######## spi_reg_dispatch ########
Figure 1. Clock nets (spi_reg_dispatch).
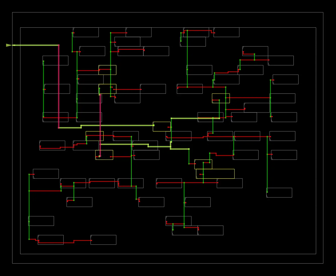

$ cat src/rtl/spi_disp_pkg.sv
// Shared constants and types for the SPI register dispatcher.
package spi_disp_pkg;

  // Clear command: wipes the sticky ovf/inv flags at frame end.
  localparam logic [7:0] CMD_CLR = 8'hFF;

  // Command byte field positions.
  localparam int TID_MSB = 7;
  localparam int TID_LSB = 5;
  localparam int AI_BIT  = 4;

  // Status byte layout: {ovf, inv, pend, fcnt[4:0]}.
  localparam int ST_OVF  = 7;
  localparam int ST_INV  = 6;
  localparam int ST_PEND = 5;
  localparam int FCNT_W  = 5;

  typedef enum logic {
    S_IDLE = 1'b0,
    S_DATA = 1'b1
  } state_t;

  // Queue entry: {tid, ai (carried along, not consumed), offset, data}.
  typedef struct packed {
    logic [2:0] tid;
    logic       ai_unused;
    logic [7:0] offset;
    logic [7:0] data;
  } wr_ent_t;

endpackage

$ cat src/rtl/spi_disp_fifo.sv
// Two-entry write queue. Entry 0 is always the head, so the bus fields
// come straight off a register. Push while full is accepted only when
// the head pops in the same cycle.
module spi_disp_fifo
  import spi_disp_pkg::*;
(
  input  logic    clk,
  input  logic    rst,
  input  logic    i_push,
  input  wr_ent_t i_din,
  input  logic    i_pop,
  output wr_ent_t o_head,
  output logic    o_full,
  output logic    o_empty
);

  logic [1:0]    r_vld;
  wr_ent_t [1:0] r_mem;
  logic          w_pop;
  logic          w_push_ok;
  logic          w_wpos;

  assign w_pop     = i_pop & r_vld[0];
  assign w_push_ok = i_push & (~r_vld[1] | w_pop);
  // First free slot once any pop this cycle has shifted the queue down.
  assign w_wpos    = w_pop ? r_vld[1] : r_vld[0];

  // Shift on pop, then drop the new entry into the first free slot.
  always_ff @(posedge clk) begin
    if (rst) begin
      r_vld <= 2'b00;
      r_mem <= '0;
    end else begin
      if (w_pop) begin
        r_mem[0] <= r_mem[1];
        r_vld    <= {1'b0, r_vld[1]};
      end
      if (w_push_ok) begin
        if (w_wpos) begin
          r_mem[1] <= i_din;
          r_vld[1] <= 1'b1;
        end else begin
          r_mem[0] <= i_din;
          r_vld[0] <= 1'b1;
        end
      end
    end
  end

  assign o_head  = r_mem[0];
  assign o_full  = r_vld[1];
  assign o_empty = ~r_vld[0];

endmodule

$ cat src/rtl/spi_reg_dispatch.sv
// Command decoder and write scheduler on the SPI slave byte bus.
// Frames become offset-addressed register writes queued to N_TGT targets.
module spi_reg_dispatch
  import spi_disp_pkg::*;
#(
  parameter int N_TGT = 4
) (
  input  logic             clk,
  input  logic             rst,
  input  logic [7:0]       addr,
  input  logic [7:0]       data,
  input  logic             first,
  input  logic             last,
  input  logic             strobe,
  output logic [7:0]       out,
  output logic [N_TGT-1:0] bus_sel,
  output logic [7:0]       bus_addr,
  output logic [7:0]       bus_data,
  output logic             bus_valid,
  input  logic [N_TGT-1:0] tgt_ready
);

  localparam logic [3:0] NT = 4'(N_TGT);

  state_t            r_state;
  logic [7:0]        r_off;
  logic              r_ovf;
  logic              r_inv;
  logic [FCNT_W-1:0] r_fcnt;

  logic [2:0]       w_tid;
  logic             w_ai;
  logic             w_clr;
  logic             w_tid_ok;
  logic             w_push;
  logic             w_xfer;
  logic             w_end;
  logic             w_full;
  logic             w_empty;
  logic             w_ovf_set;
  logic             w_inv_set;
  logic             w_flag_clr;
  logic             w_ai_unused;
  wr_ent_t          w_ent;
  wr_ent_t          w_head;
  logic [N_TGT-1:0] w_sel;

  assign w_tid    = addr[TID_MSB:TID_LSB];
  assign w_ai     = addr[AI_BIT];
  assign w_clr    = (addr == CMD_CLR);
  assign w_tid_ok = ({1'b0, w_tid} < NT);

  // Only non-first data bytes inside a frame produce writes.
  assign w_push = strobe & ~first & (r_state == S_DATA) & w_tid_ok;
  assign w_ent  = {w_tid, w_ai, r_off, data};
  assign w_end  = strobe & last;

  assign w_xfer     = bus_valid & |(bus_sel & tgt_ready);
  assign w_ovf_set  = w_push & w_full & ~w_xfer;
  // The clear command uses tid 7 on purpose and must not flag itself.
  assign w_inv_set  = strobe & first & ~w_tid_ok & ~w_clr;
  assign w_flag_clr = w_end & w_clr;

  spi_disp_fifo u_fifo (
    .clk     (clk),
    .rst     (rst),
    .i_push  (w_push),
    .i_din   (w_ent),
    .i_pop   (w_xfer),
    .o_head  (w_head),
    .o_full  (w_full),
    .o_empty (w_empty)
  );

  assign w_ai_unused = w_head.ai_unused;

  assign bus_valid = ~w_empty;
  assign bus_addr  = w_head.offset;
  assign bus_data  = w_head.data;

  // One-hot decode of the head target, forced to zero when idle.
  always_comb begin
    w_sel = '0;
    for (int i = 0; i < N_TGT; i++) w_sel[i] = bus_valid && (w_head.tid == 3'(i));
  end
  assign bus_sel = w_sel;

  // Frame FSM, offset counter, frame counter and sticky flags (set wins).
  always_ff @(posedge clk) begin
    if (rst) begin
      r_state <= S_IDLE;
      r_off   <= 8'h00;
      r_ovf   <= 1'b0;
      r_inv   <= 1'b0;
      r_fcnt  <= '0;
    end else begin
      if (strobe) begin
        if (first) begin
          r_off   <= data;
          r_state <= last ? S_IDLE : S_DATA;
        end else if (r_state == S_DATA) begin
          if (w_push && w_ai) r_off <= r_off + 8'd1;
          if (last) r_state <= S_IDLE;
        end
      end
      if (w_end) r_fcnt <= r_fcnt + 5'd1;
      r_ovf <= w_ovf_set | (r_ovf & ~w_flag_clr);
      r_inv <= w_inv_set | (r_inv & ~w_flag_clr);
    end
  end

  assign out = {r_ovf, r_inv, ~w_empty, r_fcnt};

endmodule

$ cat config.mk
export PLATFORM = sky130hd
export DESIGN_NAME = spi_reg_dispatch
export DESIGN_NICKNAME = d
export VERILOG_FILES = /design/src/rtl/spi_disp_pkg.sv /design/src/rtl/spi_disp_fifo.sv /design/src/rtl/spi_reg_dispatch.sv
export SDC_FILE = /design/constraint.sdc
export NUM_CORES = 1
export LEC_CHECK = 0
export CAP_MARGIN = 20
export CORE_ASPECT_RATIO = 0.8
export CORE_MARGIN = 2
export CORE_UTILIZATION = 50
export DETAILED_ROUTE_END_ITERATION = 8
export PLACE_DENSITY = 0.74
export SKIP_LAST_GASP = 1
export SLEW_MARGIN = 20
export SYNTH_ARGS = -nofsm -noshare
export SYNTH_HDL_FRONTEND = slang
export SYNTH_SLANG_ARGS = --single-unit
$ cat constraint.sdc
create_clock -name clk -period 2.4 [get_ports clk]
set_input_delay 0.72 -clock clk [delete_from_list [all_inputs] [get_ports clk]]
set_output_delay 0.72 -clock clk [all_outputs]
set_load 0.02 [all_outputs]
######## jk_mod_counter ########
`config.mk`:
```
export PLATFORM = sky130hd
export DESIGN_NAME = jk_mod_counter
export DESIGN_NICKNAME = d
export VERILOG_FILES = /design/src/rtl/jk_pkg.sv /design/src/rtl/jk_stage.sv /design/src/rtl/jk_mod_counter.sv
export SDC_FILE = /design/constraint.sdc
export NUM_CORES = 1
export LEC_CHECK = 0
export CORE_AREA = 4 4 41 43
export DETAILED_ROUTE_END_ITERATION = 8
export DIE_AREA = 0 0 45 47
export PLACE_DENSITY = 0.64
export SYNTH_ARGS = -nofsm -noshare
export SYNTH_HDL_FRONTEND = slang
export SYNTH_SLANG_ARGS = --single-unit
```
`constraint.sdc`:
```
create_clock -name clock -period 2.8 [get_ports clock]
set_input_delay 0.56 -clock clock [delete_from_list [all_inputs] [get_ports clock]]
set_output_delay 0.56 -clock clock [all_outputs]
set_load 0.02 [all_outputs]
```
`src/rtl/jk_pkg.sv`:
```
// Shared JK stage command encoding for the JK-based modulo counter.
package jk_pkg;

  typedef enum logic [1:0] {
    HOLD   = 2'd0,
    SET    = 2'd1,
    RST    = 2'd2,
    TOGGLE = 2'd3
  } jk_cmd_t;

  // Returns {j,k} for a stage command.
  function automatic logic [1:0] jk_to_jk(input jk_cmd_t cmd);
    logic [1:0] jk;
    jk = 2'b00;
    case (cmd)
      HOLD:    jk = 2'b00;
      SET:     jk = 2'b10;
      RST:     jk = 2'b01;
      TOGGLE:  jk = 2'b11;
      default: jk = 2'b00;
    endcase
    return jk;
  endfunction

endpackage

```
`src/rtl/jk_stage.sv`:
```
// Single JK flip-flop stage with synchronous active-low reset; qb is always ~q.
module jk_stage (
  input  logic clock,
  input  logic reset,
  input  logic j,
  input  logic k,
  output logic q,
  output logic qb
);

  logic q_q;
  logic q_d;

  always_comb begin
    q_d = q_q;
    case ({j, k})
      2'b10:   q_d = 1'b1;
      2'b01:   q_d = 1'b0;
      2'b11:   q_d = ~q_q;
      default: q_d = q_q;
    endcase
  end

  always_ff @(posedge clock) begin
    if (!reset) q_q <= 1'b0;
    else        q_q <= q_d;
  end

  assign q  = q_q;
  assign qb = ~q_q;

endmodule

```
`src/rtl/jk_mod_counter.sv`:
```
// Synchronous modulo-MODULUS counter built from JK stages.
// Define JK_COUNTER_UPDOWN_EN to add the up port and down counting.
module jk_mod_counter
  import jk_pkg::*;
#(
  parameter int WIDTH   = 4,
  parameter int MODULUS = 10
) (
  input  logic             clock,
  input  logic             reset,
  input  logic             en,
  input  logic             load,
  input  logic [WIDTH-1:0] load_value,
`ifdef JK_COUNTER_UPDOWN_EN
  input  logic             up,
`endif
  output logic [WIDTH-1:0] count,
  output logic [WIDTH-1:0] count_b,
  output logic             tc,
  output logic             wrap,
  output logic             load_err
);

  localparam logic [WIDTH-1:0] MAX_VAL = WIDTH'(MODULUS - 1);
  // Full-range counters roll over by plain toggling, so no force is needed.
  localparam bit NATURAL = (MODULUS == (1 << WIDTH));

  logic             at_max;
  logic             load_ok;
  logic [WIDTH-1:0] load_target;
  logic [WIDTH-1:0] wrap_target;
  logic             wrap_event;
  logic             wrap_force;
  logic [WIDTH-1:0] step_toggle;
  logic [WIDTH-1:0] low_ones;
  logic             wrap_q, wrap_d;
  logic             load_err_q, load_err_d;

  assign at_max      = (count == MAX_VAL);
  assign load_ok     = (32'(load_value) < MODULUS);
  assign load_target = load_ok ? load_value : '0;

`ifdef JK_COUNTER_UPDOWN_EN
  logic             at_zero;
  logic [WIDTH-1:0] low_zeros;

  assign at_zero     = (count == '0);
  assign wrap_event  = en && !load && (up ? at_max : at_zero);
  assign wrap_target = up ? '0 : MAX_VAL;
  assign step_toggle = up ? low_ones : low_zeros;
  assign tc          = up ? at_max : at_zero;
`else
  assign wrap_event  = en && !load && at_max;
  assign wrap_target = '0;
  assign step_toggle = low_ones;
  assign tc          = at_max;
`endif

  assign wrap_force = wrap_event && !NATURAL;

  generate
    for (genvar gi = 0; gi < WIDTH; gi++) begin : g_bit
      localparam logic [WIDTH-1:0] LOW_MASK = WIDTH'((1 << gi) - 1);
      jk_cmd_t    cmd;
      logic [1:0] jk;

      assign low_ones[gi] = ((count & LOW_MASK) == LOW_MASK);
`ifdef JK_COUNTER_UPDOWN_EN
      assign low_zeros[gi] = ((count & LOW_MASK) == '0);
`endif

      always_comb begin
        cmd = HOLD;
        if (load) begin
          cmd = load_target[gi] ? SET : RST;
        end else if (en) begin
          if (wrap_force)            cmd = wrap_target[gi] ? SET : RST;
          else if (step_toggle[gi])  cmd = TOGGLE;
        end
      end

      assign jk = jk_to_jk(cmd);

      jk_stage u_stage (
        .clock (clock),
        .reset (reset),
        .j     (jk[1]),
        .k     (jk[0]),
        .q     (count[gi]),
        .qb    (count_b[gi])
      );
    end
  endgenerate

  always_comb begin
    wrap_d     = wrap_event;
    load_err_d = load_err_q | (load && !load_ok);
  end

  always_ff @(posedge clock) begin
    if (!reset) begin
      wrap_q     <= 1'b0;
      load_err_q <= 1'b0;
    end else begin
      wrap_q     <= wrap_d;
      load_err_q <= load_err_d;
    end
  end

  assign wrap     = wrap_q;
  assign load_err = load_err_q;

endmodule

```
Figure 2. Gate-type map (jk_mod_counter).
Scale bar: 10 um.
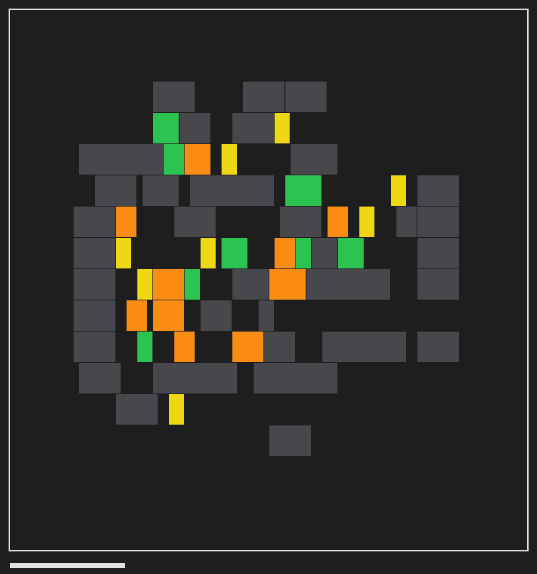
NAND gates: drawn in green, cells 8. inverting AOI/OAI gates: drawn in orange, cells 10. inverters: drawn in yellow, cells 8.
fin cells: 76
multi-input combinational area share: 31.4%

==> impl_metrics.py, jk_mod_counter <==
# Flow results
metrics = {
    "status": {
        "status": "finished, final reports clean",
    },
    "floorplanning": {
        "initCoreUtil_pct": 30.0,
        "fp.dieH_um": 47,
        "die_w_um": 45,
        "fp.coreArea_um2": 1300,
        "num_rows": 13,
        "die_area_um2": 2120,
    },
    "synthesis": {
        "ys_chip_area_um2": 390,
        "logic_family": "buffers and inverters",
        "yosys_warnings": 0,
        "fa_ha_area_share_pct": 0,
        "netlist.area_leader.share_pct": 30.8,
        "yosysTopAreaCell": "dfxtp_1",
        "ys_sh_aoi_pct": 21.2,
        "fp_nets": 58,
        "synthCells": 50,
        "synthSimpleGateAreaFrac_pct": 17.9,
        "ys_types": 25,
    },
    "power_and_ir_drop": {
        "power_leader": "sequential cells",
        "ir_drop_v": 0.000194,
        "p_seq_share_pct": 40.6,
    },
    "cts": {
        "cts_tree": "built",
        "htree_num_levels": 1,
        "post-cts-setup-buffer-count": 0,
        "path_clk_slew_ns": 0.05,
        "cts_buffers": 3,
        "cts.sinks": 6,
    },
    "global_route": {
        "grt.overflow.total": 0,
        "grt_use_met1_pct": 11.0,
    },
    "route": {
        "viasPerCell": 4.75,
        "antenna_left": 0,
        "via_count": 361,
        "dr.pass1.iters": 4,
        "drc_errors": 0,
        "wl_per_cell_um": 10.2,
    },
    "critical_path": {
        "crit_path_start_kind": "flop",
        "critPathKind": "flop to output port",
        "critical_path.endpoint_type": "output port",
        "slowest_stage": "clkdlybuf4s50_1",
        "path_cells": "or2b_4 > nor3_1 > clkdlybuf4s50_1",
    },
    "cells_and_area": {
        "postLayoutCellArea_um2": 542,
        "layout-drive-gt1-share_pct": 6.56,
        "n_antenna_cell": 0,
        "fillCellCount": 151,
    },
    "timing": {
        "rsz0062_at_grt": "no",
        "relSlewSlack_pct": 79.6,
        "drv_slew": 0,
    },
    "run": {
        "warning_count": 26,
    },
}
==> jk_mod_counter: worst paths after layout <==
kind / start / cells past startpoint / slack, ns / to
worst max register to register: g_bit[1].u_stage.q / 3 / 1.69 / g_bit[3].u_stage.q
worst min-delay path: load_err / 2 / 0.45 / load_err
worst min register to register: load_err / 2 / 0.45 / load_err
worst max-delay path: g_bit[3].u_stage.q / 3 / 0.59 / tc
==> jk_mod_counter: through the flow <==
stage	std cells	hold slack, ns	setup slack (ns)
finish	76	0.446	0.594
global route	76	0.485	0.473
CTS	76	0.456	0.594
detailed placement	73	0.443	0.866
global placement	73	0.445	0.873
floorplan	50	0.497	1.17
==> jk_mod_counter: area by class of cell <==
class | instances | share of cell area, %
flip-flops and latches | 6 | 22.2
multi-input cells | 26 | 31.4
clock buffers | 3 | 4.16
inverters | 8 | 5.54
repair buffers | 18 | 33.3
well taps | 15 | 3.46
==> jk_mod_counter: flip-flops by register name (all words and copies together), names as in the netlist <==
register / flops
wrap: 1
load_err: 1
g_bit.u_stage.q: 4
Figure 3. Power grid (spi_reg_dispatch).
Pins as bars on the die edge. Tap cells in grey.
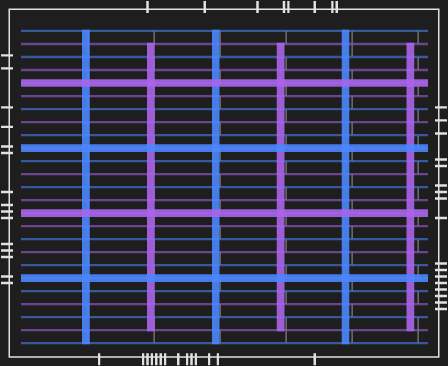
VSS: drawn in blue. VDD: drawn in purple.
54 signal pins sit on the boundary. The core has 24 rows.
Die H: 72.4 um
VDD IR max: 0.000310 V
core area: 5560 um^2

Figure 4. Cells coloured by class (spi_reg_dispatch).
Scale bar: 20 um.
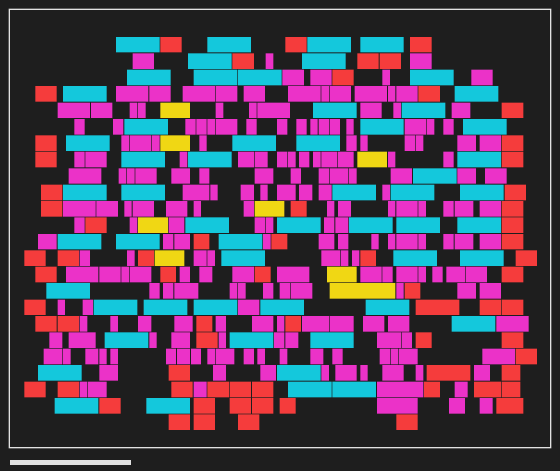
all other logic: drawn in magenta, cells 217, share of their area 44%. other buffers and delay cells: drawn in red, cells 68, share of their area 19%. flip-flops: drawn in cyan, cells 56, share of their area 33%. clock drivers and dummy loads: drawn in yellow, cells 8, share of their area 3.7%.
post-layout util: 63.7%
Core Rows: 24

## Picture notes: Figure 1
clkbuf count: 7
Setup Skew: 0.00857 ns
Late-Pin Clk Latency: 0.31 ns

==> impl_metrics.py, spi_reg_dispatch <==
# Flow results
metrics = {
    "timing": {
        "holdWs_ns": 0.464,
        "fmax_ghz": 0.455,
        "setup_slack_ns": 0.201,
    },
    "critical_path": {
        "crit_path_start_kind": "flop",
        "endpoint": "bus_sel[3]",
        "critical_path.endpoint_type": "output port",
    },
    "floorplanning": {
        "io_pins": 54,
    },
    "route": {
        "viasPerCell": 5.47,
        "wirelength_um": 6450,
        "drc_errors": 0,
        "drtIter0Drc": 115,
    },
    "status": {
        "status": "finished, final reports clean",
    },
    "cts": {
        "post-cts-setup-buffer-count": 0,
        "htree_num_levels": 2,
    },
    "cells_and_area": {
        "num-multi-input-gates": 211,
        "flop-count": 56,
    },
    "worst_hold_path": {
        "hold_depth": 2,
    },
    "synthesis": {
        "logic_family": "simple AND/OR/NAND/NOR gates",
        "ys_sh_aoi_pct": 17.0,
    },
    "global_route": {
        "grt_use_met1_pct": 29.8,
    },
}
[spi_reg_dispatch: worst max-delay path, stage by stage (launching register included)]
cell and delay, ns:
dfxtp_1 0.42, and3b_2 0.28, and2_1 0.16, dlygate4sd2_1 0.31
[spi_reg_dispatch: registers in the layout, indices dropped and copies added (netlist names)]
signal	cells
r_fcnt	5
r_inv	1
r_off	8
r_ovf	1
r_state	1
u_fifo.o_head	19
u_fifo.r_mem	19
u_fifo.r_vld	2
[spi_reg_dispatch: power by group]
part	switching (W)	leakage, nW	total (W)	internal (W)
clock	0.000301	0.0645	0.000670	0.000369
combinational	0.0000932	0.903	0.000186	0.0000928
sequential	0.0000180	0.453	0.000962	0.000944
total	0.000412	1.42	0.00182	0.00141
[spi_reg_dispatch: metal layers]
metal	share of wire, %	wire [um]
met1	51	3260
met2	45	2880
met3	4.0	260
met4	0.64	41
met5	0	0
[spi_reg_dispatch: cells in the final DEF (no fill, tap or decap), types with 5 or more instances in the layout]
master	n
nor3_1	23
nor2_1	12
o21ai_0	6
mux2i_1	38
dfxtp_1	56
a221oi_1	8
nand4_1	5
a221oi_2	9
clkbuf_8	7
nand2_1	47
a21oi_1	13
clkdlybuf4s50_1	49
inv_1	5
buf_4	13

######## uart_debug_host ########
Figure 5. Clock nets (uart_debug_host).
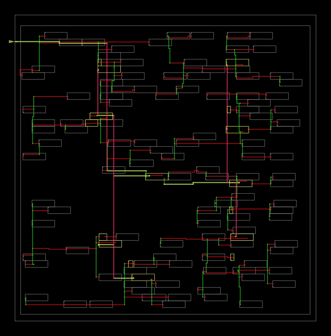

## src/rtl/uart_debug_host.sv

```systemverilog
// uart_debug_host
// Host-side initiator for the CPU debug UART link. Sends one command byte
// ({5'b0, op}) on tx and, for read ops, collects a 4-byte little-endian
// response on rx.
//
// Ports:
//   clk, rst_n   system clock, asynchronous active-low reset
//   cmd_valid    command request; accepted when cmd_valid && cmd_ready
//   cmd_ready    high only while idle
//   cmd_op       1=RST_CPU 2=STEP_CPU 3=READ_ADDR 4=READ_RDATA 5=READ_WDATA
//   rsp_valid    one-cycle completion strobe
//   rsp_data     assembled read word (0 for non-read ops), held until next accept
//   rsp_err      timeout, framing error or illegal op; valid with rsp_valid
//   busy         ~cmd_ready
//   tx           serial line to the controller (idle high)
//   rx           serial line from the controller (asynchronous)
module uart_debug_host #(
    parameter int CLKS_PER_BIT = 5002,
    parameter int TIMEOUT_BITS = 64
) (
    input  logic        clk,
    input  logic        rst_n,
    input  logic        cmd_valid,
    output logic        cmd_ready,
    input  logic [2:0]  cmd_op,
    output logic        rsp_valid,
    output logic [31:0] rsp_data,
    output logic        rsp_err,
    output logic        busy,
    output logic        tx,
    input  logic        rx
);

    localparam int BW = $clog2(CLKS_PER_BIT);
    localparam int TW = $clog2(TIMEOUT_BITS + 1);
    localparam logic [BW-1:0] BAUD_LAST = BW'(CLKS_PER_BIT - 1);
    localparam logic [BW-1:0] BAUD_HALF = BW'(CLKS_PER_BIT / 2 - 1);
    localparam logic [TW-1:0] TOUT_LAST = TW'(TIMEOUT_BITS - 1);

    typedef enum logic [3:0] {
        IDLE, TX_START, TX_DATA, TX_STOP,
        RX_WAIT, RX_START, RX_DATA, RX_STOP, DONE
    } state_e;

    state_e        state_q, state_d;
    logic [2:0]    op_q, op_d;
    logic [BW-1:0] baud_q, baud_d;
    logic [2:0]    bit_q, bit_d;
    logic [7:0]    shift_q, shift_d;
    logic [1:0]    idx_q, idx_d;
    logic [TW-1:0] tout_q, tout_d;
    logic [31:0]   word_q, word_d;
    logic          err_q, err_d;
    logic          stop_seen_q, stop_seen_d;
    logic          rsp_valid_q, rsp_valid_d;
    logic [31:0]   rsp_data_q, rsp_data_d;
    logic          rsp_err_q, rsp_err_d;
    logic          tx_q, tx_d;
    logic          rx_meta_q, rx_sync_q;
    logic          baud_wrap;

    assign cmd_ready = (state_q == IDLE);
    assign busy      = ~cmd_ready;
    assign rsp_valid = rsp_valid_q;
    assign rsp_data  = rsp_data_q;
    assign rsp_err   = rsp_err_q;
    assign tx        = tx_q;
    assign baud_wrap = (baud_q == BAUD_LAST);

    always_comb begin
        state_d     = state_q;
        op_d        = op_q;
        baud_d      = baud_wrap ? '0 : baud_q + BW'(1);
        bit_d       = bit_q;
        shift_d     = shift_q;
        idx_d       = idx_q;
        tout_d      = tout_q;
        word_d      = word_q;
        err_d       = err_q;
        stop_seen_d = stop_seen_q;
        rsp_valid_d = 1'b0;
        rsp_data_d  = rsp_data_q;
        rsp_err_d   = rsp_err_q;
        tx_d        = tx_q;

        case (state_q)
            IDLE: begin
                baud_d = '0;
                if (cmd_valid) begin
                    op_d       = cmd_op;
                    rsp_data_d = '0;
                    rsp_err_d  = 1'b0;
                    word_d     = '0;
                    err_d      = 1'b0;
                    if (cmd_op == 3'd0 || cmd_op > 3'd5) begin
                        // Illegal op: nothing goes on the wire.
                        state_d     = DONE;
                        rsp_valid_d = 1'b1;
                        rsp_err_d   = 1'b1;
                    end else begin
                        state_d = TX_START;
                        tx_d    = 1'b0;
                        shift_d = {5'b0, cmd_op};
                    end
                end
            end

            TX_START: begin
                if (baud_wrap) begin
                    state_d = TX_DATA;
                    tx_d    = shift_q[0];
                    shift_d = shift_q >> 1;
                    bit_d   = 3'd0;
                end
            end

            TX_DATA: begin
                if (baud_wrap) begin
                    if (bit_q == 3'd7) begin
                        state_d = TX_STOP;
                        tx_d    = 1'b1;
                    end else begin
                        tx_d    = shift_q[0];
                        shift_d = shift_q >> 1;
                        bit_d   = bit_q + 3'd1;
                    end
                end
            end

            TX_STOP: begin
                if (baud_wrap) begin
                    if (op_q <= 3'd2) begin
                        state_d     = DONE;
                        rsp_valid_d = 1'b1;
                        rsp_data_d  = word_q;
                        rsp_err_d   = err_q;
                    end else begin
                        state_d = RX_WAIT;
                        idx_d   = 2'd0;
                        tout_d  = '0;
                    end
                end
            end

            RX_WAIT: begin
                if (!rx_sync_q) begin
                    state_d = RX_START;
                    baud_d  = '0;
                end else if (baud_wrap) begin
                    if (tout_q == TOUT_LAST) begin
                        // Missing bytes stay zero in word_q.
                        state_d     = DONE;
                        rsp_valid_d = 1'b1;
                        rsp_data_d  = word_q;
                        rsp_err_d   = 1'b1;
                    end else begin
                        tout_d = tout_q + TW'(1);
                    end
                end
            end

            RX_START: begin
                // Half-bit re-check; from here on every sample lands mid-bit.
                if (baud_q == BAUD_HALF) begin
                    baud_d = '0;
                    if (!rx_sync_q) begin
                        state_d = RX_DATA;
                        bit_d   = 3'd0;
                    end else begin
                        // Glitch: resume waiting, timeout keeps running.
                        state_d = RX_WAIT;
                    end
                end
            end

            RX_DATA: begin
                if (baud_wrap) begin
                    shift_d = {rx_sync_q, shift_q[7:1]};
                    if (bit_q == 3'd7) begin
                        word_d[{idx_q, 3'b000} +: 8] = {rx_sync_q, shift_q[7:1]};
                        state_d     = RX_STOP;
                        stop_seen_d = 1'b0;
                    end else begin
                        bit_d = bit_q + 3'd1;
                    end
                end
            end

            RX_STOP: begin
                if (!stop_seen_q) begin
                    if (baud_wrap) begin
                        stop_seen_d = 1'b1;
                        if (!rx_sync_q) begin
                            err_d = 1'b1;
                        end
                    end
                end else if (rx_sync_q) begin
                    // Line back high: byte fully done.
                    if (idx_q == 2'd3) begin
                        state_d     = DONE;
                        rsp_valid_d = 1'b1;
                        rsp_data_d  = word_q;
                        rsp_err_d   = err_q;
                    end else begin
                        state_d = RX_WAIT;
                        idx_d   = idx_q + 2'd1;
                        tout_d  = '0;
                        baud_d  = '0;
                    end
                end
            end

            DONE: begin
                state_d = IDLE;
            end

            default: begin
                state_d = IDLE;
            end
        endcase
    end

    always_ff @(posedge clk or negedge rst_n) begin
        if (!rst_n) begin
            state_q     <= IDLE;
            op_q        <= '0;
            baud_q      <= '0;
            bit_q       <= '0;
            shift_q     <= '0;
            idx_q       <= '0;
            tout_q      <= '0;
            word_q      <= '0;
            err_q       <= 1'b0;
            stop_seen_q <= 1'b0;
            rsp_valid_q <= 1'b0;
            rsp_data_q  <= '0;
            rsp_err_q   <= 1'b0;
            tx_q        <= 1'b1;
            rx_meta_q   <= 1'b1;
            rx_sync_q   <= 1'b1;
        end else begin
            state_q     <= state_d;
            op_q        <= op_d;
            baud_q      <= baud_d;
            bit_q       <= bit_d;
            shift_q     <= shift_d;
            idx_q       <= idx_d;
            tout_q      <= tout_d;
            word_q      <= word_d;
            err_q       <= err_d;
            stop_seen_q <= stop_seen_d;
            rsp_valid_q <= rsp_valid_d;
            rsp_data_q  <= rsp_data_d;
            rsp_err_q   <= rsp_err_d;
            tx_q        <= tx_d;
            rx_meta_q   <= rx;
            rx_sync_q   <= rx_meta_q;
        end
    end

endmodule

```

## config.mk

```make
export PLATFORM = sky130hd
export DESIGN_NAME = uart_debug_host
export DESIGN_NICKNAME = d
export VERILOG_FILES = /design/src/rtl/uart_debug_host.sv
export SDC_FILE = /design/constraint.sdc
export NUM_CORES = 1
export LEC_CHECK = 0
export CELL_PAD_IN_SITES_DETAIL_PLACEMENT = 0
export CELL_PAD_IN_SITES_GLOBAL_PLACEMENT = 2
export CORE_AREA = 2 2 120 122
export CTS_CLUSTER_DIAMETER = 100
export DETAILED_ROUTE_END_ITERATION = 8
export DIE_AREA = 0 0 122 124
export GPL_TIMING_DRIVEN = 0
export PLACE_DENSITY_LB_ADDON = 0.1
export SYNTH_ARGS = -nofsm -noshare
export SYNTH_HDL_FRONTEND = slang
export SYNTH_SLANG_ARGS = --single-unit
```

## constraint.sdc

```tcl
create_clock -name clk -period 3.9 [get_ports clk]
set_input_delay 0.39 -clock clk [delete_from_list [all_inputs] [get_ports clk]]
set_output_delay 0.39 -clock clk [all_outputs]
set_load 0.03 [all_outputs]
```

######## sram_bist ########
===== config.mk =====
export PLATFORM = sky130hd
export DESIGN_NAME = sram_bist
export DESIGN_NICKNAME = d
export VERILOG_FILES = /design/src/rtl/sram_bist.sv
export SDC_FILE = /design/constraint.sdc
export NUM_CORES = 1
export LEC_CHECK = 0
export ABC_AREA = 1
export CELL_PAD_IN_SITES_DETAIL_PLACEMENT = 1
export CELL_PAD_IN_SITES_GLOBAL_PLACEMENT = 1
export CORE_MARGIN = 10
export CORE_UTILIZATION = 34
export CTS_CLUSTER_SIZE = 10
export DETAILED_ROUTE_END_ITERATION = 16
export PLACE_DENSITY = 0.82
export SLEW_MARGIN = 20
export SYNTH_ARGS = -nofsm -noshare
export SYNTH_HDL_FRONTEND = slang
export SYNTH_SLANG_ARGS = --single-unit

===== constraint.sdc =====
create_clock -name clk -period 2.5 [get_ports clk]
set_input_delay 0.5 -clock clk [delete_from_list [all_inputs] [get_ports clk]]
set_output_delay 0.5 -clock clk [all_outputs]
set_load 0.1 [all_outputs]

===== src/rtl/sram_bist.sv =====
// Built-in self-test for a 16x8 asynchronous-read SRAM: writes a seed-derived
// pattern and its complement to every location, reads each back and logs miscompares.
module sram_bist #(
    parameter int ADDR_W = 4,
    parameter int DATA_W = 8,
    parameter int DEPTH  = 16
) (
    input  logic              clk,
    input  logic              reset,
    input  logic              start,
    input  logic [DATA_W-1:0] seed,
    output logic              busy,
    output logic              done,
    output logic              pass,
    output logic [ADDR_W+1:0] error_count,
    output logic [ADDR_W-1:0] first_fail_addr,
    output logic              first_fail_phase,
    output logic [ADDR_W-1:0] mem_address,
    output logic [DATA_W-1:0] mem_data_in,
    output logic              mem_control,
    input  logic [DATA_W-1:0] mem_data_out
);

    typedef enum logic [2:0] {
        IDLE = 3'd0,
        WR0  = 3'd1,
        RD0  = 3'd2,
        WR1  = 3'd3,
        RD1  = 3'd4,
        DONE = 3'd5
    } state_t;

    state_t              state, state_nxt;
    logic [ADDR_W-1:0]   a, a_nxt;
    logic [DATA_W-1:0]   seed_q;
    logic [DATA_W-1:0]   pattern;
    logic [DATA_W-1:0]   expected;
    logic                last;
    logic                accept;
    logic                mismatch;
    logic                mem_control_nxt;

    assign last    = (a == ADDR_W'(DEPTH - 1));
    assign pattern = seed_q + DATA_W'(a);

    always_ff @(posedge clk) begin
        if (reset) begin
            state <= IDLE;
            a     <= '0;
        end else begin
            state <= state_nxt;
            a     <= a_nxt;
        end
    end

    // Each active state walks a through every location, then hands off.
    always_comb begin
        state_nxt = state;
        a_nxt     = a;
        accept    = 1'b0;
        case (state)
            IDLE, DONE: begin
                if (start) begin
                    accept    = 1'b1;
                    state_nxt = WR0;
                    a_nxt     = '0;
                end
            end
            WR0: begin
                a_nxt = last ? '0 : a + 1'b1;
                if (last) state_nxt = RD0;
            end
            RD0: begin
                a_nxt = last ? '0 : a + 1'b1;
                if (last) state_nxt = WR1;
            end
            WR1: begin
                a_nxt = last ? '0 : a + 1'b1;
                if (last) state_nxt = RD1;
            end
            RD1: begin
                a_nxt = last ? '0 : a + 1'b1;
                if (last) state_nxt = DONE;
            end
            default: state_nxt = IDLE;
        endcase
    end

    // Write enable comes straight from a flop so the SRAM never sees a decode glitch.
    assign mem_control_nxt = (state_nxt == WR0) || (state_nxt == WR1);

    // Case inequality so X/Z on the read bus is treated as a failure.
    assign expected = (state == RD1) ? ~pattern : pattern;
    assign mismatch = ((state == RD0) || (state == RD1)) && (mem_data_out !== expected);

    always_ff @(posedge clk) begin
        if (reset) begin
            mem_control      <= 1'b0;
            seed_q           <= '0;
            error_count      <= '0;
            first_fail_addr  <= '0;
            first_fail_phase <= 1'b0;
        end else begin
            mem_control <= mem_control_nxt;
            if (accept) begin
                seed_q           <= seed;
                error_count      <= '0;
                first_fail_addr  <= '0;
                first_fail_phase <= 1'b0;
            end else if (mismatch) begin
                error_count <= error_count + 1'b1;
                if (error_count == '0) begin
                    first_fail_addr  <= a;
                    first_fail_phase <= (state == RD1);
                end
            end
        end
    end

    assign busy        = (state != IDLE) && (state != DONE);
    assign done        = (state == DONE);
    assign pass        = (error_count == '0);
    assign mem_address = a;
    assign mem_data_in = (state == WR0) ? pattern :
                         (state == WR1) ? ~pattern : '0;

endmodule


######## serial_add_ctrl ########
===== src/rtl/serial_add_ctrl.sv =====
// Bit-serial adder controller: computes {Cout,S} = A + B + Cin with one full adder,
// LSB first, one bit per clock, behind a valid/ready handshake on each side.

module serial_add_half_adder (
    input  logic a_i,
    input  logic b_i,
    output logic sum_o,
    output logic carry_o
);
    assign sum_o   = a_i ^ b_i;
    assign carry_o = a_i & b_i;
endmodule

module serial_add_ctrl #(
    parameter int WIDTH = 8
) (
    input  logic             clk,
    input  logic             reset,
    input  logic             in_valid,
    output logic             in_ready,
    input  logic [WIDTH-1:0] A,
    input  logic [WIDTH-1:0] B,
    input  logic             Cin,
    output logic [WIDTH-1:0] S,
    output logic             Cout,
    output logic             out_valid,
    input  logic             out_ready,
    output logic             busy
);
    localparam int CW = $clog2(WIDTH) + 1;

    typedef enum logic [1:0] {
        IDLE = 2'd0,
        RUN  = 2'd1,
        DONE = 2'd2
    } state_t;

    state_t           state_q, state_d;
    logic [WIDTH-1:0] a_q, a_d;
    logic [WIDTH-1:0] b_q, b_d;
    logic [WIDTH-1:0] s_q, s_d;
    logic             carry_q, carry_d;
    logic             cout_q, cout_d;
    logic [CW-1:0]    cnt_q, cnt_d;

    logic halfSum, genLow, sumBit, genHigh, carryNext;

    // Single full adder built from two half adders; the carry is the majority function.
    serial_add_half_adder u_ha_low (
        .a_i     (a_q[0]),
        .b_i     (b_q[0]),
        .sum_o   (halfSum),
        .carry_o (genLow)
    );

    serial_add_half_adder u_ha_high (
        .a_i     (halfSum),
        .b_i     (carry_q),
        .sum_o   (sumBit),
        .carry_o (genHigh)
    );

    assign carryNext = genLow | genHigh;

    always_comb begin
        state_d = state_q;
        a_d     = a_q;
        b_d     = b_q;
        s_d     = s_q;
        carry_d = carry_q;
        cout_d  = cout_q;
        cnt_d   = cnt_q;

        case (state_q)
            IDLE: begin
                if (in_valid) begin
                    a_d     = A;
                    b_d     = B;
                    carry_d = Cin;
                    s_d     = '0;
                    cnt_d   = '0;
                    state_d = RUN;
                end
            end
            RUN: begin
                // Sum bits enter at the MSB so after WIDTH shifts bit 0 lands at S[0].
                s_d     = {sumBit, s_q[WIDTH-1:1]};
                a_d     = {1'b0, a_q[WIDTH-1:1]};
                b_d     = {1'b0, b_q[WIDTH-1:1]};
                carry_d = carryNext;
                cnt_d   = cnt_q + CW'(1);
                if (cnt_q == CW'(WIDTH - 1)) begin
                    cout_d  = carryNext;
                    state_d = DONE;
                end
            end
            DONE: begin
                if (out_ready) begin
                    state_d = IDLE;
                end
            end
            default: begin
                state_d = IDLE;
            end
        endcase
    end

    always_ff @(posedge clk) begin
        if (reset) begin
            state_q <= IDLE;
            a_q     <= '0;
            b_q     <= '0;
            s_q     <= '0;
            carry_q <= 1'b0;
            cout_q  <= 1'b0;
            cnt_q   <= '0;
        end else begin
            state_q <= state_d;
            a_q     <= a_d;
            b_q     <= b_d;
            s_q     <= s_d;
            carry_q <= carry_d;
            cout_q  <= cout_d;
            cnt_q   <= cnt_d;
        end
    end

    assign in_ready  = (state_q == IDLE);
    assign busy      = (state_q == RUN);
    assign out_valid = (state_q == DONE);
    assign S         = s_q;
    assign Cout      = cout_q;

endmodule


===== config.mk =====
export PLATFORM = sky130hd
export DESIGN_NAME = serial_add_ctrl
export DESIGN_NICKNAME = d
export VERILOG_FILES = /design/src/rtl/serial_add_ctrl.sv
export SDC_FILE = /design/constraint.sdc
export NUM_CORES = 1
export LEC_CHECK = 0
export ABC_AREA = 1
export CORE_ASPECT_RATIO = 1.75
export CORE_UTILIZATION = 53
export DETAILED_ROUTE_END_ITERATION = 8
export PLACE_DENSITY = 0.84
export SYNTH_ARGS = -nofsm -noshare
export SYNTH_HDL_FRONTEND = slang
export SYNTH_SLANG_ARGS = --single-unit

===== constraint.sdc =====
create_clock -name clk -period 3.45 [get_ports clk]
set_clock_uncertainty 0.05 [all_clocks]
set_input_delay 0.345 -clock clk [delete_from_list [all_inputs] [get_ports clk]]
set_output_delay 0.345 -clock clk [all_outputs]
set_load 0.02 [all_outputs]

######## pep_ks_cmd_gen_flat ########
<file path="config.mk">
export PLATFORM = sky130hd
export DESIGN_NAME = pep_ks_cmd_gen_flat
export DESIGN_NICKNAME = d
export VERILOG_FILES = /design/src/rtl/pep_ks_cmd_gen_pkg.sv /design/src/rtl/pep_ks_cmd_gen_if.sv /design/src/rtl/pep_ks_cmd_gen_pool_pointer.sv /design/src/rtl/pep_ks_cmd_gen.sv /design/src/flat_wrapper.sv
export SDC_FILE = /design/constraint.sdc
export NUM_CORES = 1
export LEC_CHECK = 0
export CAP_MARGIN = 10
export CELL_PAD_IN_SITES_DETAIL_PLACEMENT = 1
export CELL_PAD_IN_SITES_GLOBAL_PLACEMENT = 1
export CORE_MARGIN = 2
export CORE_UTILIZATION = 42
export CTS_CLUSTER_DIAMETER = 60
export DETAILED_ROUTE_END_ITERATION = 6
export GPL_TIMING_DRIVEN = 0
export PLACE_DENSITY = 0.9
export SETUP_SLACK_MARGIN = 0.05
export SLEW_MARGIN = 0
export SYNTH_ARGS = -nofsm -noshare
export SYNTH_HDL_FRONTEND = slang
export SYNTH_SLANG_ARGS = --single-unit
export TNS_END_PERCENT = 10
</file>
<file path="constraint.sdc">
create_clock -name clk -period 6.41 [get_ports clk]
set_input_delay 0.9615 -clock clk [delete_from_list [all_inputs] [get_ports clk]]
set_output_delay 0.9615 -clock clk [all_outputs]
set_load 0.02 [all_outputs]
</file>
<file path="src/rtl/pep_ks_cmd_gen_pkg.sv">
// Shared definitions for the keyswitch command generator: default sizing,
// FSM state and launch-reason encodings, and a command-width helper.
package pep_ks_cmd_gen_pkg;

  localparam int TOTAL_PBS_NB_DFLT  = 32;
  localparam int BATCH_PBS_NB_DFLT  = 8;
  localparam int LWE_K_DFLT         = 6;
  localparam int TIMEOUT_CNT_W_DFLT = 32;

  typedef enum logic {
    ST_IDLE,
    ST_ISSUE
  } ks_state_e;

  typedef enum logic [1:0] {
    LAUNCH_NONE,
    LAUNCH_FULL,
    LAUNCH_FLUSH,
    LAUNCH_TMO
  } launch_e;

  // Width of a packed command {ks_loop_c, ks_loop, wp, rp}. Each pointer
  // carries the pool index plus one wrap bit.
  function automatic int ks_cmd_w(input int total_pbs_nb, input int lwe_k);
    return 1 + $clog2(lwe_k + 1) + 2 * ($clog2(total_pbs_nb) + 1);
  endfunction

endpackage

</file>
<file path="src/rtl/pep_ks_cmd_gen_if.sv">
// Command channel from the generator to the keyswitch (valid/ready).
interface pep_ks_cmd_gen_if
  import pep_ks_cmd_gen_pkg::*;
#(
  parameter int KS_CMD_W = ks_cmd_w(TOTAL_PBS_NB_DFLT, LWE_K_DFLT)
);

  logic [KS_CMD_W-1:0] ks_cmd;
  logic                ks_cmd_vld;
  logic                ks_cmd_rdy;

  modport master (
    output ks_cmd,
    output ks_cmd_vld,
    input  ks_cmd_rdy
  );

  modport slave (
    input  ks_cmd,
    input  ks_cmd_vld,
    output ks_cmd_rdy
  );

endinterface

</file>
<file path="src/rtl/pep_ks_cmd_gen_pool_pointer.sv">
// Wrap-bit pool pointer. The MSB is the wrap bit, so a plain binary
// increment over the full width advances pt modulo the (power-of-two) pool
// size and toggles c on every wrap. A load takes priority over an increment.
module pep_pool_pointer #(
  parameter int W = 6
) (
  input  logic         clk,
  input  logic         a_rst_n,
  input  logic         inc,
  input  logic         ld,
  input  logic [W-1:0] ld_val,
  output logic [W-1:0] ptr
);

  // Pointer register: load, else increment, else hold.
  // NOTE: clocked state uses non-blocking assignments so every register
  // samples pre-edge values regardless of block evaluation order.
  always_ff @(posedge clk or negedge a_rst_n) begin
    if (!a_rst_n) begin
      ptr <= '0;
    end else if (ld) begin
      ptr <= ld_val;
    end else if (inc) begin
      ptr <= ptr + 1'b1;
    end
  end

endmodule

</file>
<file path="src/rtl/pep_ks_cmd_gen.sv">
// Keyswitch command generator. Counts BLWE loads into a circular PBS pool,
// launches batches when full, on flush or on timeout, and issues one command
// per ks_loop column (0..LWE_K) of each batch to the keyswitch.
module pep_ks_cmd_gen
  import pep_ks_cmd_gen_pkg::*;
#(
  parameter  int TOTAL_PBS_NB  = TOTAL_PBS_NB_DFLT,
  parameter  int BATCH_PBS_NB  = BATCH_PBS_NB_DFLT,
  parameter  int LWE_K         = LWE_K_DFLT,
  parameter  int TIMEOUT_CNT_W = TIMEOUT_CNT_W_DFLT,
  localparam int PID_W         = $clog2(TOTAL_PBS_NB),
  localparam int LWE_K_P1_W    = $clog2(LWE_K + 1)
) (
  input  logic                     clk,
  input  logic                     a_rst_n,
  input  logic                     ldb_done,
  input  logic                     flush,
  input  logic [TIMEOUT_CNT_W-1:0] timeout_val,
  pep_ks_cmd_gen_if.master         ks_if,
  output logic                     batch_inc,
  output logic                     batch_flush_inc,
  output logic                     batch_timeout_inc,
  output logic                     error_ovf,
  output logic [PID_W:0]           info_wp,
  output logic [PID_W:0]           info_rp
);

  localparam int PTR_W = PID_W + 1;

  typedef struct packed {
    logic             c;
    logic [PID_W-1:0] pt;
  } pointer_t;

  typedef struct packed {
    logic                  ks_loop_c;
    logic [LWE_K_P1_W-1:0] ks_loop;
    pointer_t              wp;
    pointer_t              rp;
  } ks_cmd_t;

  localparam logic [PTR_W-1:0]      TOTAL_NB  = PTR_W'(TOTAL_PBS_NB);
  localparam logic [PTR_W-1:0]      BATCH_NB  = PTR_W'(BATCH_PBS_NB);
  localparam logic [LWE_K_P1_W-1:0] LAST_LOOP = LWE_K_P1_W'(LWE_K);

  // Occupancy between two wrap-bit pointers: 0..TOTAL_PBS_NB.
  function automatic logic [PTR_W-1:0] pt_elt_nb(input logic [PTR_W-1:0] w,
                                                 input logic [PTR_W-1:0] r);
    return w - r;
  endfunction

  ks_state_e                state, state_nxt;
  launch_e                  launch;
  logic [PTR_W-1:0]         wp, rp, bwp, bsize, elt_nb;
  logic [PTR_W-1:0]         launch_bwp, flush_base;
  logic [LWE_K_P1_W-1:0]    ks_loop;
  logic                     ks_loop_c;
  logic                     flush_pend, flush_set;
  logic [TIMEOUT_CNT_W-1:0] tmo_cnt;
  logic                     tmo_hit, launch_go;
  logic                     issue_acc, issue_last, wp_inc;
  ks_cmd_t                  cmd;

  assign elt_nb     = pt_elt_nb(wp, rp);
  assign tmo_hit    = (elt_nb != '0) && (tmo_cnt >= timeout_val);
  assign launch_go  = (launch != LAUNCH_NONE);
  assign launch_bwp = rp + bsize;
  assign issue_acc  = (state == ST_ISSUE) && ks_if.ks_cmd_rdy;
  assign issue_last = issue_acc && (ks_loop == LAST_LOOP);
  assign wp_inc     = ldb_done && (elt_nb != TOTAL_NB);

  // A flush is judged against the elements that will remain once the batch
  // in flight (or the one launching now) has been consumed.
  assign flush_base = (state == ST_ISSUE) ? bwp : (launch_go ? launch_bwp : rp);
  assign flush_set  = flush && ((pt_elt_nb(wp, flush_base) != '0) || ldb_done);

  pep_pool_pointer #(.W(PTR_W)) u_wp (
    .clk    (clk),
    .a_rst_n(a_rst_n),
    .inc    (wp_inc),
    .ld     (1'b0),
    .ld_val ('0),
    .ptr    (wp)
  );

  pep_pool_pointer #(.W(PTR_W)) u_rp (
    .clk    (clk),
    .a_rst_n(a_rst_n),
    .inc    (1'b0),
    .ld     (issue_last),
    .ld_val (bwp),
    .ptr    (rp)
  );

  // FSM state register.
  always_ff @(posedge clk or negedge a_rst_n) begin
    if (!a_rst_n) state <= ST_IDLE;
    else          state <= state_nxt;
  end

  // Launch arbitration (full > flush > timeout) and next-state decode.
  // NOTE: every output of this block is given a default first so no path
  // leaves a signal unassigned and a latch cannot be inferred.
  always_comb begin
    state_nxt         = state;
    launch            = LAUNCH_NONE;
    bsize             = '0;
    batch_inc         = 1'b0;
    batch_flush_inc   = 1'b0;
    batch_timeout_inc = 1'b0;
    case (state)
      ST_IDLE: begin
        if (elt_nb >= BATCH_NB) begin
          launch    = LAUNCH_FULL;
          bsize     = BATCH_NB;
          batch_inc = 1'b1;
        end else if (flush_pend && (elt_nb != '0)) begin
          launch          = LAUNCH_FLUSH;
          bsize           = elt_nb;
          batch_flush_inc = 1'b1;
        end else if (tmo_hit) begin
          launch            = LAUNCH_TMO;
          bsize             = elt_nb;
          batch_timeout_inc = 1'b1;
        end
        if (launch != LAUNCH_NONE) state_nxt = ST_ISSUE;
      end
      ST_ISSUE: begin
        if (issue_last) state_nxt = ST_IDLE;
      end
      default: state_nxt = ST_IDLE;
    endcase
  end

  // Batch bookkeeping: batch end pointer, column counter, flush and timeout.
  always_ff @(posedge clk or negedge a_rst_n) begin
    if (!a_rst_n) begin
      bwp        <= '0;
      ks_loop    <= '0;
      ks_loop_c  <= 1'b0;
      flush_pend <= 1'b0;
      tmo_cnt    <= '0;
      error_ovf  <= 1'b0;
    end else begin
      if (launch_go) bwp <= launch_bwp;

      if (issue_last) begin
        ks_loop   <= '0;
        ks_loop_c <= ~ks_loop_c;
      end else if (issue_acc) begin
        ks_loop <= ks_loop + 1'b1;
      end

      if (flush_set) flush_pend <= 1'b1;
      else if (launch_go && (bsize == elt_nb)) flush_pend <= 1'b0;

      if ((elt_nb == '0) || launch_go) tmo_cnt <= '0;
      else if ((state == ST_IDLE) && (tmo_cnt != '1)) tmo_cnt <= tmo_cnt + 1'b1;

      error_ovf <= ldb_done && (elt_nb == TOTAL_NB);
    end
  end

  // Command output; held at zero when no command is offered.
  always_comb begin
    cmd.ks_loop_c = ks_loop_c;
    cmd.ks_loop   = ks_loop;
    cmd.wp        = bwp;
    cmd.rp        = rp;
  end

  assign ks_if.ks_cmd_vld = (state == ST_ISSUE);
  assign ks_if.ks_cmd     = (state == ST_ISSUE) ? cmd : '0;
  assign info_wp          = wp;
  assign info_rp          = rp;

endmodule

</file>
<file path="src/flat_wrapper.sv">
// flat-port wrapper written by rule: the top's interface ports become plain ports
module pep_ks_cmd_gen_flat import pep_ks_cmd_gen_pkg::*;
#(
  parameter  int TOTAL_PBS_NB  = TOTAL_PBS_NB_DFLT,
  parameter  int BATCH_PBS_NB  = BATCH_PBS_NB_DFLT,
  parameter  int LWE_K         = LWE_K_DFLT,
  parameter  int TIMEOUT_CNT_W = TIMEOUT_CNT_W_DFLT,
  localparam int PID_W         = $clog2(TOTAL_PBS_NB),
  localparam int LWE_K_P1_W    = $clog2(LWE_K + 1)
)
  (clk, a_rst_n, ldb_done, flush, timeout_val, batch_inc, batch_flush_inc, batch_timeout_inc, error_ovf, info_wp, info_rp, ks_if_ks_cmd, ks_if_ks_cmd_vld, ks_if_ks_cmd_rdy);
  pep_ks_cmd_gen_if #(.KS_CMD_W((11))) ks_if_i ();
  input  logic clk;
  input  logic a_rst_n;
  input  logic ldb_done;
  input  logic flush;
  input  logic [TIMEOUT_CNT_W-1:0] timeout_val;
  output logic batch_inc;
  output logic batch_flush_inc;
  output logic batch_timeout_inc;
  output logic error_ovf;
  output logic [PID_W:0] info_wp;
  output logic [PID_W:0] info_rp;
  output wire logic [$bits(ks_if_i.ks_cmd)-1:0] ks_if_ks_cmd;
  output wire logic [$bits(ks_if_i.ks_cmd_vld)-1:0] ks_if_ks_cmd_vld;
  input wire logic [$bits(ks_if_i.ks_cmd_rdy)-1:0] ks_if_ks_cmd_rdy;
  assign ks_if_ks_cmd = ks_if_i.ks_cmd;
  assign ks_if_ks_cmd_vld = ks_if_i.ks_cmd_vld;
  assign ks_if_i.ks_cmd_rdy = ks_if_ks_cmd_rdy;
  pep_ks_cmd_gen #(.TOTAL_PBS_NB(TOTAL_PBS_NB), .BATCH_PBS_NB(BATCH_PBS_NB), .LWE_K(LWE_K), .TIMEOUT_CNT_W(TIMEOUT_CNT_W)) u_core (.clk(clk), .a_rst_n(a_rst_n), .ldb_done(ldb_done), .flush(flush), .timeout_val(timeout_val), .ks_if(ks_if_i), .batch_inc(batch_inc), .batch_flush_inc(batch_flush_inc), .batch_timeout_inc(batch_timeout_inc), .error_ovf(error_ovf), .info_wp(info_wp), .info_rp(info_rp));
endmodule
</file>

==> layout pictures side by side <==
Clock wires, drivers and flops.
Plate I
Scale bar: 20 um.
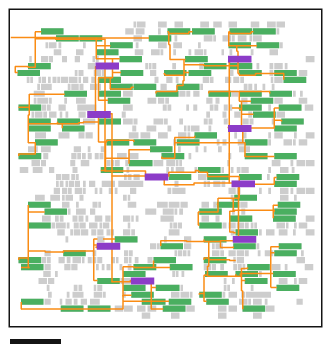
Plate II
Scale bar: 10 um.
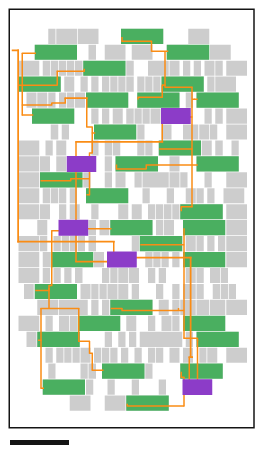
Plate III
Scale bar: 20 um.
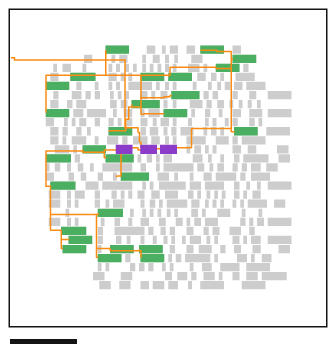
Plate IV
Scale bar: 20 um.
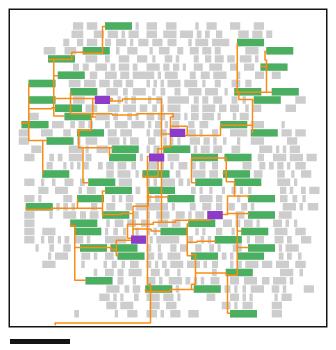
- serial_add_ctrl = Plate II
- pep_ks_cmd_gen_flat = Plate IV
- uart_debug_host = Plate I
- sram_bist = Plate III
The one with the smallest die is Plate II.
The one with the largest die is Plate I.

Figure 6. Gate-type map (uart_debug_host).
Scale bar: 20 um.
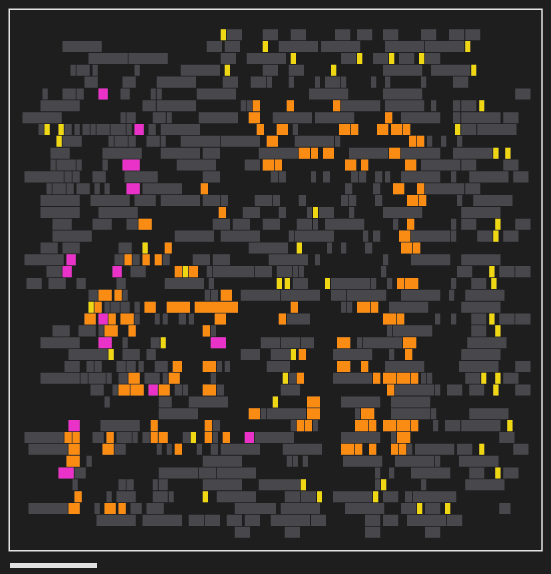
inverters: drawn in yellow, cells 50, where all over the die. inverting AOI/OAI gates: drawn in orange, cells 117. AND and OR gates: drawn in magenta, cells 14.
fin cells: 800
multi-input combinational area share: 38.4%

Notes on Figure 5 above:
CTS sink count: 111
clkbuf count: 14
sequential cells: 111

==> impl_metrics.py, uart_debug_host <==
# Flow results
metrics = {
    "synthesis": {
        "ys_sh_aoi_pct": 15.0,
        "ys.flops": 111,
        "area_leaders": "dfrtp_1, mux2i_1, nand2_1",
        "ys_chip_area_um2": 5600,
        "fp_nets": 578,
        "async_flop_share_pct": 100,
        "synth_area_um2": 5600,
        "synthCells": 560,
        "synthFlopType": "dfrtp_1",
        "yosysTopAreaCell": "dfrtp_1",
        "edf_count": 0,
    },
    "cells_and_area": {
        "dominant_cells": "flip-flops and latches",
        "seq_area_um2": 2780,
        "clkCellAreaFrac_pct": 4.08,
        "nNonClkBuffers": 73,
        "n_antenna_cell": 0,
        "nets": 633,
        "final-comb-area_um2": 2510,
    },
    "power_and_ir_drop": {
        "p_leak_nw": 2.80,
        "internal_power_w": 0.00225,
        "netSwitchingPower_w": 0.00146,
    },
    "run": {
        "cap_violations": 0,
    },
    "route": {
        "drc_errors": 0,
        "via_count": 4282,
    },
    "critical_path": {
        "path_cells": "buf_2 > clkbuf_1 > nor2_1 > nand2_1 > inv_1 > clkdlybuf4s50_1",
        "path_depth": 6,
        "critPathKind": "flop to output port",
        "critPathLaunch": "state_q[3]",
        "cp.arrival_ns": 2.57,
        "slowest_stage": "clkdlybuf4s50_1",
        "crit_family": "buffers and inverters",
    },
    "timing": {
        "setup-tns-final_ns": 0,
        "setup_slack_ns": 0.942,
    },
    "worst_hold_path": {
        "hold_path_class": "input port to asynchronous set/reset pin",
    },
    "floorplanning": {
        "initCoreUtil_pct": 40.8,
        "die_w_um": 122,
        "die_area_um2": 15100,
    },
    "cts": {
        "cts_max_path_buffers": 2,
        "htree_num_levels": 3,
        "root_buffer": "clkbuf_16",
    },
    "placed_design": {
        "port_buffers": 43,
    },
    "status": {
        "status": "finished, final reports clean",
    },
}
[uart_debug_host: power groups by stage]
stage	Combinational [W]	Clock (W)	Sequential, W
2_1_floorplan	0.00108	0	0.00136
3_3_place_gp	0.00149	0	0.00136
3_5_place_dp	0.00151	0	0.00137
4_1_cts	0.00151	0.000885	0.00135
5_1_grt	0.00166	0.000942	0.00136
6_report	0.00150	0.000864	0.00135
[uart_debug_host: per-layer routing]
layer	global-route usage (%)	vias to the layer above	wire length, um
li1	-	2094	-
met1	25.6	2100	6110
met2	31.3	75	6520
met3	2.38	13	386
met4	6.90	0	205
met5	0	-	0
[uart_debug_host: cells in the final DEF (no fill, tap or decap), drive strengths merged, types with 4 or more instances in the layout]
cell             n
a21oi           16
and3             4
buf             11
clkbuf          34
clkdlybuf4s50   42
dfrtp          108
ha              11
inv             51
mux2            17
mux2i           39
nand2           69
nand2b           4
nand3           28
nand4            5
nor2            24
nor3             8
o21ai           44
o31ai           22
o41ai           17
xnor2            4
xor2             7
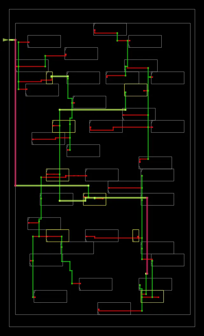
Figure 7: serial_add_ctrl, clock nets.
sequential cells: 32
CTS sink count: 32
CTS Buf Count: 5

Figure 8. Power grid (serial_add_ctrl).
Pins as bars on the die edge. Tap cells in grey.
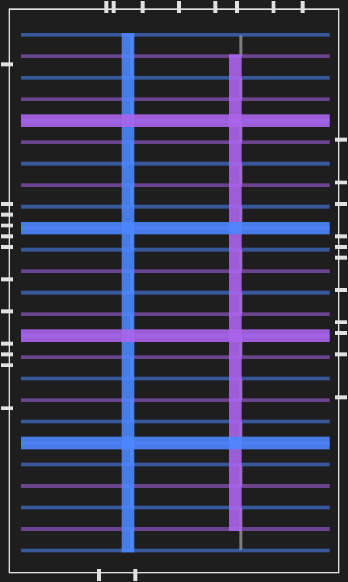
VSS: drawn in blue. VDD: drawn in purple.
2 straps on met4. 33 signal pins sit on the boundary. The core has 24 rows. 25 met1 rails follow the rows.

==> impl_metrics.py, serial_add_ctrl <==
# Flow results
metrics = {
    "critical_path": {
        "r2r_cells": 3,
        "r2r_start": "state_q[0]",
        "slowest_delay_ns": 0.84,
        "crit_path_start_kind": "input port",
        "timing.critical_path.buf_inv": 1,
    },
    "timing": {
        "holdWs_ns": 0.413,
        "tightest_slew_ns": 0.809,
        "rsz0062_at_grt": "no",
        "min_period_over_period_pct": 62.1,
        "setup-tns-final_ns": 0,
    },
    "placed_design": {
        "placed_cells": 270,
        "hpwl_um": 2020,
    },
    "power_and_ir_drop": {
        "p_leak_nw": 0.787,
        "p_total_w": 0.000797,
        "powerDensity_nw_per_um2": 429,
    },
    "synthesis": {
        "yosys_cells": 220,
        "fp_nets": 243,
        "synthSimpleGateAreaFrac_pct": 36.6,
        "area_leaders": "dfxtp_1, nand2_1, nor2_1",
        "ys_types": 16,
        "top_cell": "nand2_1",
        "synth_area_um2": 1450,
    },
    "worst_hold_path": {
        "hold_start": "Cout",
        "hold_path_class": "flop to flop",
    },
    "cts": {
        "cts_resized": 0,
        "path_clk_slew_ns": 0.06,
        "post-cts-setup-buffer-count": 0,
        "clk_latency_ns": 0.28,
        "htree_num_levels": 2,
    },
    "global_route": {
        "grt.overflow.total": 0,
        "antenna_found_initial": 0,
    },
    "route": {
        "dr.pass1.iters": 4,
        "wl_per_cell_um": 10.8,
    },
    "floorplanning": {
        "initCoreUtil_pct": 56.7,
        "io_pins": 33,
    },
    "status": {
        "status": "finished, final reports clean",
    },
}
[serial_add_ctrl: report_power, final]
part	total, W	internal (W)	leakage (nW)	switching [W]
Clock	0.000291	0.000162	0.0455	0.000129
Combinational	0.000111	0.0000492	0.480	0.0000616
Sequential	0.000395	0.000386	0.261	0.00000911
Total	0.000797	0.000597	0.787	0.000199
[serial_add_ctrl: routing by layer]
layer,track usage [%],wire length (um)
met4,12.9,49
met3,6.12,125
met1,24.2,1240
met5,0,0
met2,39.6,1570
[serial_add_ctrl: cells in the final DEF, fill, tap and decap left out, drive strengths merged]
cell,instances
a21oi,16
clkbuf,8
buf,3
or2,1
fa,1
nand3,24
inv,23
nand2,64
clkdlybuf4s50,32
nor2,43
dfxtp,32
ha,1
o21ai,4
[serial_add_ctrl: flip-flops by register name, indices dropped and copies added (netlist names)]
name     flops
Cout         1
carry_q      1
cnt_q        4
a_q          8
S            8
state_q      2
b_q          8
[serial_add_ctrl: area by class of cell]
class | count | area, um^2 | area share (%)
sequential | 32 | 641 | 34.5
timing repair buffer | 35 | 343 | 18.5
clock buffer | 8 | 90.1 | 4.86
tap | 26 | 32.5 | 1.75
inverter | 23 | 86.3 | 4.65
multi-input combinational | 154 | 663 | 35.7
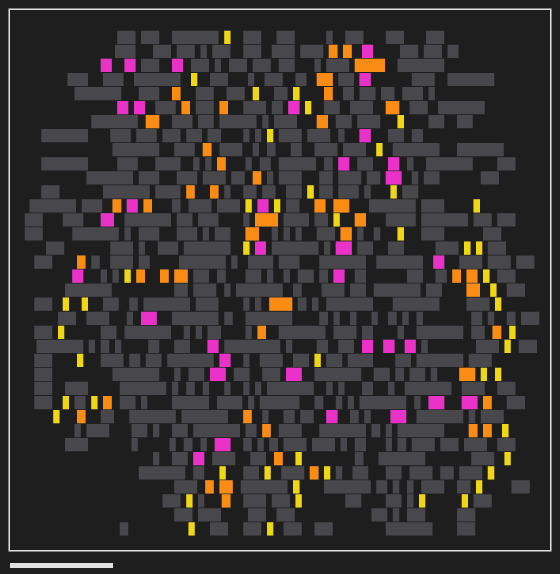
Figure 9: pep_ks_cmd_gen_flat, gate-type map.
Scale bar: 20 um.
inverting AOI/OAI gates: drawn in orange, cells 47, where all over the die. inverters: drawn in yellow, cells 49, where all over the die. AND and OR gates: drawn in magenta, cells 34.
Top cell excl fill/tap: clkdlybuf4s50_1
fin cells: 673
multi-input combinational area share: 50.4%

==> impl_metrics.py, pep_ks_cmd_gen_flat <==
# Flow results
metrics = {
    "timing": {
        "tightest_slew_ns": 0.657,
        "drv_slew": 0,
    },
    "synthesis": {
        "synthSimpleGateAreaFrac_pct": 20.1,
        "synthCells": 466,
        "yosysSeqAreaShare_pct": 33.0,
        "synth.area.mux_share_pct": 4.98,
        "synth_area_um2": 4250,
        "fa_ha_area_share_pct": 16.0,
        "area_leaders": "dfrtp_1, ha_1, xor2_1",
        "ys.flops": 56,
    },
    "cells_and_area": {
        "layout_top_cells": "clkdlybuf4s50_1, dfrtp_1, nor2_1",
        "dominant_cells": "logic gates",
        "clkbuf_count": 6,
        "inverters_excl_clock": 49,
        "postLayoutCellArea_um2": 5220,
        "final-comb-area_um2": 2630,
        "clkCellAreaFrac_pct": 2.33,
        "final-nonclk-buf-share_pct": 13.7,
        "n_antenna_cell": 0,
    },
    "worst_hold_path": {
        "hold_depth": 1,
        "hold_path_class": "flop to flop",
    },
    "status": {
        "status": "finished, final reports clean",
    },
    "floorplanning": {
        "fp.dieH_um": 105,
        "taps": 133,
    },
    "placed_design": {
        "dp_worst_setup_slack_ns": -0.142,
    },
    "route": {
        "wl_met2_um": 5990,
        "antenna_left": 0,
        "wl_per_cell_um": 17.6,
        "drc_errors": 0,
    },
    "cts": {
        "cts_buffers": 5,
        "root_buffer": "clkbuf_8",
        "cts.sinks": 56,
    },
    "power_and_ir_drop": {
        "p_leak_nw": 2.55,
    },
    "critical_path": {
        "cp.arrival_ns": 6.27,
        "r2r_start": "u_core.u_wp.ptr[0]",
        "critPathLaunch": "timeout_val[31]",
    },
}
[pep_ks_cmd_gen_flat: worst max-delay path, stage by stage]
cell and delay [ns]:
clkdlybuf4s50_1 0.46, inv_1 0.05, ha_1 0.31, nand4_1 0.22
nor4_4 0.40, o2111ai_1 0.22, and4_1 0.31, and2_1 0.20
nand2b_1 0.18, nor2_1 0.19, ha_1 0.27, a21o_1 0.17
a21oi_1 0.24, xnor2_1 0.13, mux2_1 0.29, a21oi_1 0.22
ha_1 0.31, xor2_1 0.16, nor3_1 0.15, a31oi_1 0.08
nor4_2 0.24, and3_1 0.23, a31oi_1 0.06, o221a_1 0.21
[pep_ks_cmd_gen_flat: metal layers]
layer	up-vias	track usage (%)
li1	1749	-
met2	79	40.4
met1	1860	27.6
met5	-	0
met3	22	4.24
met4	0	7.90
[pep_ks_cmd_gen_flat: where the power goes]
| part | total [W] | switching (W) | internal (W) |
|---|---|---|---|
| Clock | 0.000262 | 0.000133 | 0.000128 |
| Sequential | 0.000468 | 0.0000679 | 0.000400 |
| Combinational | 0.000692 | 0.000392 | 0.000299 |
Figure 10. Clock nets (sram_bist).
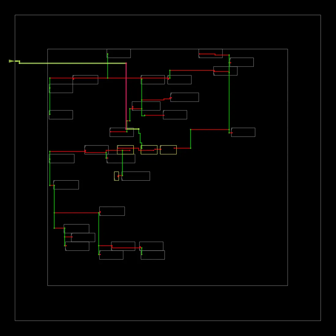
Setup Skew: 0.0172 ns
Clk. pwr: 0.000251 W
CTS sink count: 27

==> impl_metrics.py, sram_bist <==
# Flow results
metrics = {
    "cts": {
        "cts_buffers": 3,
    },
    "route": {
        "via_count": 2173,
        "viasPerCell": 5.03,
    },
    "global_route": {
        "grt_pass1_wl_um": 10600,
        "antenna_found_initial": 0,
        "grt_usage_pct": 14.3,
    },
    "power_and_ir_drop": {
        "p_total_w": 0.00127,
        "power_leader": "combinational logic",
        "p_leak_nw": 1.26,
        "internal_power_w": 0.000755,
        "powerDensity_nw_per_um2": 428,
    },
    "floorplanning": {
        "die_w_um": 94.9,
    },
    "critical_path": {
        "cp.arrival_ns": 2.02,
        "path_cells": "ha_4 > fa_2 > buf_6 > nand2_2 > nand3b_1 > nand2_2 > nand2_2 > o21ai_4 > buf_12",
        "crit_required_ns": 2.00,
        "critPathLaunch": "mem_address[0]",
        "r2r_cells": 14,
    },
    "status": {
        "status": "finished with violations",
        "violations": "negative setup slack",
    },
    "timing": {
        "setup_slack_ns": -0.0210,
        "setup_viol": 1,
        "relSlewSlack_pct": 68.2,
    },
    "synthesis": {
        "synthSimpleGateAreaFrac_pct": 37.5,
        "synthCells": 300,
        "yosysSeqAreaShare_pct": 28.3,
    },
    "cells_and_area": {
        "area_growth_pct": 55.0,
        "nets": 388,
        "seq_area_um2": 562,
        "postLayoutCellArea_um2": 2960,
        "layout-drive-gt1-share_pct": 28.3,
    },
}
sram_bist: synthesized netlist by cell type:
cell	count
nor3_2	1
o21ai_0	14
a21oi_1	25
buf_2	2
nand3_1	27
o31ai_1	1
a21oi_2	1
a31oi_1	3
nor3_1	6
inv_2	2
nor4_1	1
nand4_1	9
inv_1	51
nand3_2	5
nand2_1	65
nand3b_1	2
xor2_1	8
dfxtp_1	27
nand2_2	4
nor2_1	30
buf_6	1
nand2_4	1
xnor2_1	2
nor2_2	3
ha_1	7
o22ai_1	1
fa_1	1
sram_bist: per-layer routing:
layer,vias to the layer above,global-route usage [%],wire (um)
met1,1041,17.8,3160
met5,-,0,0
li1,1091,-,-
met3,8,2.38,235
met2,33,25.9,3590
met4,0,1.75,67
sram_bist: cell type report:
| cell class | instances | share of cell area, % |
|---|---|---|
| Tap cell | 72 | 3.05 |
| Inverter | 53 | 6.73 |
| Clock buffer | 4 | 1.52 |
| Multi-Input combinational cell | 218 | 48.6 |
| Timing Repair Buffer | 58 | 21.0 |
| Sequential cell | 27 | 19.0 |
sram_bist: sequential cells by signal (all words and copies together) (netlist names):
signal / cells
error_count: 6
mem_control: 1
seed_q: 8
first_fail_phase: 1
state: 3
mem_address: 4
first_fail_addr: 4

######## op_sequencer ########
Figure 11. Clock wires, drivers and flops (op_sequencer).
Scale bar: 20 um.
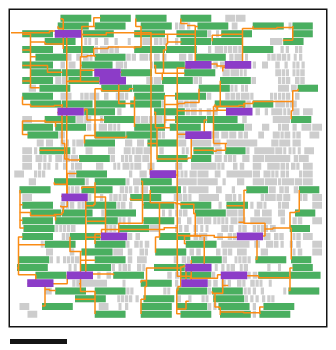

[src/rtl/op_pkg.sv]
// Shared opcode constants, FSM state type and opcode classification for the
// micro-program sequencer and the datapath controller it feeds.
package op_pkg;

  localparam logic [3:0] CLEAR_ADD   = 4'h0;
  localparam logic [3:0] ADD_LOAD    = 4'h1;
  localparam logic [3:0] ADD         = 4'h2;
  localparam logic [3:0] SHIFT_RIGHT = 4'h3;
  localparam logic [3:0] DISP        = 4'h4;
  localparam logic [3:0] HALT_NOP    = 4'hF;

  typedef enum logic [1:0] {IDLE, LOAD, RUN, DONE} state_t;

  function automatic logic is_reserved(input logic [3:0] op);
    return (op >= 4'h5) && (op <= 4'hE);
  endfunction

endpackage

[src/rtl/seq_prog_ram.sv]
// Program store for the sequencer: DEPTH words, asynchronous read, synchronous write.
module seq_prog_ram #(
  parameter int DEPTH  = 16,
  parameter int WORD_W = 8,
  localparam int AW    = $clog2(DEPTH)
) (
  input  logic              clock,
  input  logic              we,
  input  logic [AW-1:0]     waddr,
  input  logic [WORD_W-1:0] wdata,
  input  logic [AW-1:0]     raddr,
  output logic [WORD_W-1:0] rdata
);

  logic [WORD_W-1:0] mem [DEPTH];

  always_ff @(posedge clock) begin
    if (we) mem[waddr] <= wdata;
  end

  assign rdata = mem[raddr];

endmodule

[src/rtl/op_sequencer.sv]
// Micro-program sequencer issuing {opcode, repeat} words back-to-back to the controller.
// Optional cycle counter output enabled by defining SEQ_CYCLE_CNT_EN.
module op_sequencer
  import op_pkg::*;
#(
  parameter int DEPTH  = 16,
  parameter int OP_W   = 4,
  parameter int REP_W  = 4,
`ifdef SEQ_CYCLE_CNT_EN
  parameter int CNT_W  = 16,
`endif
  localparam int PC_W   = $clog2(DEPTH),
  localparam int WORD_W = OP_W + REP_W
) (
  input  logic              clock,
  input  logic              reset,
  input  logic              start,
  input  logic              abort,
  input  logic              prog_we,
  input  logic [PC_W-1:0]   prog_addr,
  input  logic [WORD_W-1:0] prog_wdata,
  output logic [OP_W-1:0]   opcode,
  output logic              op_valid,
  output logic              busy,
  output logic              done,
  output logic              err,
  output logic [PC_W-1:0]   pc
`ifdef SEQ_CYCLE_CNT_EN
  ,
  output logic [CNT_W-1:0]  cycles
`endif
);

  state_t            state, state_nxt;
  logic [REP_W-1:0]  rep_cnt;
  logic [PC_W-1:0]   pc_nxt, rd_addr;
  logic [WORD_W-1:0] rd_word;
  logic [OP_W-1:0]   rd_op;
  logic [REP_W-1:0]  rd_rep;
  logic              rd_halt, rd_resv, rd_issue, at_last, rep_done;

  seq_prog_ram #(.DEPTH(DEPTH), .WORD_W(WORD_W)) u_ram (
    .clock (clock),
    .we    (prog_we && !busy),
    .waddr (prog_addr),
    .wdata (prog_wdata),
    .raddr (rd_addr),
    .rdata (rd_word)
  );

  // LOAD looks at word 0; RUN pre-decodes the following word so issue has no bubble
  assign pc_nxt   = pc + PC_W'(1);
  assign rd_addr  = (state == RUN) ? pc_nxt : '0;
  assign rd_op    = rd_word[WORD_W-1:REP_W];
  assign rd_rep   = rd_word[REP_W-1:0];
  assign rd_halt  = (rd_op == OP_W'(HALT_NOP));
  assign rd_resv  = is_reserved(rd_op);
  assign rd_issue = !rd_halt && !rd_resv;
  assign at_last  = (pc == PC_W'(DEPTH - 1));
  assign rep_done = (rep_cnt == '0);

  always_ff @(posedge clock) begin
    if (reset) state <= IDLE;
    else       state <= state_nxt;
  end

  always_comb begin
    state_nxt = state;
    if (abort) begin
      state_nxt = IDLE;
    end else begin
      case (state)
        IDLE:    if (start) state_nxt = LOAD;
        LOAD:    state_nxt = rd_issue ? RUN : DONE;
        RUN:     if (rep_done && (at_last || !rd_issue)) state_nxt = DONE;
        DONE:    state_nxt = IDLE;
        default: state_nxt = IDLE;
      endcase
    end
  end

  always_comb begin
    busy = (state == LOAD) || (state == RUN);
    done = (state == DONE);
  end

  always_ff @(posedge clock) begin
    if (reset) begin
      opcode   <= OP_W'(HALT_NOP);
      op_valid <= 1'b0;
      err      <= 1'b0;
      pc       <= '0;
      rep_cnt  <= '0;
    end else if (abort) begin
      opcode   <= OP_W'(HALT_NOP);
      op_valid <= 1'b0;
    end else begin
      case (state)
        IDLE: begin
          if (start) begin
            err <= 1'b0;
            pc  <= '0;
          end
        end
        LOAD: begin
          if (rd_issue) begin
            opcode   <= rd_op;
            op_valid <= 1'b1;
            rep_cnt  <= rd_rep;
          end else if (rd_resv) begin
            err <= 1'b1;
          end
        end
        RUN: begin
          if (!rep_done) begin
            rep_cnt <= rep_cnt - REP_W'(1);
          end else if (at_last || !rd_issue) begin
            opcode   <= OP_W'(HALT_NOP);
            op_valid <= 1'b0;
            if (!at_last && rd_resv) err <= 1'b1;
          end else begin
            opcode  <= rd_op;
            rep_cnt <= rd_rep;
            pc      <= pc_nxt;
          end
        end
        default: ;
      endcase
    end
  end

`ifdef SEQ_CYCLE_CNT_EN
  // Start is only accepted in IDLE, where op_valid is low, so clear and count never collide
  always_ff @(posedge clock) begin
    if (reset)
      cycles <= '0;
    else if (state == IDLE && start && !abort)
      cycles <= '0;
    else if (op_valid && (cycles != '1))
      cycles <= cycles + CNT_W'(1);
  end
`endif

endmodule

[config.mk]
export PLATFORM = sky130hd
export DESIGN_NAME = op_sequencer
export DESIGN_NICKNAME = d
export VERILOG_FILES = /design/src/rtl/op_pkg.sv /design/src/rtl/seq_prog_ram.sv /design/src/rtl/op_sequencer.sv
export SDC_FILE = /design/constraint.sdc
export NUM_CORES = 1
export LEC_CHECK = 0
export ABC_AREA = 1
export CAP_MARGIN = 25
export CORE_UTILIZATION = 54
export CTS_BUF_LIST = sky130_fd_sc_hd__clkbuf_16
export CTS_CLUSTER_SIZE = 25
export DETAILED_ROUTE_END_ITERATION = 10
export GPL_ROUTABILITY_DRIVEN = 0
export GPL_TIMING_DRIVEN = 1
export PLACE_DENSITY_LB_ADDON = 0.08
export SYNTH_ARGS = -nofsm -noshare
export SYNTH_HDL_FRONTEND = slang
export SYNTH_SLANG_ARGS = --single-unit
[constraint.sdc]
create_clock -name clock -period 2.08 [get_ports clock]
set_input_delay 0.416 -clock clock [delete_from_list [all_inputs] [get_ports clock]]
set_output_delay 0.416 -clock clock [all_outputs]
set_load 0.005 [all_outputs]
######## fifo_sync_flat ########
**src/rtl/fifo_sync_pkg.sv**
```systemverilog
// fifo_sync_pkg -- shared helpers for the single-clock FIFO.
//   cntWidth(depth) : width of count/threshold/watermark signals, able to hold 0..depth+1
//   ptrInc(ptr, d)  : pointer advance over 0..d-1, wrapping by compare so any depth works
//   fifoErr_t       : reserved encoding for a future error-flag output
package fifo_sync_pkg;

  typedef enum logic [1:0] {
    FIFO_ERR_NONE      = 2'd0,
    FIFO_ERR_OVERFLOW  = 2'd1,
    FIFO_ERR_UNDERFLOW = 2'd2
  } fifoErr_t;

  function automatic int cntWidth(input int depth);
    return $clog2(depth + 2);
  endfunction

  function automatic int unsigned ptrInc(input int unsigned ptr, input int unsigned depth);
    return (ptr >= depth - 1) ? 32'd0 : ptr + 32'd1;
  endfunction

endpackage

```
**src/rtl/fifo_sync_if.sv**
```systemverilog
// fifo_sync_if -- streaming write/read handshake bundle of fifo_sync.
//   i_wdata/i_wvalid/o_wready : producer side
//   o_rdata/o_rvalid/i_rready : consumer side
//   modport slave  : the FIFO
//   modport master : the producer/consumer environment
interface fifo_sync_if
  import fifo_sync_pkg::*;
#(
  parameter int WIDTH = 8
);
  logic [WIDTH-1:0] i_wdata;
  logic             i_wvalid;
  logic             o_wready;
  logic [WIDTH-1:0] o_rdata;
  logic             o_rvalid;
  logic             i_rready;

  modport slave  (input  i_wdata, i_wvalid, i_rready,
                  output o_wready, o_rdata, o_rvalid);
  modport master (output i_wdata, i_wvalid, i_rready,
                  input  o_wready, o_rdata, o_rvalid);
endinterface

```
**src/rtl/fifo_sync_outreg.sv**
```systemverilog
// fifo_sync_outreg -- single-entry registered output stage with valid/ready on both sides.
//   i_clk, i_rst (sync, active-low), i_en (clock-gate), i_clr (synchronous empty)
//   s_valid/s_data/s_ready : upstream (storage head)
//   m_valid/m_data/m_ready : downstream (consumer), driven from flops
// The stage accepts a new entry in the same cycle its current one is taken,
// so back-to-back transfers run at one per cycle.
module fifo_sync_outreg #(
  parameter int WIDTH = 8
) (
  input  logic             i_clk,
  input  logic             i_rst,
  input  logic             i_en,
  input  logic             i_clr,
  input  logic             s_valid,
  input  logic [WIDTH-1:0] s_data,
  output logic             s_ready,
  output logic             m_valid,
  output logic [WIDTH-1:0] m_data,
  input  logic             m_ready
);
  logic             vld_p0;
  logic [WIDTH-1:0] data_p0;

  assign s_ready = !vld_p0 || m_ready;
  assign m_valid = vld_p0;
  assign m_data  = data_p0;

  // stage 0: output register
  always_ff @(posedge i_clk) begin
    if (!i_rst) begin
      vld_p0 <= 1'b0;
    end else if (i_en) begin
      if (i_clr)        vld_p0 <= 1'b0;
      else if (s_ready) vld_p0 <= s_valid;
    end
  end

  always_ff @(posedge i_clk) begin
    if (i_en && !i_clr && s_valid && s_ready) data_p0 <= s_data;
  end

endmodule

```
**src/rtl/fifo_sync.sv**
```systemverilog
// fifo_sync -- single-clock FIFO, any DEPTH >= 2, with occupancy count,
// run-time almost-full/almost-empty thresholds, synchronous flush and a
// peak-occupancy watermark.
//   i_clk, i_rst (sync, active-low), i_cg (clock-gate), i_flush
//   bus (fifo_sync_if.slave) : write and read valid/ready handshakes, show-ahead read
//   i_afThresh/i_aeThresh -> o_almostFull/o_almostEmpty
//   o_count, o_maxCount, i_clearMax, o_wpushed, o_rpopped
// Optional: define FIFO_SYNC_OUTREG_EN to register o_rdata/o_rvalid/o_almostEmpty
// through fifo_sync_outreg; capacity then becomes DEPTH+1.
module fifo_sync
  import fifo_sync_pkg::*;
#(
  parameter int WIDTH         = 8,
  parameter int DEPTH         = 8,
  parameter int FLOPS_NOT_MEM = 0,
  localparam int CNT_W        = cntWidth(DEPTH)
) (
  input  logic             i_clk,
  input  logic             i_rst,
  input  logic             i_cg,
  input  logic             i_flush,
  fifo_sync_if.slave       bus,
  input  logic [CNT_W-1:0] i_afThresh,
  input  logic [CNT_W-1:0] i_aeThresh,
  output logic             o_almostFull,
  output logic             o_almostEmpty,
  output logic [CNT_W-1:0] o_count,
  output logic [CNT_W-1:0] o_maxCount,
  input  logic             i_clearMax,
  output logic             o_wpushed,
  output logic             o_rpopped
);
  localparam int PTR_W = $clog2(DEPTH);

  logic [PTR_W-1:0] wptr, rptr;
  logic [CNT_W-1:0] cnt, cnt_next;      // entries held in storage
  logic [CNT_W-1:0] occ, occ_next;      // entries visible to the user
  logic [CNT_W-1:0] max_q, max_next;
  logic [WIDTH-1:0] mem [DEPTH];
  logic             active, s_wready, s_rvalid, push, s_pop;

  function automatic logic [PTR_W-1:0] next_ptr(input logic [PTR_W-1:0] p);
    return PTR_W'(ptrInc(32'(p), 32'(DEPTH)));
  endfunction

  assign active   = i_cg && !i_flush;
  assign s_wready = active && (cnt != CNT_W'(DEPTH));
  assign s_rvalid = active && (cnt != '0);
  assign push     = s_wready && bus.i_wvalid;

  assign bus.o_wready = s_wready;
  assign o_wpushed    = push;
  assign o_count      = occ;
  assign o_maxCount   = max_q;
  assign o_almostFull = (occ >= i_afThresh);

  always_comb begin
    cnt_next = cnt;
    if (i_flush)              cnt_next = '0;
    else if (push && !s_pop)  cnt_next = cnt + CNT_W'(1);
    else if (!push && s_pop)  cnt_next = cnt - CNT_W'(1);
  end

  // Clear-max together with flush naturally loads 0 because occ_next is 0.
  always_comb begin
    max_next = max_q;
    if (i_clearMax)           max_next = occ_next;
    else if (occ_next > max_q) max_next = occ_next;
  end

  always_ff @(posedge i_clk) begin
    if (!i_rst) begin
      wptr  <= '0;
      rptr  <= '0;
      cnt   <= '0;
      max_q <= '0;
    end else if (i_cg) begin
      cnt   <= cnt_next;
      max_q <= max_next;
      if (i_flush) begin
        wptr <= '0;
        rptr <= '0;
      end else begin
        if (push)  wptr <= next_ptr(wptr);
        if (s_pop) rptr <= next_ptr(rptr);
      end
    end
  end

  // Storage carries no reset; flush leaves contents in place.
  generate
    if (FLOPS_NOT_MEM != 0) begin : g_flops
      for (genvar i = 0; i < DEPTH; i++) begin : g_ent
        always_ff @(posedge i_clk) begin
          if (push && (wptr == PTR_W'(i))) mem[i] <= bus.i_wdata;
        end
      end
    end else begin : g_ram
      always_ff @(posedge i_clk) begin
        if (push) mem[wptr] <= bus.i_wdata;
      end
    end
  endgenerate

`ifdef FIFO_SYNC_OUTREG_EN
  logic stg_ready, ae_q;

  fifo_sync_outreg #(.WIDTH(WIDTH)) u_outreg (
    .i_clk   (i_clk),
    .i_rst   (i_rst),
    .i_en    (i_cg),
    .i_clr   (i_flush),
    .s_valid (s_rvalid),
    .s_data  (mem[rptr]),
    .s_ready (stg_ready),
    .m_valid (bus.o_rvalid),
    .m_data  (bus.o_rdata),
    .m_ready (bus.i_rready)
  );

  assign s_pop         = s_rvalid && stg_ready;
  assign o_rpopped     = active && bus.o_rvalid && bus.i_rready;
  assign o_almostEmpty = ae_q;

  always_comb begin
    occ_next = occ;
    if (i_flush)                  occ_next = '0;
    else if (push && !o_rpopped)  occ_next = occ + CNT_W'(1);
    else if (!push && o_rpopped)  occ_next = occ - CNT_W'(1);
  end

  always_ff @(posedge i_clk) begin
    if (!i_rst) begin
      occ  <= '0;
      ae_q <= 1'b1;
    end else if (i_cg) begin
      occ  <= occ_next;
      ae_q <= (occ_next <= i_aeThresh);
    end
  end
`else
  assign s_pop         = s_rvalid && bus.i_rready;
  assign o_rpopped     = s_pop;
  assign bus.o_rvalid  = s_rvalid;
  assign bus.o_rdata   = mem[rptr];
  assign occ           = cnt;
  assign occ_next      = cnt_next;
  assign o_almostEmpty = (occ <= i_aeThresh);
`endif

endmodule

```
**src/flat_wrapper.sv**
```systemverilog
// flat-port wrapper written by rule: the top's interface ports become plain ports
module fifo_sync_flat import fifo_sync_pkg::*;
#(
  parameter int WIDTH         = 8,
  parameter int DEPTH         = 8,
  parameter int FLOPS_NOT_MEM = 0,
  localparam int CNT_W        = cntWidth(DEPTH)
)
  (i_clk, i_rst, i_cg, i_flush, i_afThresh, i_aeThresh, o_almostFull, o_almostEmpty, o_count, o_maxCount, i_clearMax, o_wpushed, o_rpopped, bus_i_wdata, bus_i_wvalid, bus_i_rready, bus_o_wready, bus_o_rdata, bus_o_rvalid);
  fifo_sync_if #(.WIDTH(WIDTH)) bus_i ();
  input  logic i_clk;
  input  logic i_rst;
  input  logic i_cg;
  input  logic i_flush;
  input  logic [CNT_W-1:0] i_afThresh;
  input  logic [CNT_W-1:0] i_aeThresh;
  output logic o_almostFull;
  output logic o_almostEmpty;
  output logic [CNT_W-1:0] o_count;
  output logic [CNT_W-1:0] o_maxCount;
  input  logic i_clearMax;
  output logic o_wpushed;
  output logic o_rpopped;
  input wire logic [$bits(bus_i.i_wdata)-1:0] bus_i_wdata;
  input wire logic [$bits(bus_i.i_wvalid)-1:0] bus_i_wvalid;
  input wire logic [$bits(bus_i.i_rready)-1:0] bus_i_rready;
  output wire logic [$bits(bus_i.o_wready)-1:0] bus_o_wready;
  output wire logic [$bits(bus_i.o_rdata)-1:0] bus_o_rdata;
  output wire logic [$bits(bus_i.o_rvalid)-1:0] bus_o_rvalid;
  assign bus_i.i_wdata = bus_i_wdata;
  assign bus_i.i_wvalid = bus_i_wvalid;
  assign bus_i.i_rready = bus_i_rready;
  assign bus_o_wready = bus_i.o_wready;
  assign bus_o_rdata = bus_i.o_rdata;
  assign bus_o_rvalid = bus_i.o_rvalid;
  fifo_sync #(.WIDTH(WIDTH), .DEPTH(DEPTH), .FLOPS_NOT_MEM(FLOPS_NOT_MEM)) u_core (.i_clk(i_clk), .i_rst(i_rst), .i_cg(i_cg), .i_flush(i_flush), .bus(bus_i), .i_afThresh(i_afThresh), .i_aeThresh(i_aeThresh), .o_almostFull(o_almostFull), .o_almostEmpty(o_almostEmpty), .o_count(o_count), .o_maxCount(o_maxCount), .i_clearMax(i_clearMax), .o_wpushed(o_wpushed), .o_rpopped(o_rpopped));
endmodule
```
**config.mk**
```make
export PLATFORM = sky130hd
export DESIGN_NAME = fifo_sync_flat
export DESIGN_NICKNAME = d
export VERILOG_FILES = /design/src/rtl/fifo_sync_pkg.sv /design/src/rtl/fifo_sync_if.sv /design/src/rtl/fifo_sync_outreg.sv /design/src/rtl/fifo_sync.sv /design/src/flat_wrapper.sv
export SDC_FILE = /design/constraint.sdc
export NUM_CORES = 1
export LEC_CHECK = 0
export ABC_AREA = 1
export CAP_MARGIN = 20
export CORE_MARGIN = 1.5
export CORE_UTILIZATION = 30
export CTS_BUF_LIST = sky130_fd_sc_hd__clkbuf_4
export CTS_CLUSTER_SIZE = 8
export DETAILED_ROUTE_END_ITERATION = 8
export GPL_TIMING_DRIVEN = 0
export PLACE_DENSITY = 0.56
export SLEW_MARGIN = 30
export SYNTH_ARGS = -nofsm -noshare
export SYNTH_HDL_FRONTEND = slang
export SYNTH_HIERARCHICAL = 1
export SYNTH_SLANG_ARGS = --single-unit
```
**constraint.sdc**
```tcl
create_clock -name i_clk -period 2.8 [get_ports i_clk]
set_clock_uncertainty 0.05 [all_clocks]
set_input_delay 0.56 -clock i_clk [delete_from_list [all_inputs] [get_ports i_clk]]
set_output_delay 0.56 -clock i_clk [all_outputs]
set_load 0.01 [all_outputs]
```

==> gallery <==
Power grid.
Pins as bars on the die edge. Tap cells in grey.
picture 1
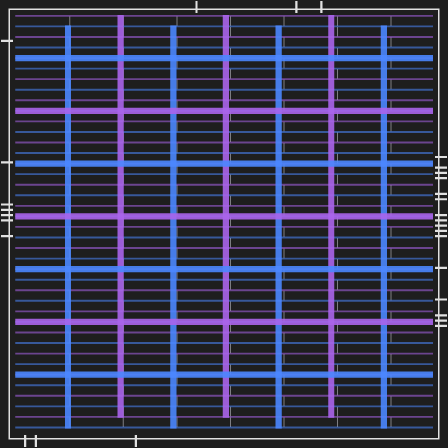
picture 2
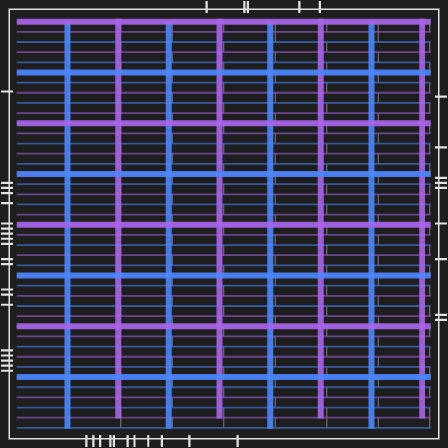
The one with the most pins is picture 2.
- fifo_sync_flat = picture 2
- op_sequencer = picture 1

Figure 12. Clock nets (op_sequencer).
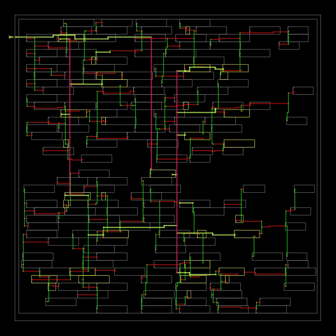
CTS sink count: 144
CTS Buf Count: 17
Setup Skew: 0.00696 ns
Late-Pin Clk Latency: 0.42 ns

## Picture notes: Figure 11
clock wires: drawn in orange, length 1640 um. cells driving clock nets: drawn in purple, count 17. flip-flops: drawn in green, count 144.
Position of the flops: all over the die. There are 18 routed clock nets.

==> impl_metrics.py, op_sequencer <==
# Flow results
metrics = {
    "timing": {
        "setup_slack_ns": -0.167,
        "period_needed_ns": 2.25,
        "hold_viol": 0,
        "setup_viol": 16,
    },
    "floorplanning": {
        "num_rows": 39,
        "fp.coreArea_um2": 11400,
        "taps": 143,
        "initCoreUtil_pct": 55.5,
    },
    "global_route": {
        "use_met2_pct": 41.1,
        "grt_usage_pct": 26.2,
    },
    "synthesis": {
        "ys_chip_area_um2": 6330,
        "area_leaders": "edfxtp_1, nor2_1, dfxtp_1",
        "avgSynthCellArea_um2": 10.6,
        "synthCells": 595,
        "top_cells_by_count": "edfxtp_1, nor2_1, nand2_1, nand3_1, inv_1",
        "fp_nets": 619,
    },
    "status": {
        "status": "finished with violations",
        "violations": "negative setup slack",
    },
    "critical_path": {
        "crit_path_start_kind": "flop",
        "crit_family": "simple AND/OR/NAND/NOR gates",
        "critPathMaxFanout": 23,
        "slowest_stage": "dfxtp_1",
        "slowest_delay_ns": 0.33,
        "timing.critical_path.buf_inv": 2,
        "path_cells": "ha_4 > nand2_4 > buf_12 > a21oi_1 > nand2_1 > nand3_1 > nand3_1 > nand2_1 > inv_2 > nand2_2 > nand3_2 > nand2_4 > nand2_4 > nor2_4 > nand3_1 > nand2_1 > nor2_1",
    },
    "route": {
        "m1WireLength_um": 6560,
        "wirelength_um": 14900,
        "wl_per_cell_um": 17.6,
    },
    "cells_and_area": {
        "dominant_cells": "flip-flops and latches",
        "sh_seq_area_pct": 52.5,
        "nets": 714,
        "area_growth_pct": 25.3,
    },
    "run": {
        "cap_violations": 0,
    },
    "worst_hold_path": {
        "hold_start": "opcode[2]",
    },
    "placed_design": {
        "dpl_cell_area_um2": 7270,
    },
}
## op_sequencer: where the power goes
| part | leakage (nW) | switching, W | internal (W) |
|---|---|---|---|
| logic | 1.54 | 0.000373 | 0.000249 |
| registers | 1.29 | 0.0000191 | 0.00320 |
| clock network | 0.271 | 0.00113 | 0.00173 |
## op_sequencer: registers in the layout, summed over array words and instances, names as in the netlist
register / count
u_ram.mem: 128
rep_cnt: 4
state: 2
op_valid: 1
err: 1
pc: 4
opcode: 4
## op_sequencer: worst max path at each step
| stage | cells after the start | endpoint | slack [ns] | startpoint |
|---|---|---|---|---|
| 6_report | 17 | rep_cnt[2] | -0.17 | pc[1] |
| 5_1_grt | 18 | rep_cnt[2] | -0.31 | state[0] |
| 4_1_cts | 17 | rep_cnt[2] | -0.13 | pc[1] |
| 3_5_place_dp | 17 | rep_cnt[2] | -0.13 | pc[1] |
| 3_3_place_gp | 17 | rep_cnt[1] | -0.13 | pc[0] |
| 2_1_floorplan | 19 | rep_cnt[0] | -0.03 | state[0] |
## op_sequencer: kinds of logic after synthesis
logic type	after synthesis	synth area share, %
AOI/OAI and AO/OA	89	8.14
and+or+nand+nor	272	19.2
DFF	144	65.7
adders and majority gates	7	1.38
buffers and inverters	83	5.59
Figure 13. Clock wires, drivers and flops (fifo_sync_flat).
Scale bar: 20 um.
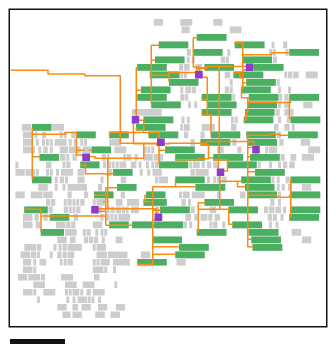
flip-flops: drawn in green, count 81. cells driving clock nets: drawn in purple, count 9. clock wires: drawn in orange, length 935 um.
There are 10 routed clock nets.

==> impl_metrics.py, fifo_sync_flat <==
# Flow results
metrics = {
    "cts": {
        "cts.sinks": 81,
        "clk_latency_ns": 0.42,
        "cts_max_path_buffers": 2,
        "path_clk_slew_ns": 0.12,
    },
    "global_route": {
        "grt_pass1_vias": 2731,
        "grt_usage_pct": 13.7,
    },
    "critical_path": {
        "slowest_stage": "clkdlybuf4s50_1",
        "critical_path.endpoint_type": "output port",
        "r2r_start": "u_core/o_count[0]",
        "crit_family": "buffers and inverters",
    },
    "power_and_ir_drop": {
        "p_seq_w": 0.00133,
        "clockPowerShare_pct": 29.3,
    },
    "placed_design": {
        "hpwl_um": 5860,
    },
    "cells_and_area": {
        "layout_top_cells": "nor2_1, edfxtp_1, o21ai_0",
        "n_antenna_cell": 0,
    },
    "synthesis": {
        "synthCells": 366,
        "avgSynthCellArea_um2": 10.2,
        "logic_family": "simple AND/OR/NAND/NOR gates",
    },
    "status": {
        "status": "finished, final reports clean",
    },
    "timing": {
        "relSlewSlack_pct": 42.4,
    },
}
-- fifo_sync_flat: state kept, by name (all words and copies together) (netlist names), named ones only --
name	count
u_core/rptr	3
u_core/o_maxCount	4
u_core/wptr	3
u_core/mem	64
u_core/o_count	4
-- fifo_sync_flat: tightest hold or removal path, cell delays in order, from the launching register on --
cell and delay [ns]:
dfxtp_1 0.35, nand2_1 0.07, a21oi_1 0.07
-- fifo_sync_flat: per-stage QoR --
stage	setup slack (ns)	setup TNS (ns)	cell area [um^2]	hold WS [ns]	utilization, %
finish	0.0817	0	4670	0.479	38.7
global route	-0.00328	-0.00328	4670	0.480	38.7
CTS	0.00293	0	4590	0.457	38.0
detailed placement	-0.425	-7.53	4410	0.466	36.5
global placement	-0.402	-13.55	4380	0.454	36.3
floorplan	0.309	0	3740	0.425	-
-- fifo_sync_flat: final timing paths --
kind | endpoint | slack (ns) | cells after the start
max | o_rpopped | 0.08 | 5
min | u_core/rptr[2] | 0.48 | 2
max reg2reg | u_core/o_maxCount[3] | 0.21 | 17
min reg2reg | u_core/rptr[2] | 0.48 | 2

######## sram_access_arbiter_flat ########
Figure 14. Clock nets (sram_access_arbiter_flat).
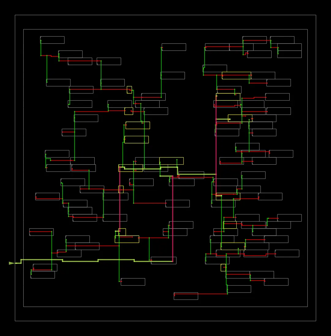

### src/rtl/sram_access_arbiter_pkg.sv
// Shared types and defaults for the SRAM access arbiter: sequencer states,
// grant encoding and the wait-counter sizing helper.
package sram_access_arbiter_pkg;

  typedef enum logic [1:0] {
    ST_IDLE,
    ST_SETUP,
    ST_ACCESS,
    ST_FINISH
  } state_e;

  typedef enum logic {
    GNT_IF,
    GNT_MEM
  } gnt_e;

  localparam int unsigned DEFAULT_WAIT_CYCLES = 2;

  function automatic int unsigned cnt_width(input int unsigned n);
    return (n > 1) ? $clog2(n) : 1;
  endfunction

endpackage

### src/rtl/sram_access_arbiter_if.sv
// CPU-side request/response signals and SRAM pin bundle of the arbiter.
interface sram_access_arbiter_if #(
  parameter int unsigned ADDR_W = 16,
  parameter int unsigned DATA_W = 16
);
  logic              ifReq;
  logic [ADDR_W-1:0] ifAddr;
  logic [DATA_W-1:0] ifData;
  logic              ifReady;
  logic              memReadReq;
  logic              memWriteReq;
  logic [ADDR_W-1:0] memAddr;
  logic [DATA_W-1:0] memWriteData;
  logic [DATA_W-1:0] memReadData;
  logic              memReady;
  logic              stallOut;
  logic [ADDR_W-1:0] ramAddr;
  logic [DATA_W-1:0] ramDataOut;
  logic              ramDataOE;
  logic [DATA_W-1:0] ramDataIn;
  logic              ramCE_n;
  logic              ramOE_n;
  logic              ramWE_n;

  modport slave (
    input  ifReq, ifAddr, memReadReq, memWriteReq, memAddr, memWriteData, ramDataIn,
    output ifData, ifReady, memReadData, memReady, stallOut,
           ramAddr, ramDataOut, ramDataOE, ramCE_n, ramOE_n, ramWE_n
  );

  modport master (
    output ifReq, ifAddr, memReadReq, memWriteReq, memAddr, memWriteData, ramDataIn,
    input  ifData, ifReady, memReadData, memReady, stallOut,
           ramAddr, ramDataOut, ramDataOE, ramCE_n, ramOE_n, ramWE_n
  );
endinterface

### src/rtl/sram_phy_seq.sv
// SRAM access sequencer: SETUP / ACCESS (wait states) / FINISH timing with
// registered strobes. A new start is accepted in IDLE or directly from FINISH.
module sram_phy_seq
  import sram_access_arbiter_pkg::*;
#(
  parameter int unsigned ADDR_W      = 16,
  parameter int unsigned DATA_W      = 16,
  parameter int unsigned WAIT_CYCLES = DEFAULT_WAIT_CYCLES
) (
  input  logic              clk,
  input  logic              rst_n,
  input  logic              start,
  input  logic              write,
  input  logic [ADDR_W-1:0] addr,
  input  logic [DATA_W-1:0] wdata,
  input  logic [DATA_W-1:0] ram_rdata,
  output state_e            state,
  output logic [DATA_W-1:0] rdata,
  output logic              done,
  output logic [ADDR_W-1:0] ram_addr,
  output logic [DATA_W-1:0] ram_wdata,
  output logic              ram_data_oe,
  output logic              ram_ce_n,
  output logic              ram_oe_n,
  output logic              ram_we_n
);
  localparam int unsigned CNT_W = cnt_width(WAIT_CYCLES);

  logic [CNT_W-1:0] wait_cnt;
  logic             wr;

  always_ff @(posedge clk or negedge rst_n) begin
    if (!rst_n) begin
      state       <= ST_IDLE;
      wait_cnt    <= '0;
      wr          <= 1'b0;
      rdata       <= '0;
      done        <= 1'b0;
      ram_addr    <= '0;
      ram_wdata   <= '0;
      ram_data_oe <= 1'b0;
      ram_ce_n    <= 1'b1;
      ram_oe_n    <= 1'b1;
      ram_we_n    <= 1'b1;
    end else begin
      done <= 1'b0;
      case (state)
        // FINISH shares IDLE's launch path so a queued requester starts without a bubble
        ST_IDLE, ST_FINISH: begin
          if (start) begin
            state       <= ST_SETUP;
            ram_addr    <= addr;
            ram_wdata   <= wdata;
            wr          <= write;
            ram_ce_n    <= 1'b0;
            ram_data_oe <= write;
          end else begin
            state       <= ST_IDLE;
            ram_ce_n    <= 1'b1;
            ram_data_oe <= 1'b0;
          end
        end
        ST_SETUP: begin
          state    <= ST_ACCESS;
          wait_cnt <= CNT_W'(WAIT_CYCLES - 1);
          if (wr) ram_we_n <= 1'b0;
          else    ram_oe_n <= 1'b0;
        end
        ST_ACCESS: begin
          if (wait_cnt == '0) begin
            state    <= ST_FINISH;
            ram_oe_n <= 1'b1;
            ram_we_n <= 1'b1;
            done     <= 1'b1;
            if (!wr) rdata <= ram_rdata;
          end else begin
            wait_cnt <= wait_cnt - 1'b1;
          end
        end
        default: state <= ST_IDLE;
      endcase
    end
  end
endmodule

### src/rtl/sram_access_arbiter.sv
// Shares one SRAM between instruction fetch and data access (MEM first) and
// stalls the pipeline until every pending request of the cycle is served.
module sram_access_arbiter
  import sram_access_arbiter_pkg::*;
#(
  parameter int unsigned ADDR_W      = 16,
  parameter int unsigned DATA_W      = 16,
  parameter int unsigned WAIT_CYCLES = DEFAULT_WAIT_CYCLES
) (
  input logic                   CLK,
  input logic                   RST,
  sram_access_arbiter_if.slave  bus
);
  state_e            state;
  gnt_e              gnt;
  logic              gnt_wr;
  logic              phy_done;
  logic [DATA_W-1:0] phy_rdata;
  logic              start;
  logic              sel_mem;
  logic              phy_write;
  logic [ADDR_W-1:0] phy_addr;
  logic              if_done, mem_done;
  logic              if_ready, mem_ready;
  logic              mem_req, if_pend, mem_pend;
  logic              stall;
  logic [DATA_W-1:0] if_data_q, mem_rd_q;

  assign mem_req   = bus.memReadReq | bus.memWriteReq;
  assign if_pend   = bus.ifReq & ~if_done;
  assign mem_pend  = mem_req & ~mem_done;
  assign if_ready  = phy_done & (gnt == GNT_IF);
  assign mem_ready = phy_done & (gnt == GNT_MEM);
  assign stall     = RST & ((bus.ifReq & ~(if_done | if_ready)) |
                            (mem_req & ~(mem_done | mem_ready)));

  // From FINISH only the other requester may be launched
  always_comb begin
    start   = 1'b0;
    sel_mem = 1'b0;
    case (state)
      ST_IDLE: begin
        start   = if_pend | mem_pend;
        sel_mem = mem_pend;
      end
      ST_FINISH: begin
        if (gnt == GNT_IF) begin
          start   = mem_pend;
          sel_mem = 1'b1;
        end else begin
          start   = if_pend;
          sel_mem = 1'b0;
        end
      end
      default: ;
    endcase
  end

  assign phy_write = sel_mem & bus.memWriteReq;
  assign phy_addr  = sel_mem ? bus.memAddr : bus.ifAddr;

  always_ff @(posedge CLK or negedge RST) begin
    if (!RST) begin
      gnt       <= GNT_IF;
      gnt_wr    <= 1'b0;
      if_done   <= 1'b0;
      mem_done  <= 1'b0;
      if_data_q <= '0;
      mem_rd_q  <= '0;
    end else begin
      if (start) begin
        gnt    <= sel_mem ? GNT_MEM : GNT_IF;
        gnt_wr <= phy_write;
      end
      if (if_ready)            if_data_q <= phy_rdata;
      if (mem_ready && !gnt_wr) mem_rd_q <= phy_rdata;
      // Clearing on a released stall outranks setting, so a request repeated
      // right after the pipeline advances is treated as new
      if (!stall) begin
        if_done  <= 1'b0;
        mem_done <= 1'b0;
      end else begin
        if (if_ready && bus.ifReq) if_done  <= 1'b1;
        if (mem_ready && mem_req)  mem_done <= 1'b1;
      end
    end
  end

  assign bus.ifReady     = if_ready;
  assign bus.memReady    = mem_ready;
  assign bus.stallOut    = stall;
  assign bus.ifData      = if_ready ? phy_rdata : if_data_q;
  assign bus.memReadData = (mem_ready && !gnt_wr) ? phy_rdata : mem_rd_q;

  sram_phy_seq #(
    .ADDR_W      (ADDR_W),
    .DATA_W      (DATA_W),
    .WAIT_CYCLES (WAIT_CYCLES)
  ) u_phy (
    .clk         (CLK),
    .rst_n       (RST),
    .start       (start),
    .write       (phy_write),
    .addr        (phy_addr),
    .wdata       (bus.memWriteData),
    .ram_rdata   (bus.ramDataIn),
    .state       (state),
    .rdata       (phy_rdata),
    .done        (phy_done),
    .ram_addr    (bus.ramAddr),
    .ram_wdata   (bus.ramDataOut),
    .ram_data_oe (bus.ramDataOE),
    .ram_ce_n    (bus.ramCE_n),
    .ram_oe_n    (bus.ramOE_n),
    .ram_we_n    (bus.ramWE_n)
  );
endmodule
### src/flat_wrapper.sv
// flat-port wrapper written by rule: the top's interface ports become plain ports
module sram_access_arbiter_flat import sram_access_arbiter_pkg::*;
#(
  parameter int unsigned ADDR_W      = 16,
  parameter int unsigned DATA_W      = 16,
  parameter int unsigned WAIT_CYCLES = DEFAULT_WAIT_CYCLES
)
  (CLK, RST, bus_ifReq, bus_ifAddr, bus_memReadReq, bus_memWriteReq, bus_memAddr, bus_memWriteData, bus_ramDataIn, bus_ifData, bus_ifReady, bus_memReadData, bus_memReady, bus_stallOut, bus_ramAddr, bus_ramDataOut, bus_ramDataOE, bus_ramCE_n, bus_ramOE_n, bus_ramWE_n);
  sram_access_arbiter_if #(.ADDR_W(ADDR_W), .DATA_W(DATA_W)) bus_i ();
  input logic CLK;
  input logic RST;
  input wire logic [$bits(bus_i.ifReq)-1:0] bus_ifReq;
  input wire logic [$bits(bus_i.ifAddr)-1:0] bus_ifAddr;
  input wire logic [$bits(bus_i.memReadReq)-1:0] bus_memReadReq;
  input wire logic [$bits(bus_i.memWriteReq)-1:0] bus_memWriteReq;
  input wire logic [$bits(bus_i.memAddr)-1:0] bus_memAddr;
  input wire logic [$bits(bus_i.memWriteData)-1:0] bus_memWriteData;
  input wire logic [$bits(bus_i.ramDataIn)-1:0] bus_ramDataIn;
  output wire logic [$bits(bus_i.ifData)-1:0] bus_ifData;
  output wire logic [$bits(bus_i.ifReady)-1:0] bus_ifReady;
  output wire logic [$bits(bus_i.memReadData)-1:0] bus_memReadData;
  output wire logic [$bits(bus_i.memReady)-1:0] bus_memReady;
  output wire logic [$bits(bus_i.stallOut)-1:0] bus_stallOut;
  output wire logic [$bits(bus_i.ramAddr)-1:0] bus_ramAddr;
  output wire logic [$bits(bus_i.ramDataOut)-1:0] bus_ramDataOut;
  output wire logic [$bits(bus_i.ramDataOE)-1:0] bus_ramDataOE;
  output wire logic [$bits(bus_i.ramCE_n)-1:0] bus_ramCE_n;
  output wire logic [$bits(bus_i.ramOE_n)-1:0] bus_ramOE_n;
  output wire logic [$bits(bus_i.ramWE_n)-1:0] bus_ramWE_n;
  assign bus_i.ifReq = bus_ifReq;
  assign bus_i.ifAddr = bus_ifAddr;
  assign bus_i.memReadReq = bus_memReadReq;
  assign bus_i.memWriteReq = bus_memWriteReq;
  assign bus_i.memAddr = bus_memAddr;
  assign bus_i.memWriteData = bus_memWriteData;
  assign bus_i.ramDataIn = bus_ramDataIn;
  assign bus_ifData = bus_i.ifData;
  assign bus_ifReady = bus_i.ifReady;
  assign bus_memReadData = bus_i.memReadData;
  assign bus_memReady = bus_i.memReady;
  assign bus_stallOut = bus_i.stallOut;
  assign bus_ramAddr = bus_i.ramAddr;
  assign bus_ramDataOut = bus_i.ramDataOut;
  assign bus_ramDataOE = bus_i.ramDataOE;
  assign bus_ramCE_n = bus_i.ramCE_n;
  assign bus_ramOE_n = bus_i.ramOE_n;
  assign bus_ramWE_n = bus_i.ramWE_n;
  sram_access_arbiter #(.ADDR_W(ADDR_W), .DATA_W(DATA_W), .WAIT_CYCLES(WAIT_CYCLES)) u_core (.CLK(CLK), .RST(RST), .bus(bus_i));
endmodule
### config.mk
export PLATFORM = sky130hd
export DESIGN_NAME = sram_access_arbiter_flat
export DESIGN_NICKNAME = d
export VERILOG_FILES = /design/src/rtl/sram_access_arbiter_pkg.sv /design/src/rtl/sram_access_arbiter_if.sv /design/src/rtl/sram_phy_seq.sv /design/src/rtl/sram_access_arbiter.sv /design/src/flat_wrapper.sv
export SDC_FILE = /design/constraint.sdc
export NUM_CORES = 1
export LEC_CHECK = 0
export ABC_AREA = 1
export CORE_AREA = 3 3 112 114
export DETAILED_ROUTE_END_ITERATION = 7
export DIE_AREA = 0 0 115 117
export PLACE_DENSITY = 0.66
export SETUP_SLACK_MARGIN = 0.02
export SYNTH_ARGS = -nofsm -noshare
export SYNTH_HDL_FRONTEND = slang
export SYNTH_HIERARCHICAL = 1
export SYNTH_SLANG_ARGS = --single-unit
### constraint.sdc
create_clock -name CLK -period 1.7 [get_ports CLK]
set_input_delay 0.255 -clock CLK [delete_from_list [all_inputs] [get_ports CLK]]
set_output_delay 0.255 -clock CLK [all_outputs]
set_load 0.03 [all_outputs]
######## gcd_operand_sequencer ########
[src/rtl/gcd_pkg.sv]
// Shared types and widths for the GCD operand sequencer and its timer.
package gcd_pkg;
   localparam int unsigned GCD_WIDTH = 16;
   localparam int unsigned CYC_W     = 16;

   typedef enum logic [2:0] {
      S_IDLE,
      S_LOAD_A,
      S_LOAD_B,
      S_WAIT,
      S_OUT
   } seq_state_t;
endpackage

[src/rtl/gcd_wait_timer.sv]
// WAIT-phase cycle counter with clear, enable and terminal-count detect.
module gcd_wait_timer
   import gcd_pkg::*;
#(
   parameter int unsigned TIMEOUT = 1000
) (
   input  logic             clk,
   input  logic             rst_n,
   input  logic             clear,
   input  logic             en,
   output logic [CYC_W-1:0] count,
   output logic             expired
);

   always_ff @(posedge clk or negedge rst_n) begin
      if (!rst_n) begin
         count <= '0;
      end else if (clear) begin
         count <= '0;
      end else if (en) begin
         count <= count + CYC_W'(1);
      end
   end

   // Asserted in the enabled cycle that brings the count up to TIMEOUT.
   assign expired = en && (count == CYC_W'(TIMEOUT - 1));

endmodule

[src/rtl/gcd_operand_sequencer.sv]
// Serialises operand pairs onto the GCD core bus and returns its result,
// with zero-operand bypass, stale-done rejection and a wait timeout.
module gcd_operand_sequencer
   import gcd_pkg::*;
#(
   parameter int unsigned WIDTH   = GCD_WIDTH,
   parameter int unsigned TIMEOUT = 1000
) (
   input  logic             clk,
   input  logic             rst_n,
   input  logic             in_valid,
   output logic             in_ready,
   input  logic [WIDTH-1:0] in_a,
   input  logic [WIDTH-1:0] in_b,
   output logic             out_valid,
   input  logic             out_ready,
   output logic [WIDTH-1:0] out_gcd,
   output logic [CYC_W-1:0] out_cycles,
   output logic             out_err,
   output logic             core_start,
   output logic [WIDTH-1:0] core_data,
   input  logic             core_done,
   input  logic [WIDTH-1:0] core_gcd
);

   seq_state_t       state, state_d;
   logic [WIDTH-1:0] a_q, a_d, b_q, b_d, gcd_q, gcd_d;
   logic [CYC_W-1:0] cyc_q, cyc_d, count;
   logic             err_q, err_d, armed_q, armed_d;
   logic             tmr_clr, tmr_en, expired;

   gcd_wait_timer #(.TIMEOUT(TIMEOUT)) u_timer (
      .clk     (clk),
      .rst_n   (rst_n),
      .clear   (tmr_clr),
      .en      (tmr_en),
      .count   (count),
      .expired (expired)
   );

   always_ff @(posedge clk or negedge rst_n) begin
      if (!rst_n) begin
         state   <= S_IDLE;
         a_q     <= '0;
         b_q     <= '0;
         gcd_q   <= '0;
         cyc_q   <= '0;
         err_q   <= 1'b0;
         armed_q <= 1'b0;
      end else begin
         state   <= state_d;
         a_q     <= a_d;
         b_q     <= b_d;
         gcd_q   <= gcd_d;
         cyc_q   <= cyc_d;
         err_q   <= err_d;
         armed_q <= armed_d;
      end
   end

   always_comb begin
      state_d = state;
      a_d     = a_q;
      b_d     = b_q;
      gcd_d   = gcd_q;
      cyc_d   = cyc_q;
      err_d   = err_q;
      armed_d = armed_q;
      tmr_clr = 1'b0;
      tmr_en  = 1'b0;
      case (state)
         S_IDLE: begin
            if (in_valid) begin
               a_d = in_a;
               b_d = in_b;
               // The core never terminates on a zero operand; answer directly.
               if (in_a == '0 || in_b == '0) begin
                  gcd_d   = in_a | in_b;
                  cyc_d   = '0;
                  err_d   = 1'b0;
                  state_d = S_OUT;
               end else begin
                  state_d = S_LOAD_A;
               end
            end
         end
         S_LOAD_A: state_d = S_LOAD_B;
         S_LOAD_B: begin
            armed_d = 1'b0;
            tmr_clr = 1'b1;
            state_d = S_WAIT;
         end
         S_WAIT: begin
            tmr_en = 1'b1;
            if (!core_done) begin
               armed_d = 1'b1;
            end
            // A done level is only trusted after it has been seen low.
            if (core_done && armed_q) begin
               gcd_d   = core_gcd;
               cyc_d   = count + CYC_W'(1);
               err_d   = 1'b0;
               state_d = S_OUT;
            end else if (expired) begin
               gcd_d   = '0;
               cyc_d   = CYC_W'(TIMEOUT);
               err_d   = 1'b1;
               state_d = S_OUT;
            end
         end
         S_OUT: begin
            if (out_ready) begin
               state_d = S_IDLE;
            end
         end
         default: state_d = S_IDLE;
      endcase
   end

   always_comb begin
      core_data = '0;
      case (state)
         S_LOAD_A:         core_data = a_q;
         S_LOAD_B, S_WAIT: core_data = b_q;
         default:          core_data = '0;
      endcase
   end

   assign in_ready   = (state == S_IDLE);
   assign out_valid  = (state == S_OUT);
   assign core_start = (state == S_LOAD_A);
   assign out_gcd    = gcd_q;
   assign out_cycles = cyc_q;
   assign out_err    = err_q;

endmodule

[config.mk]
export PLATFORM = sky130hd
export DESIGN_NAME = gcd_operand_sequencer
export DESIGN_NICKNAME = d
export VERILOG_FILES = /design/src/rtl/gcd_pkg.sv /design/src/rtl/gcd_wait_timer.sv /design/src/rtl/gcd_operand_sequencer.sv
export SDC_FILE = /design/constraint.sdc
export NUM_CORES = 1
export LEC_CHECK = 0
export CORE_MARGIN = 2
export CORE_UTILIZATION = 55
export CTS_BUF_LIST = sky130_fd_sc_hd__clkbuf_8
export DETAILED_ROUTE_END_ITERATION = 10
export GPL_ROUTABILITY_DRIVEN = 0
export PLACE_DENSITY_LB_ADDON = 0.2
export SYNTH_ARGS = -nofsm -noshare
export SYNTH_HDL_FRONTEND = slang
export SYNTH_SLANG_ARGS = --single-unit
[constraint.sdc]
create_clock -name clk -period 5 [get_ports clk]
set_input_delay 1 -clock clk [delete_from_list [all_inputs] [get_ports clk]]
set_output_delay 1 -clock clk [all_outputs]
set_load 0.005 [all_outputs]
Figure 15. Clock nets (gcd_operand_sequencer).
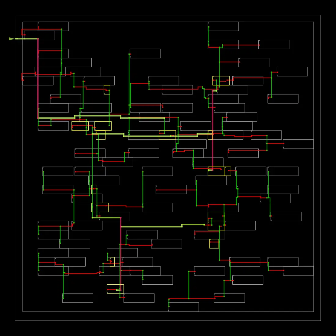
CTS sink count: 85
Late-Pin Clk Latency: 0.36 ns
sequential cells: 85

==> impl_metrics.py, gcd_operand_sequencer <==
# Flow results
metrics = {
    "power_and_ir_drop": {
        "p_seq_w": 0.00108,
        "netSwitchingPower_w": 0.00101,
        "p_total_w": 0.00292,
        "pg_comb_w": 0.00142,
    },
    "global_route": {
        "grt.overflow.total": 0,
    },
    "synthesis": {
        "ys_types": 39,
        "edf_count": 0,
    },
    "floorplanning": {
        "fp.dieH_um": 91.8,
        "initCoreUtil_pct": 55.8,
    },
    "cells_and_area": {
        "layout_top_cells": "clkdlybuf4s50_1, dfrtp_1, nor2_1",
        "lay_top_count": "clkdlybuf4s50_1",
        "final-comb-area_um2": 1980,
    },
    "status": {
        "status": "finished, final reports clean",
    },
    "critical_path": {
        "slowest_delay_ns": 1.00,
        "timing.critical_path.buf_inv": 1,
        "crit_path_start_kind": "flop",
    },
    "timing": {
        "holdWs_ns": 0.495,
        "tightest_slew_ns": 1.19,
        "rsz0062_at_grt": "no",
    },
    "route": {
        "dr.pass1.iters": 4,
    },
    "worst_hold_path": {
        "hold_depth": 1,
        "whs_endpoint": "out_cycles[12]",
    },
    "placed_design": {
        "hpwl_um": 7050,
    },
    "cts": {
        "path_clk_slew_ns": 0.08,
    },
}
==> gcd_operand_sequencer: flip-flops by register name (all words and copies together) (netlist names) <==
name	count
out_cycles	16
state	3
a_q	16
out_gcd	16
u_timer.count	16
out_err	1
b_q	16
armed_q	1
==> gcd_operand_sequencer: worst register-to-register path: cells and delay by family (launching register included) <==
family,cells,cell delay (ns)
buf+inv,1,0.43
simple gates,2,1.19
compound gates,2,0.63
mux,1,0.38
flops,1,0.47
==> gcd_operand_sequencer: cells in the mapped netlist (4+ instances only) <==
library cell  instances  area share (%)
buf_2                 4            0.47
dfrtp_1              85              50
mux2_4               16             5.7
a22o_1               17             3.5
a21oi_1              21             2.5
nor3_1               22             2.6
clkbuf_1             18             1.6
xnor2_1              12             2.5
nor2_1               39             3.5
mux2_2               37             9.8
nand4_1               6            0.89
mux2i_1              10             2.4
nor4_1                9             1.3
nand2_1              23             2.0
inv_1                 5            0.44
o21ai_0              13             1.5
o2bb2ai_1             9             1.9
==> gcd_operand_sequencer: area by class of cell <==
class                      instances  share of cell area [%]
sequential                        85                    38.7
multi-input combinational        267                    36.0
timing repair buffer             110                    19.7
tap                              102                    2.32
clock buffer                       9                    2.25
clock inverter                     7                   0.660
inverter                           6                   0.410
Figure 16. Cells coloured by class (sram_access_arbiter_flat).
Scale bar: 20 um.
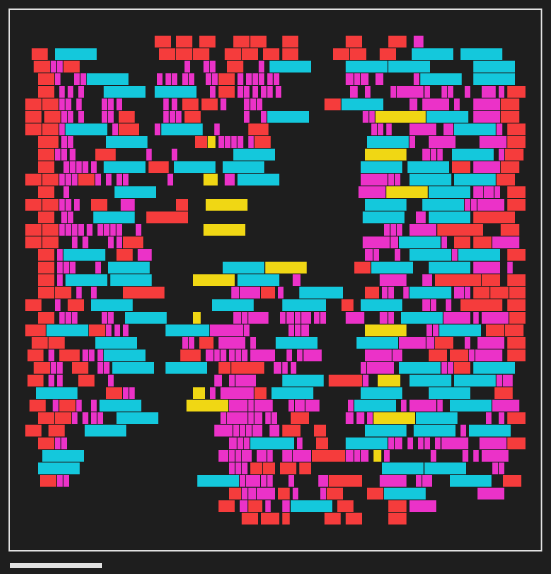
flip-flops: drawn in cyan, cells 93, share of their area 36%. all other logic: drawn in magenta, cells 363, share of their area 31%. clock drivers and dummy loads: drawn in yellow, cells 16, share of their area 4.7%. other buffers and delay cells: drawn in red, cells 162, share of their area 28%.

Notes on Figure 14 above:
CTS Buf Count: 9
sequential cells: 93

==> impl_metrics.py, sram_access_arbiter_flat <==
# Flow results
metrics = {
    "status": {
        "status": "finished with violations",
        "violations": "negative hold slack, negative setup slack",
    },
    "timing": {
        "clock_skew_ns": 0.00701,
        "holdWs_ns": -0.0189,
        "hold_viol": 16,
        "setup-tns-final_ns": -3.10,
        "setup_slack_ns": -0.134,
        "setup_viol": 32,
    },
    "cells_and_area": {
        "final-nonclk-buf-share_pct": 27.0,
        "n_antenna_cell": 0,
        "clkCellAreaFrac_pct": 4.55,
    },
    "synthesis": {
        "yosysTopAreaCell": "dfrtp_1",
    },
    "route": {
        "viasPerCell": 4.65,
    },
    "global_route": {
        "grt_usage_pct": 16.8,
    },
    "placed_design": {
        "dpl_cell_area_um2": 5580,
    },
}
[sram_access_arbiter_flat: metal layers]
layer,wire (um),vias up
met5,0,-
met4,108,0
met3,912,10
met2,5700,121
met1,5060,1722
li1,-,1763
[sram_access_arbiter_flat: cell usage in the layout, fill, tap and decap left out, drive strengths merged, types with 2 or more instances in the layout]
cell type	netlist	final
buf	17	53
inv	36	38
dfrtp	90	90
clkinv	0	4
dlygate4sd2	0	4
nand3	20	20
nand2	246	247
nor2	9	9
clkbuf	2	15
ha	5	5
clkdlybuf4s50	0	91
dfstp	3	3
o21ai	40	40
a21oi	2	2
dlymetal6s2s	0	9
[sram_access_arbiter_flat: worst register-to-register path: cells and delay by family (launching register included)]
family	cells	cell delay, ns
flops	1	0.41
simple gates	7	0.58
buf+inv	4	0.53
[sram_access_arbiter_flat: logic make-up after synthesis]
family | count (synthesis) | share of synthesized area, %
AOI/OAI and AO/OA | 42 | 6.66
adders and majority gates | 5 | 1.54
buffers and inverters | 55 | 7.28
DFF | 93 | 57.5
and+or+nand+nor | 277 | 27.1
[sram_access_arbiter_flat: power by group]
part	internal, W	leakage [nW]	switching, W
sequential	0.00328	1.16	0.000528
clock	0.00118	0.149	0.000828
combinational	0.00353	2.03	0.00554

==> layout pictures side by side <==
Clock wires, drivers and flops.
Scale bar: 20 um.
panel A
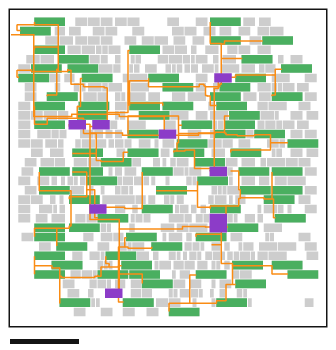
panel B
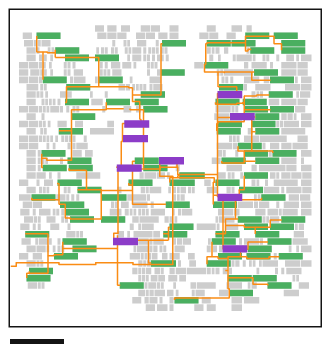
panel B: sram_access_arbiter_flat
panel A: gcd_operand_sequencer
- largest die: panel B



==> notes/layouts.md <==
Pictures saved along the way, in no particular order.

Cells coloured by class.
image #1
Scale bar: 20 um.
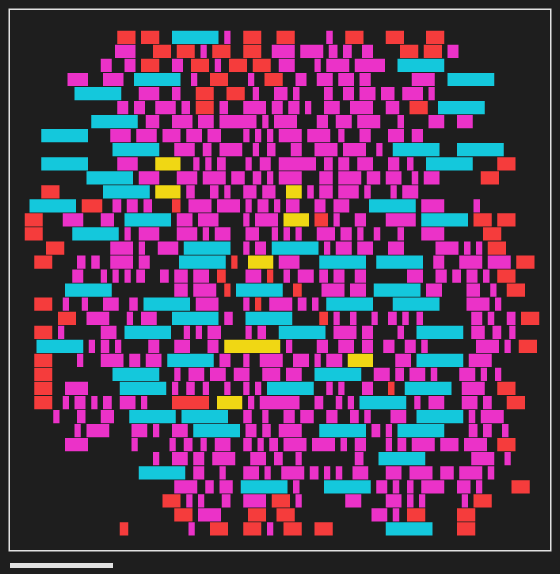
image #2
Scale bar: 20 um.
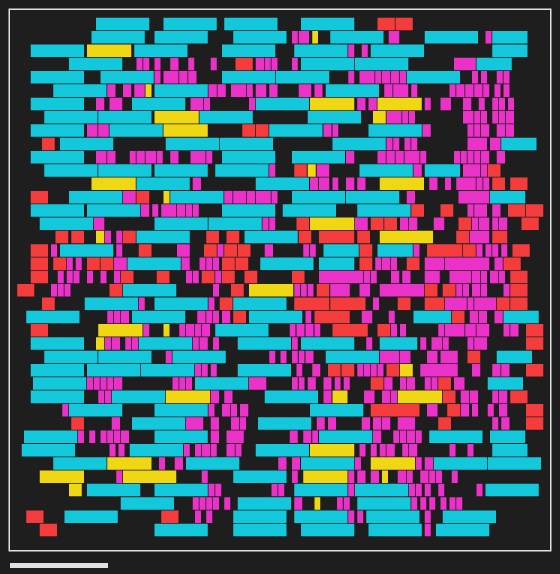
image #3
Scale bar: 20 um.
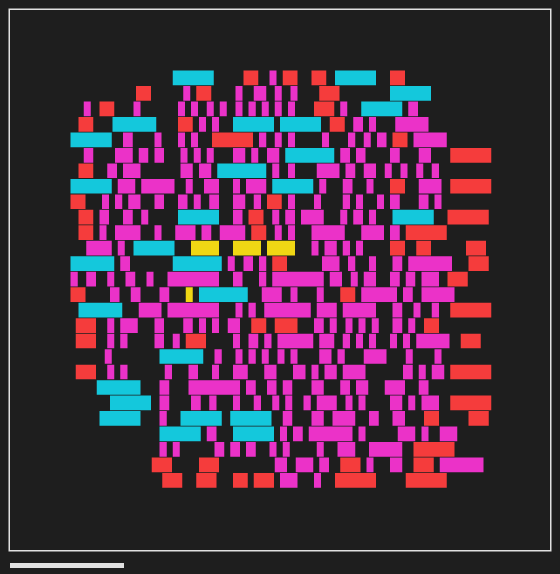
image #4
Scale bar: 20 um.
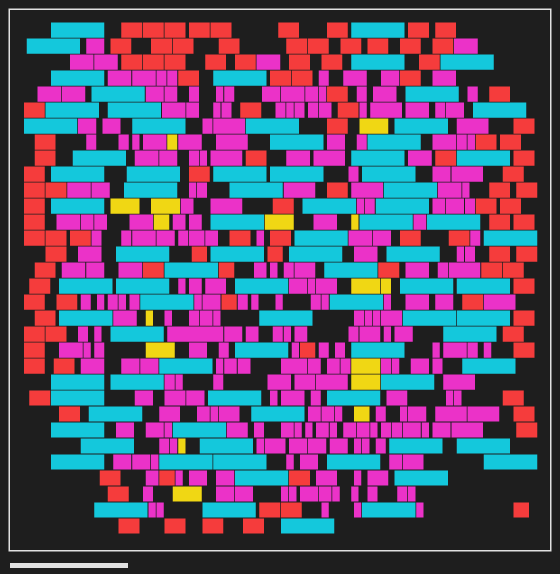
image #5
Scale bar: 10 um.
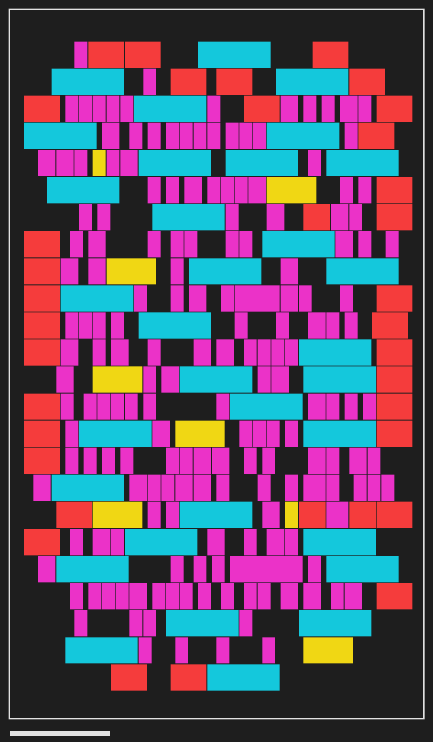
image #6
Scale bar: 20 um.
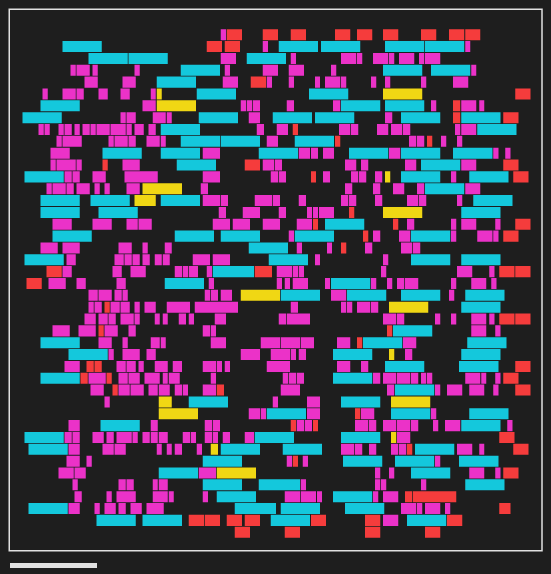
- image #4 = gcd_operand_sequencer
- image #2 = op_sequencer
- image #5 = serial_add_ctrl
- image #3 = sram_bist
- image #1 = pep_ks_cmd_gen_flat
- image #6 = uart_debug_host

Key to image #3:
other buffers and delay cells: drawn in red, cells 58, share of their area 22%. clock drivers and dummy loads: drawn in yellow, cells 4, share of their area 1.6%. all other logic: drawn in magenta, cells 271, share of their area 57%. flip-flops: drawn in cyan, cells 27, share of their area 20%.


==> notes/layouts.md <==
Pictures saved along the way, in no particular order.

Clock nets.
(a)
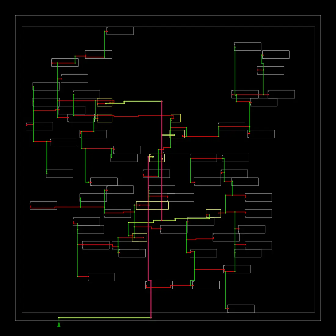
(b)
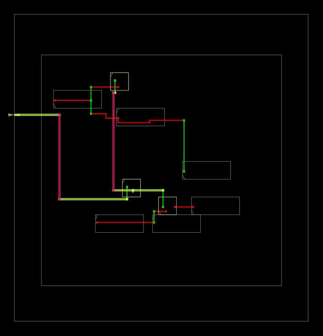
(c)
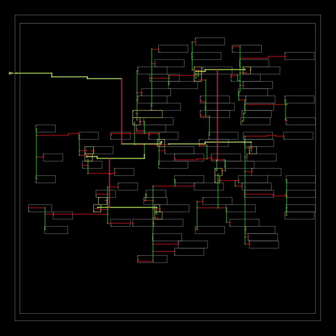
(b): jk_mod_counter
(c): fifo_sync_flat
(a): pep_ks_cmd_gen_flat

Power and IR drop assume default switching activity.
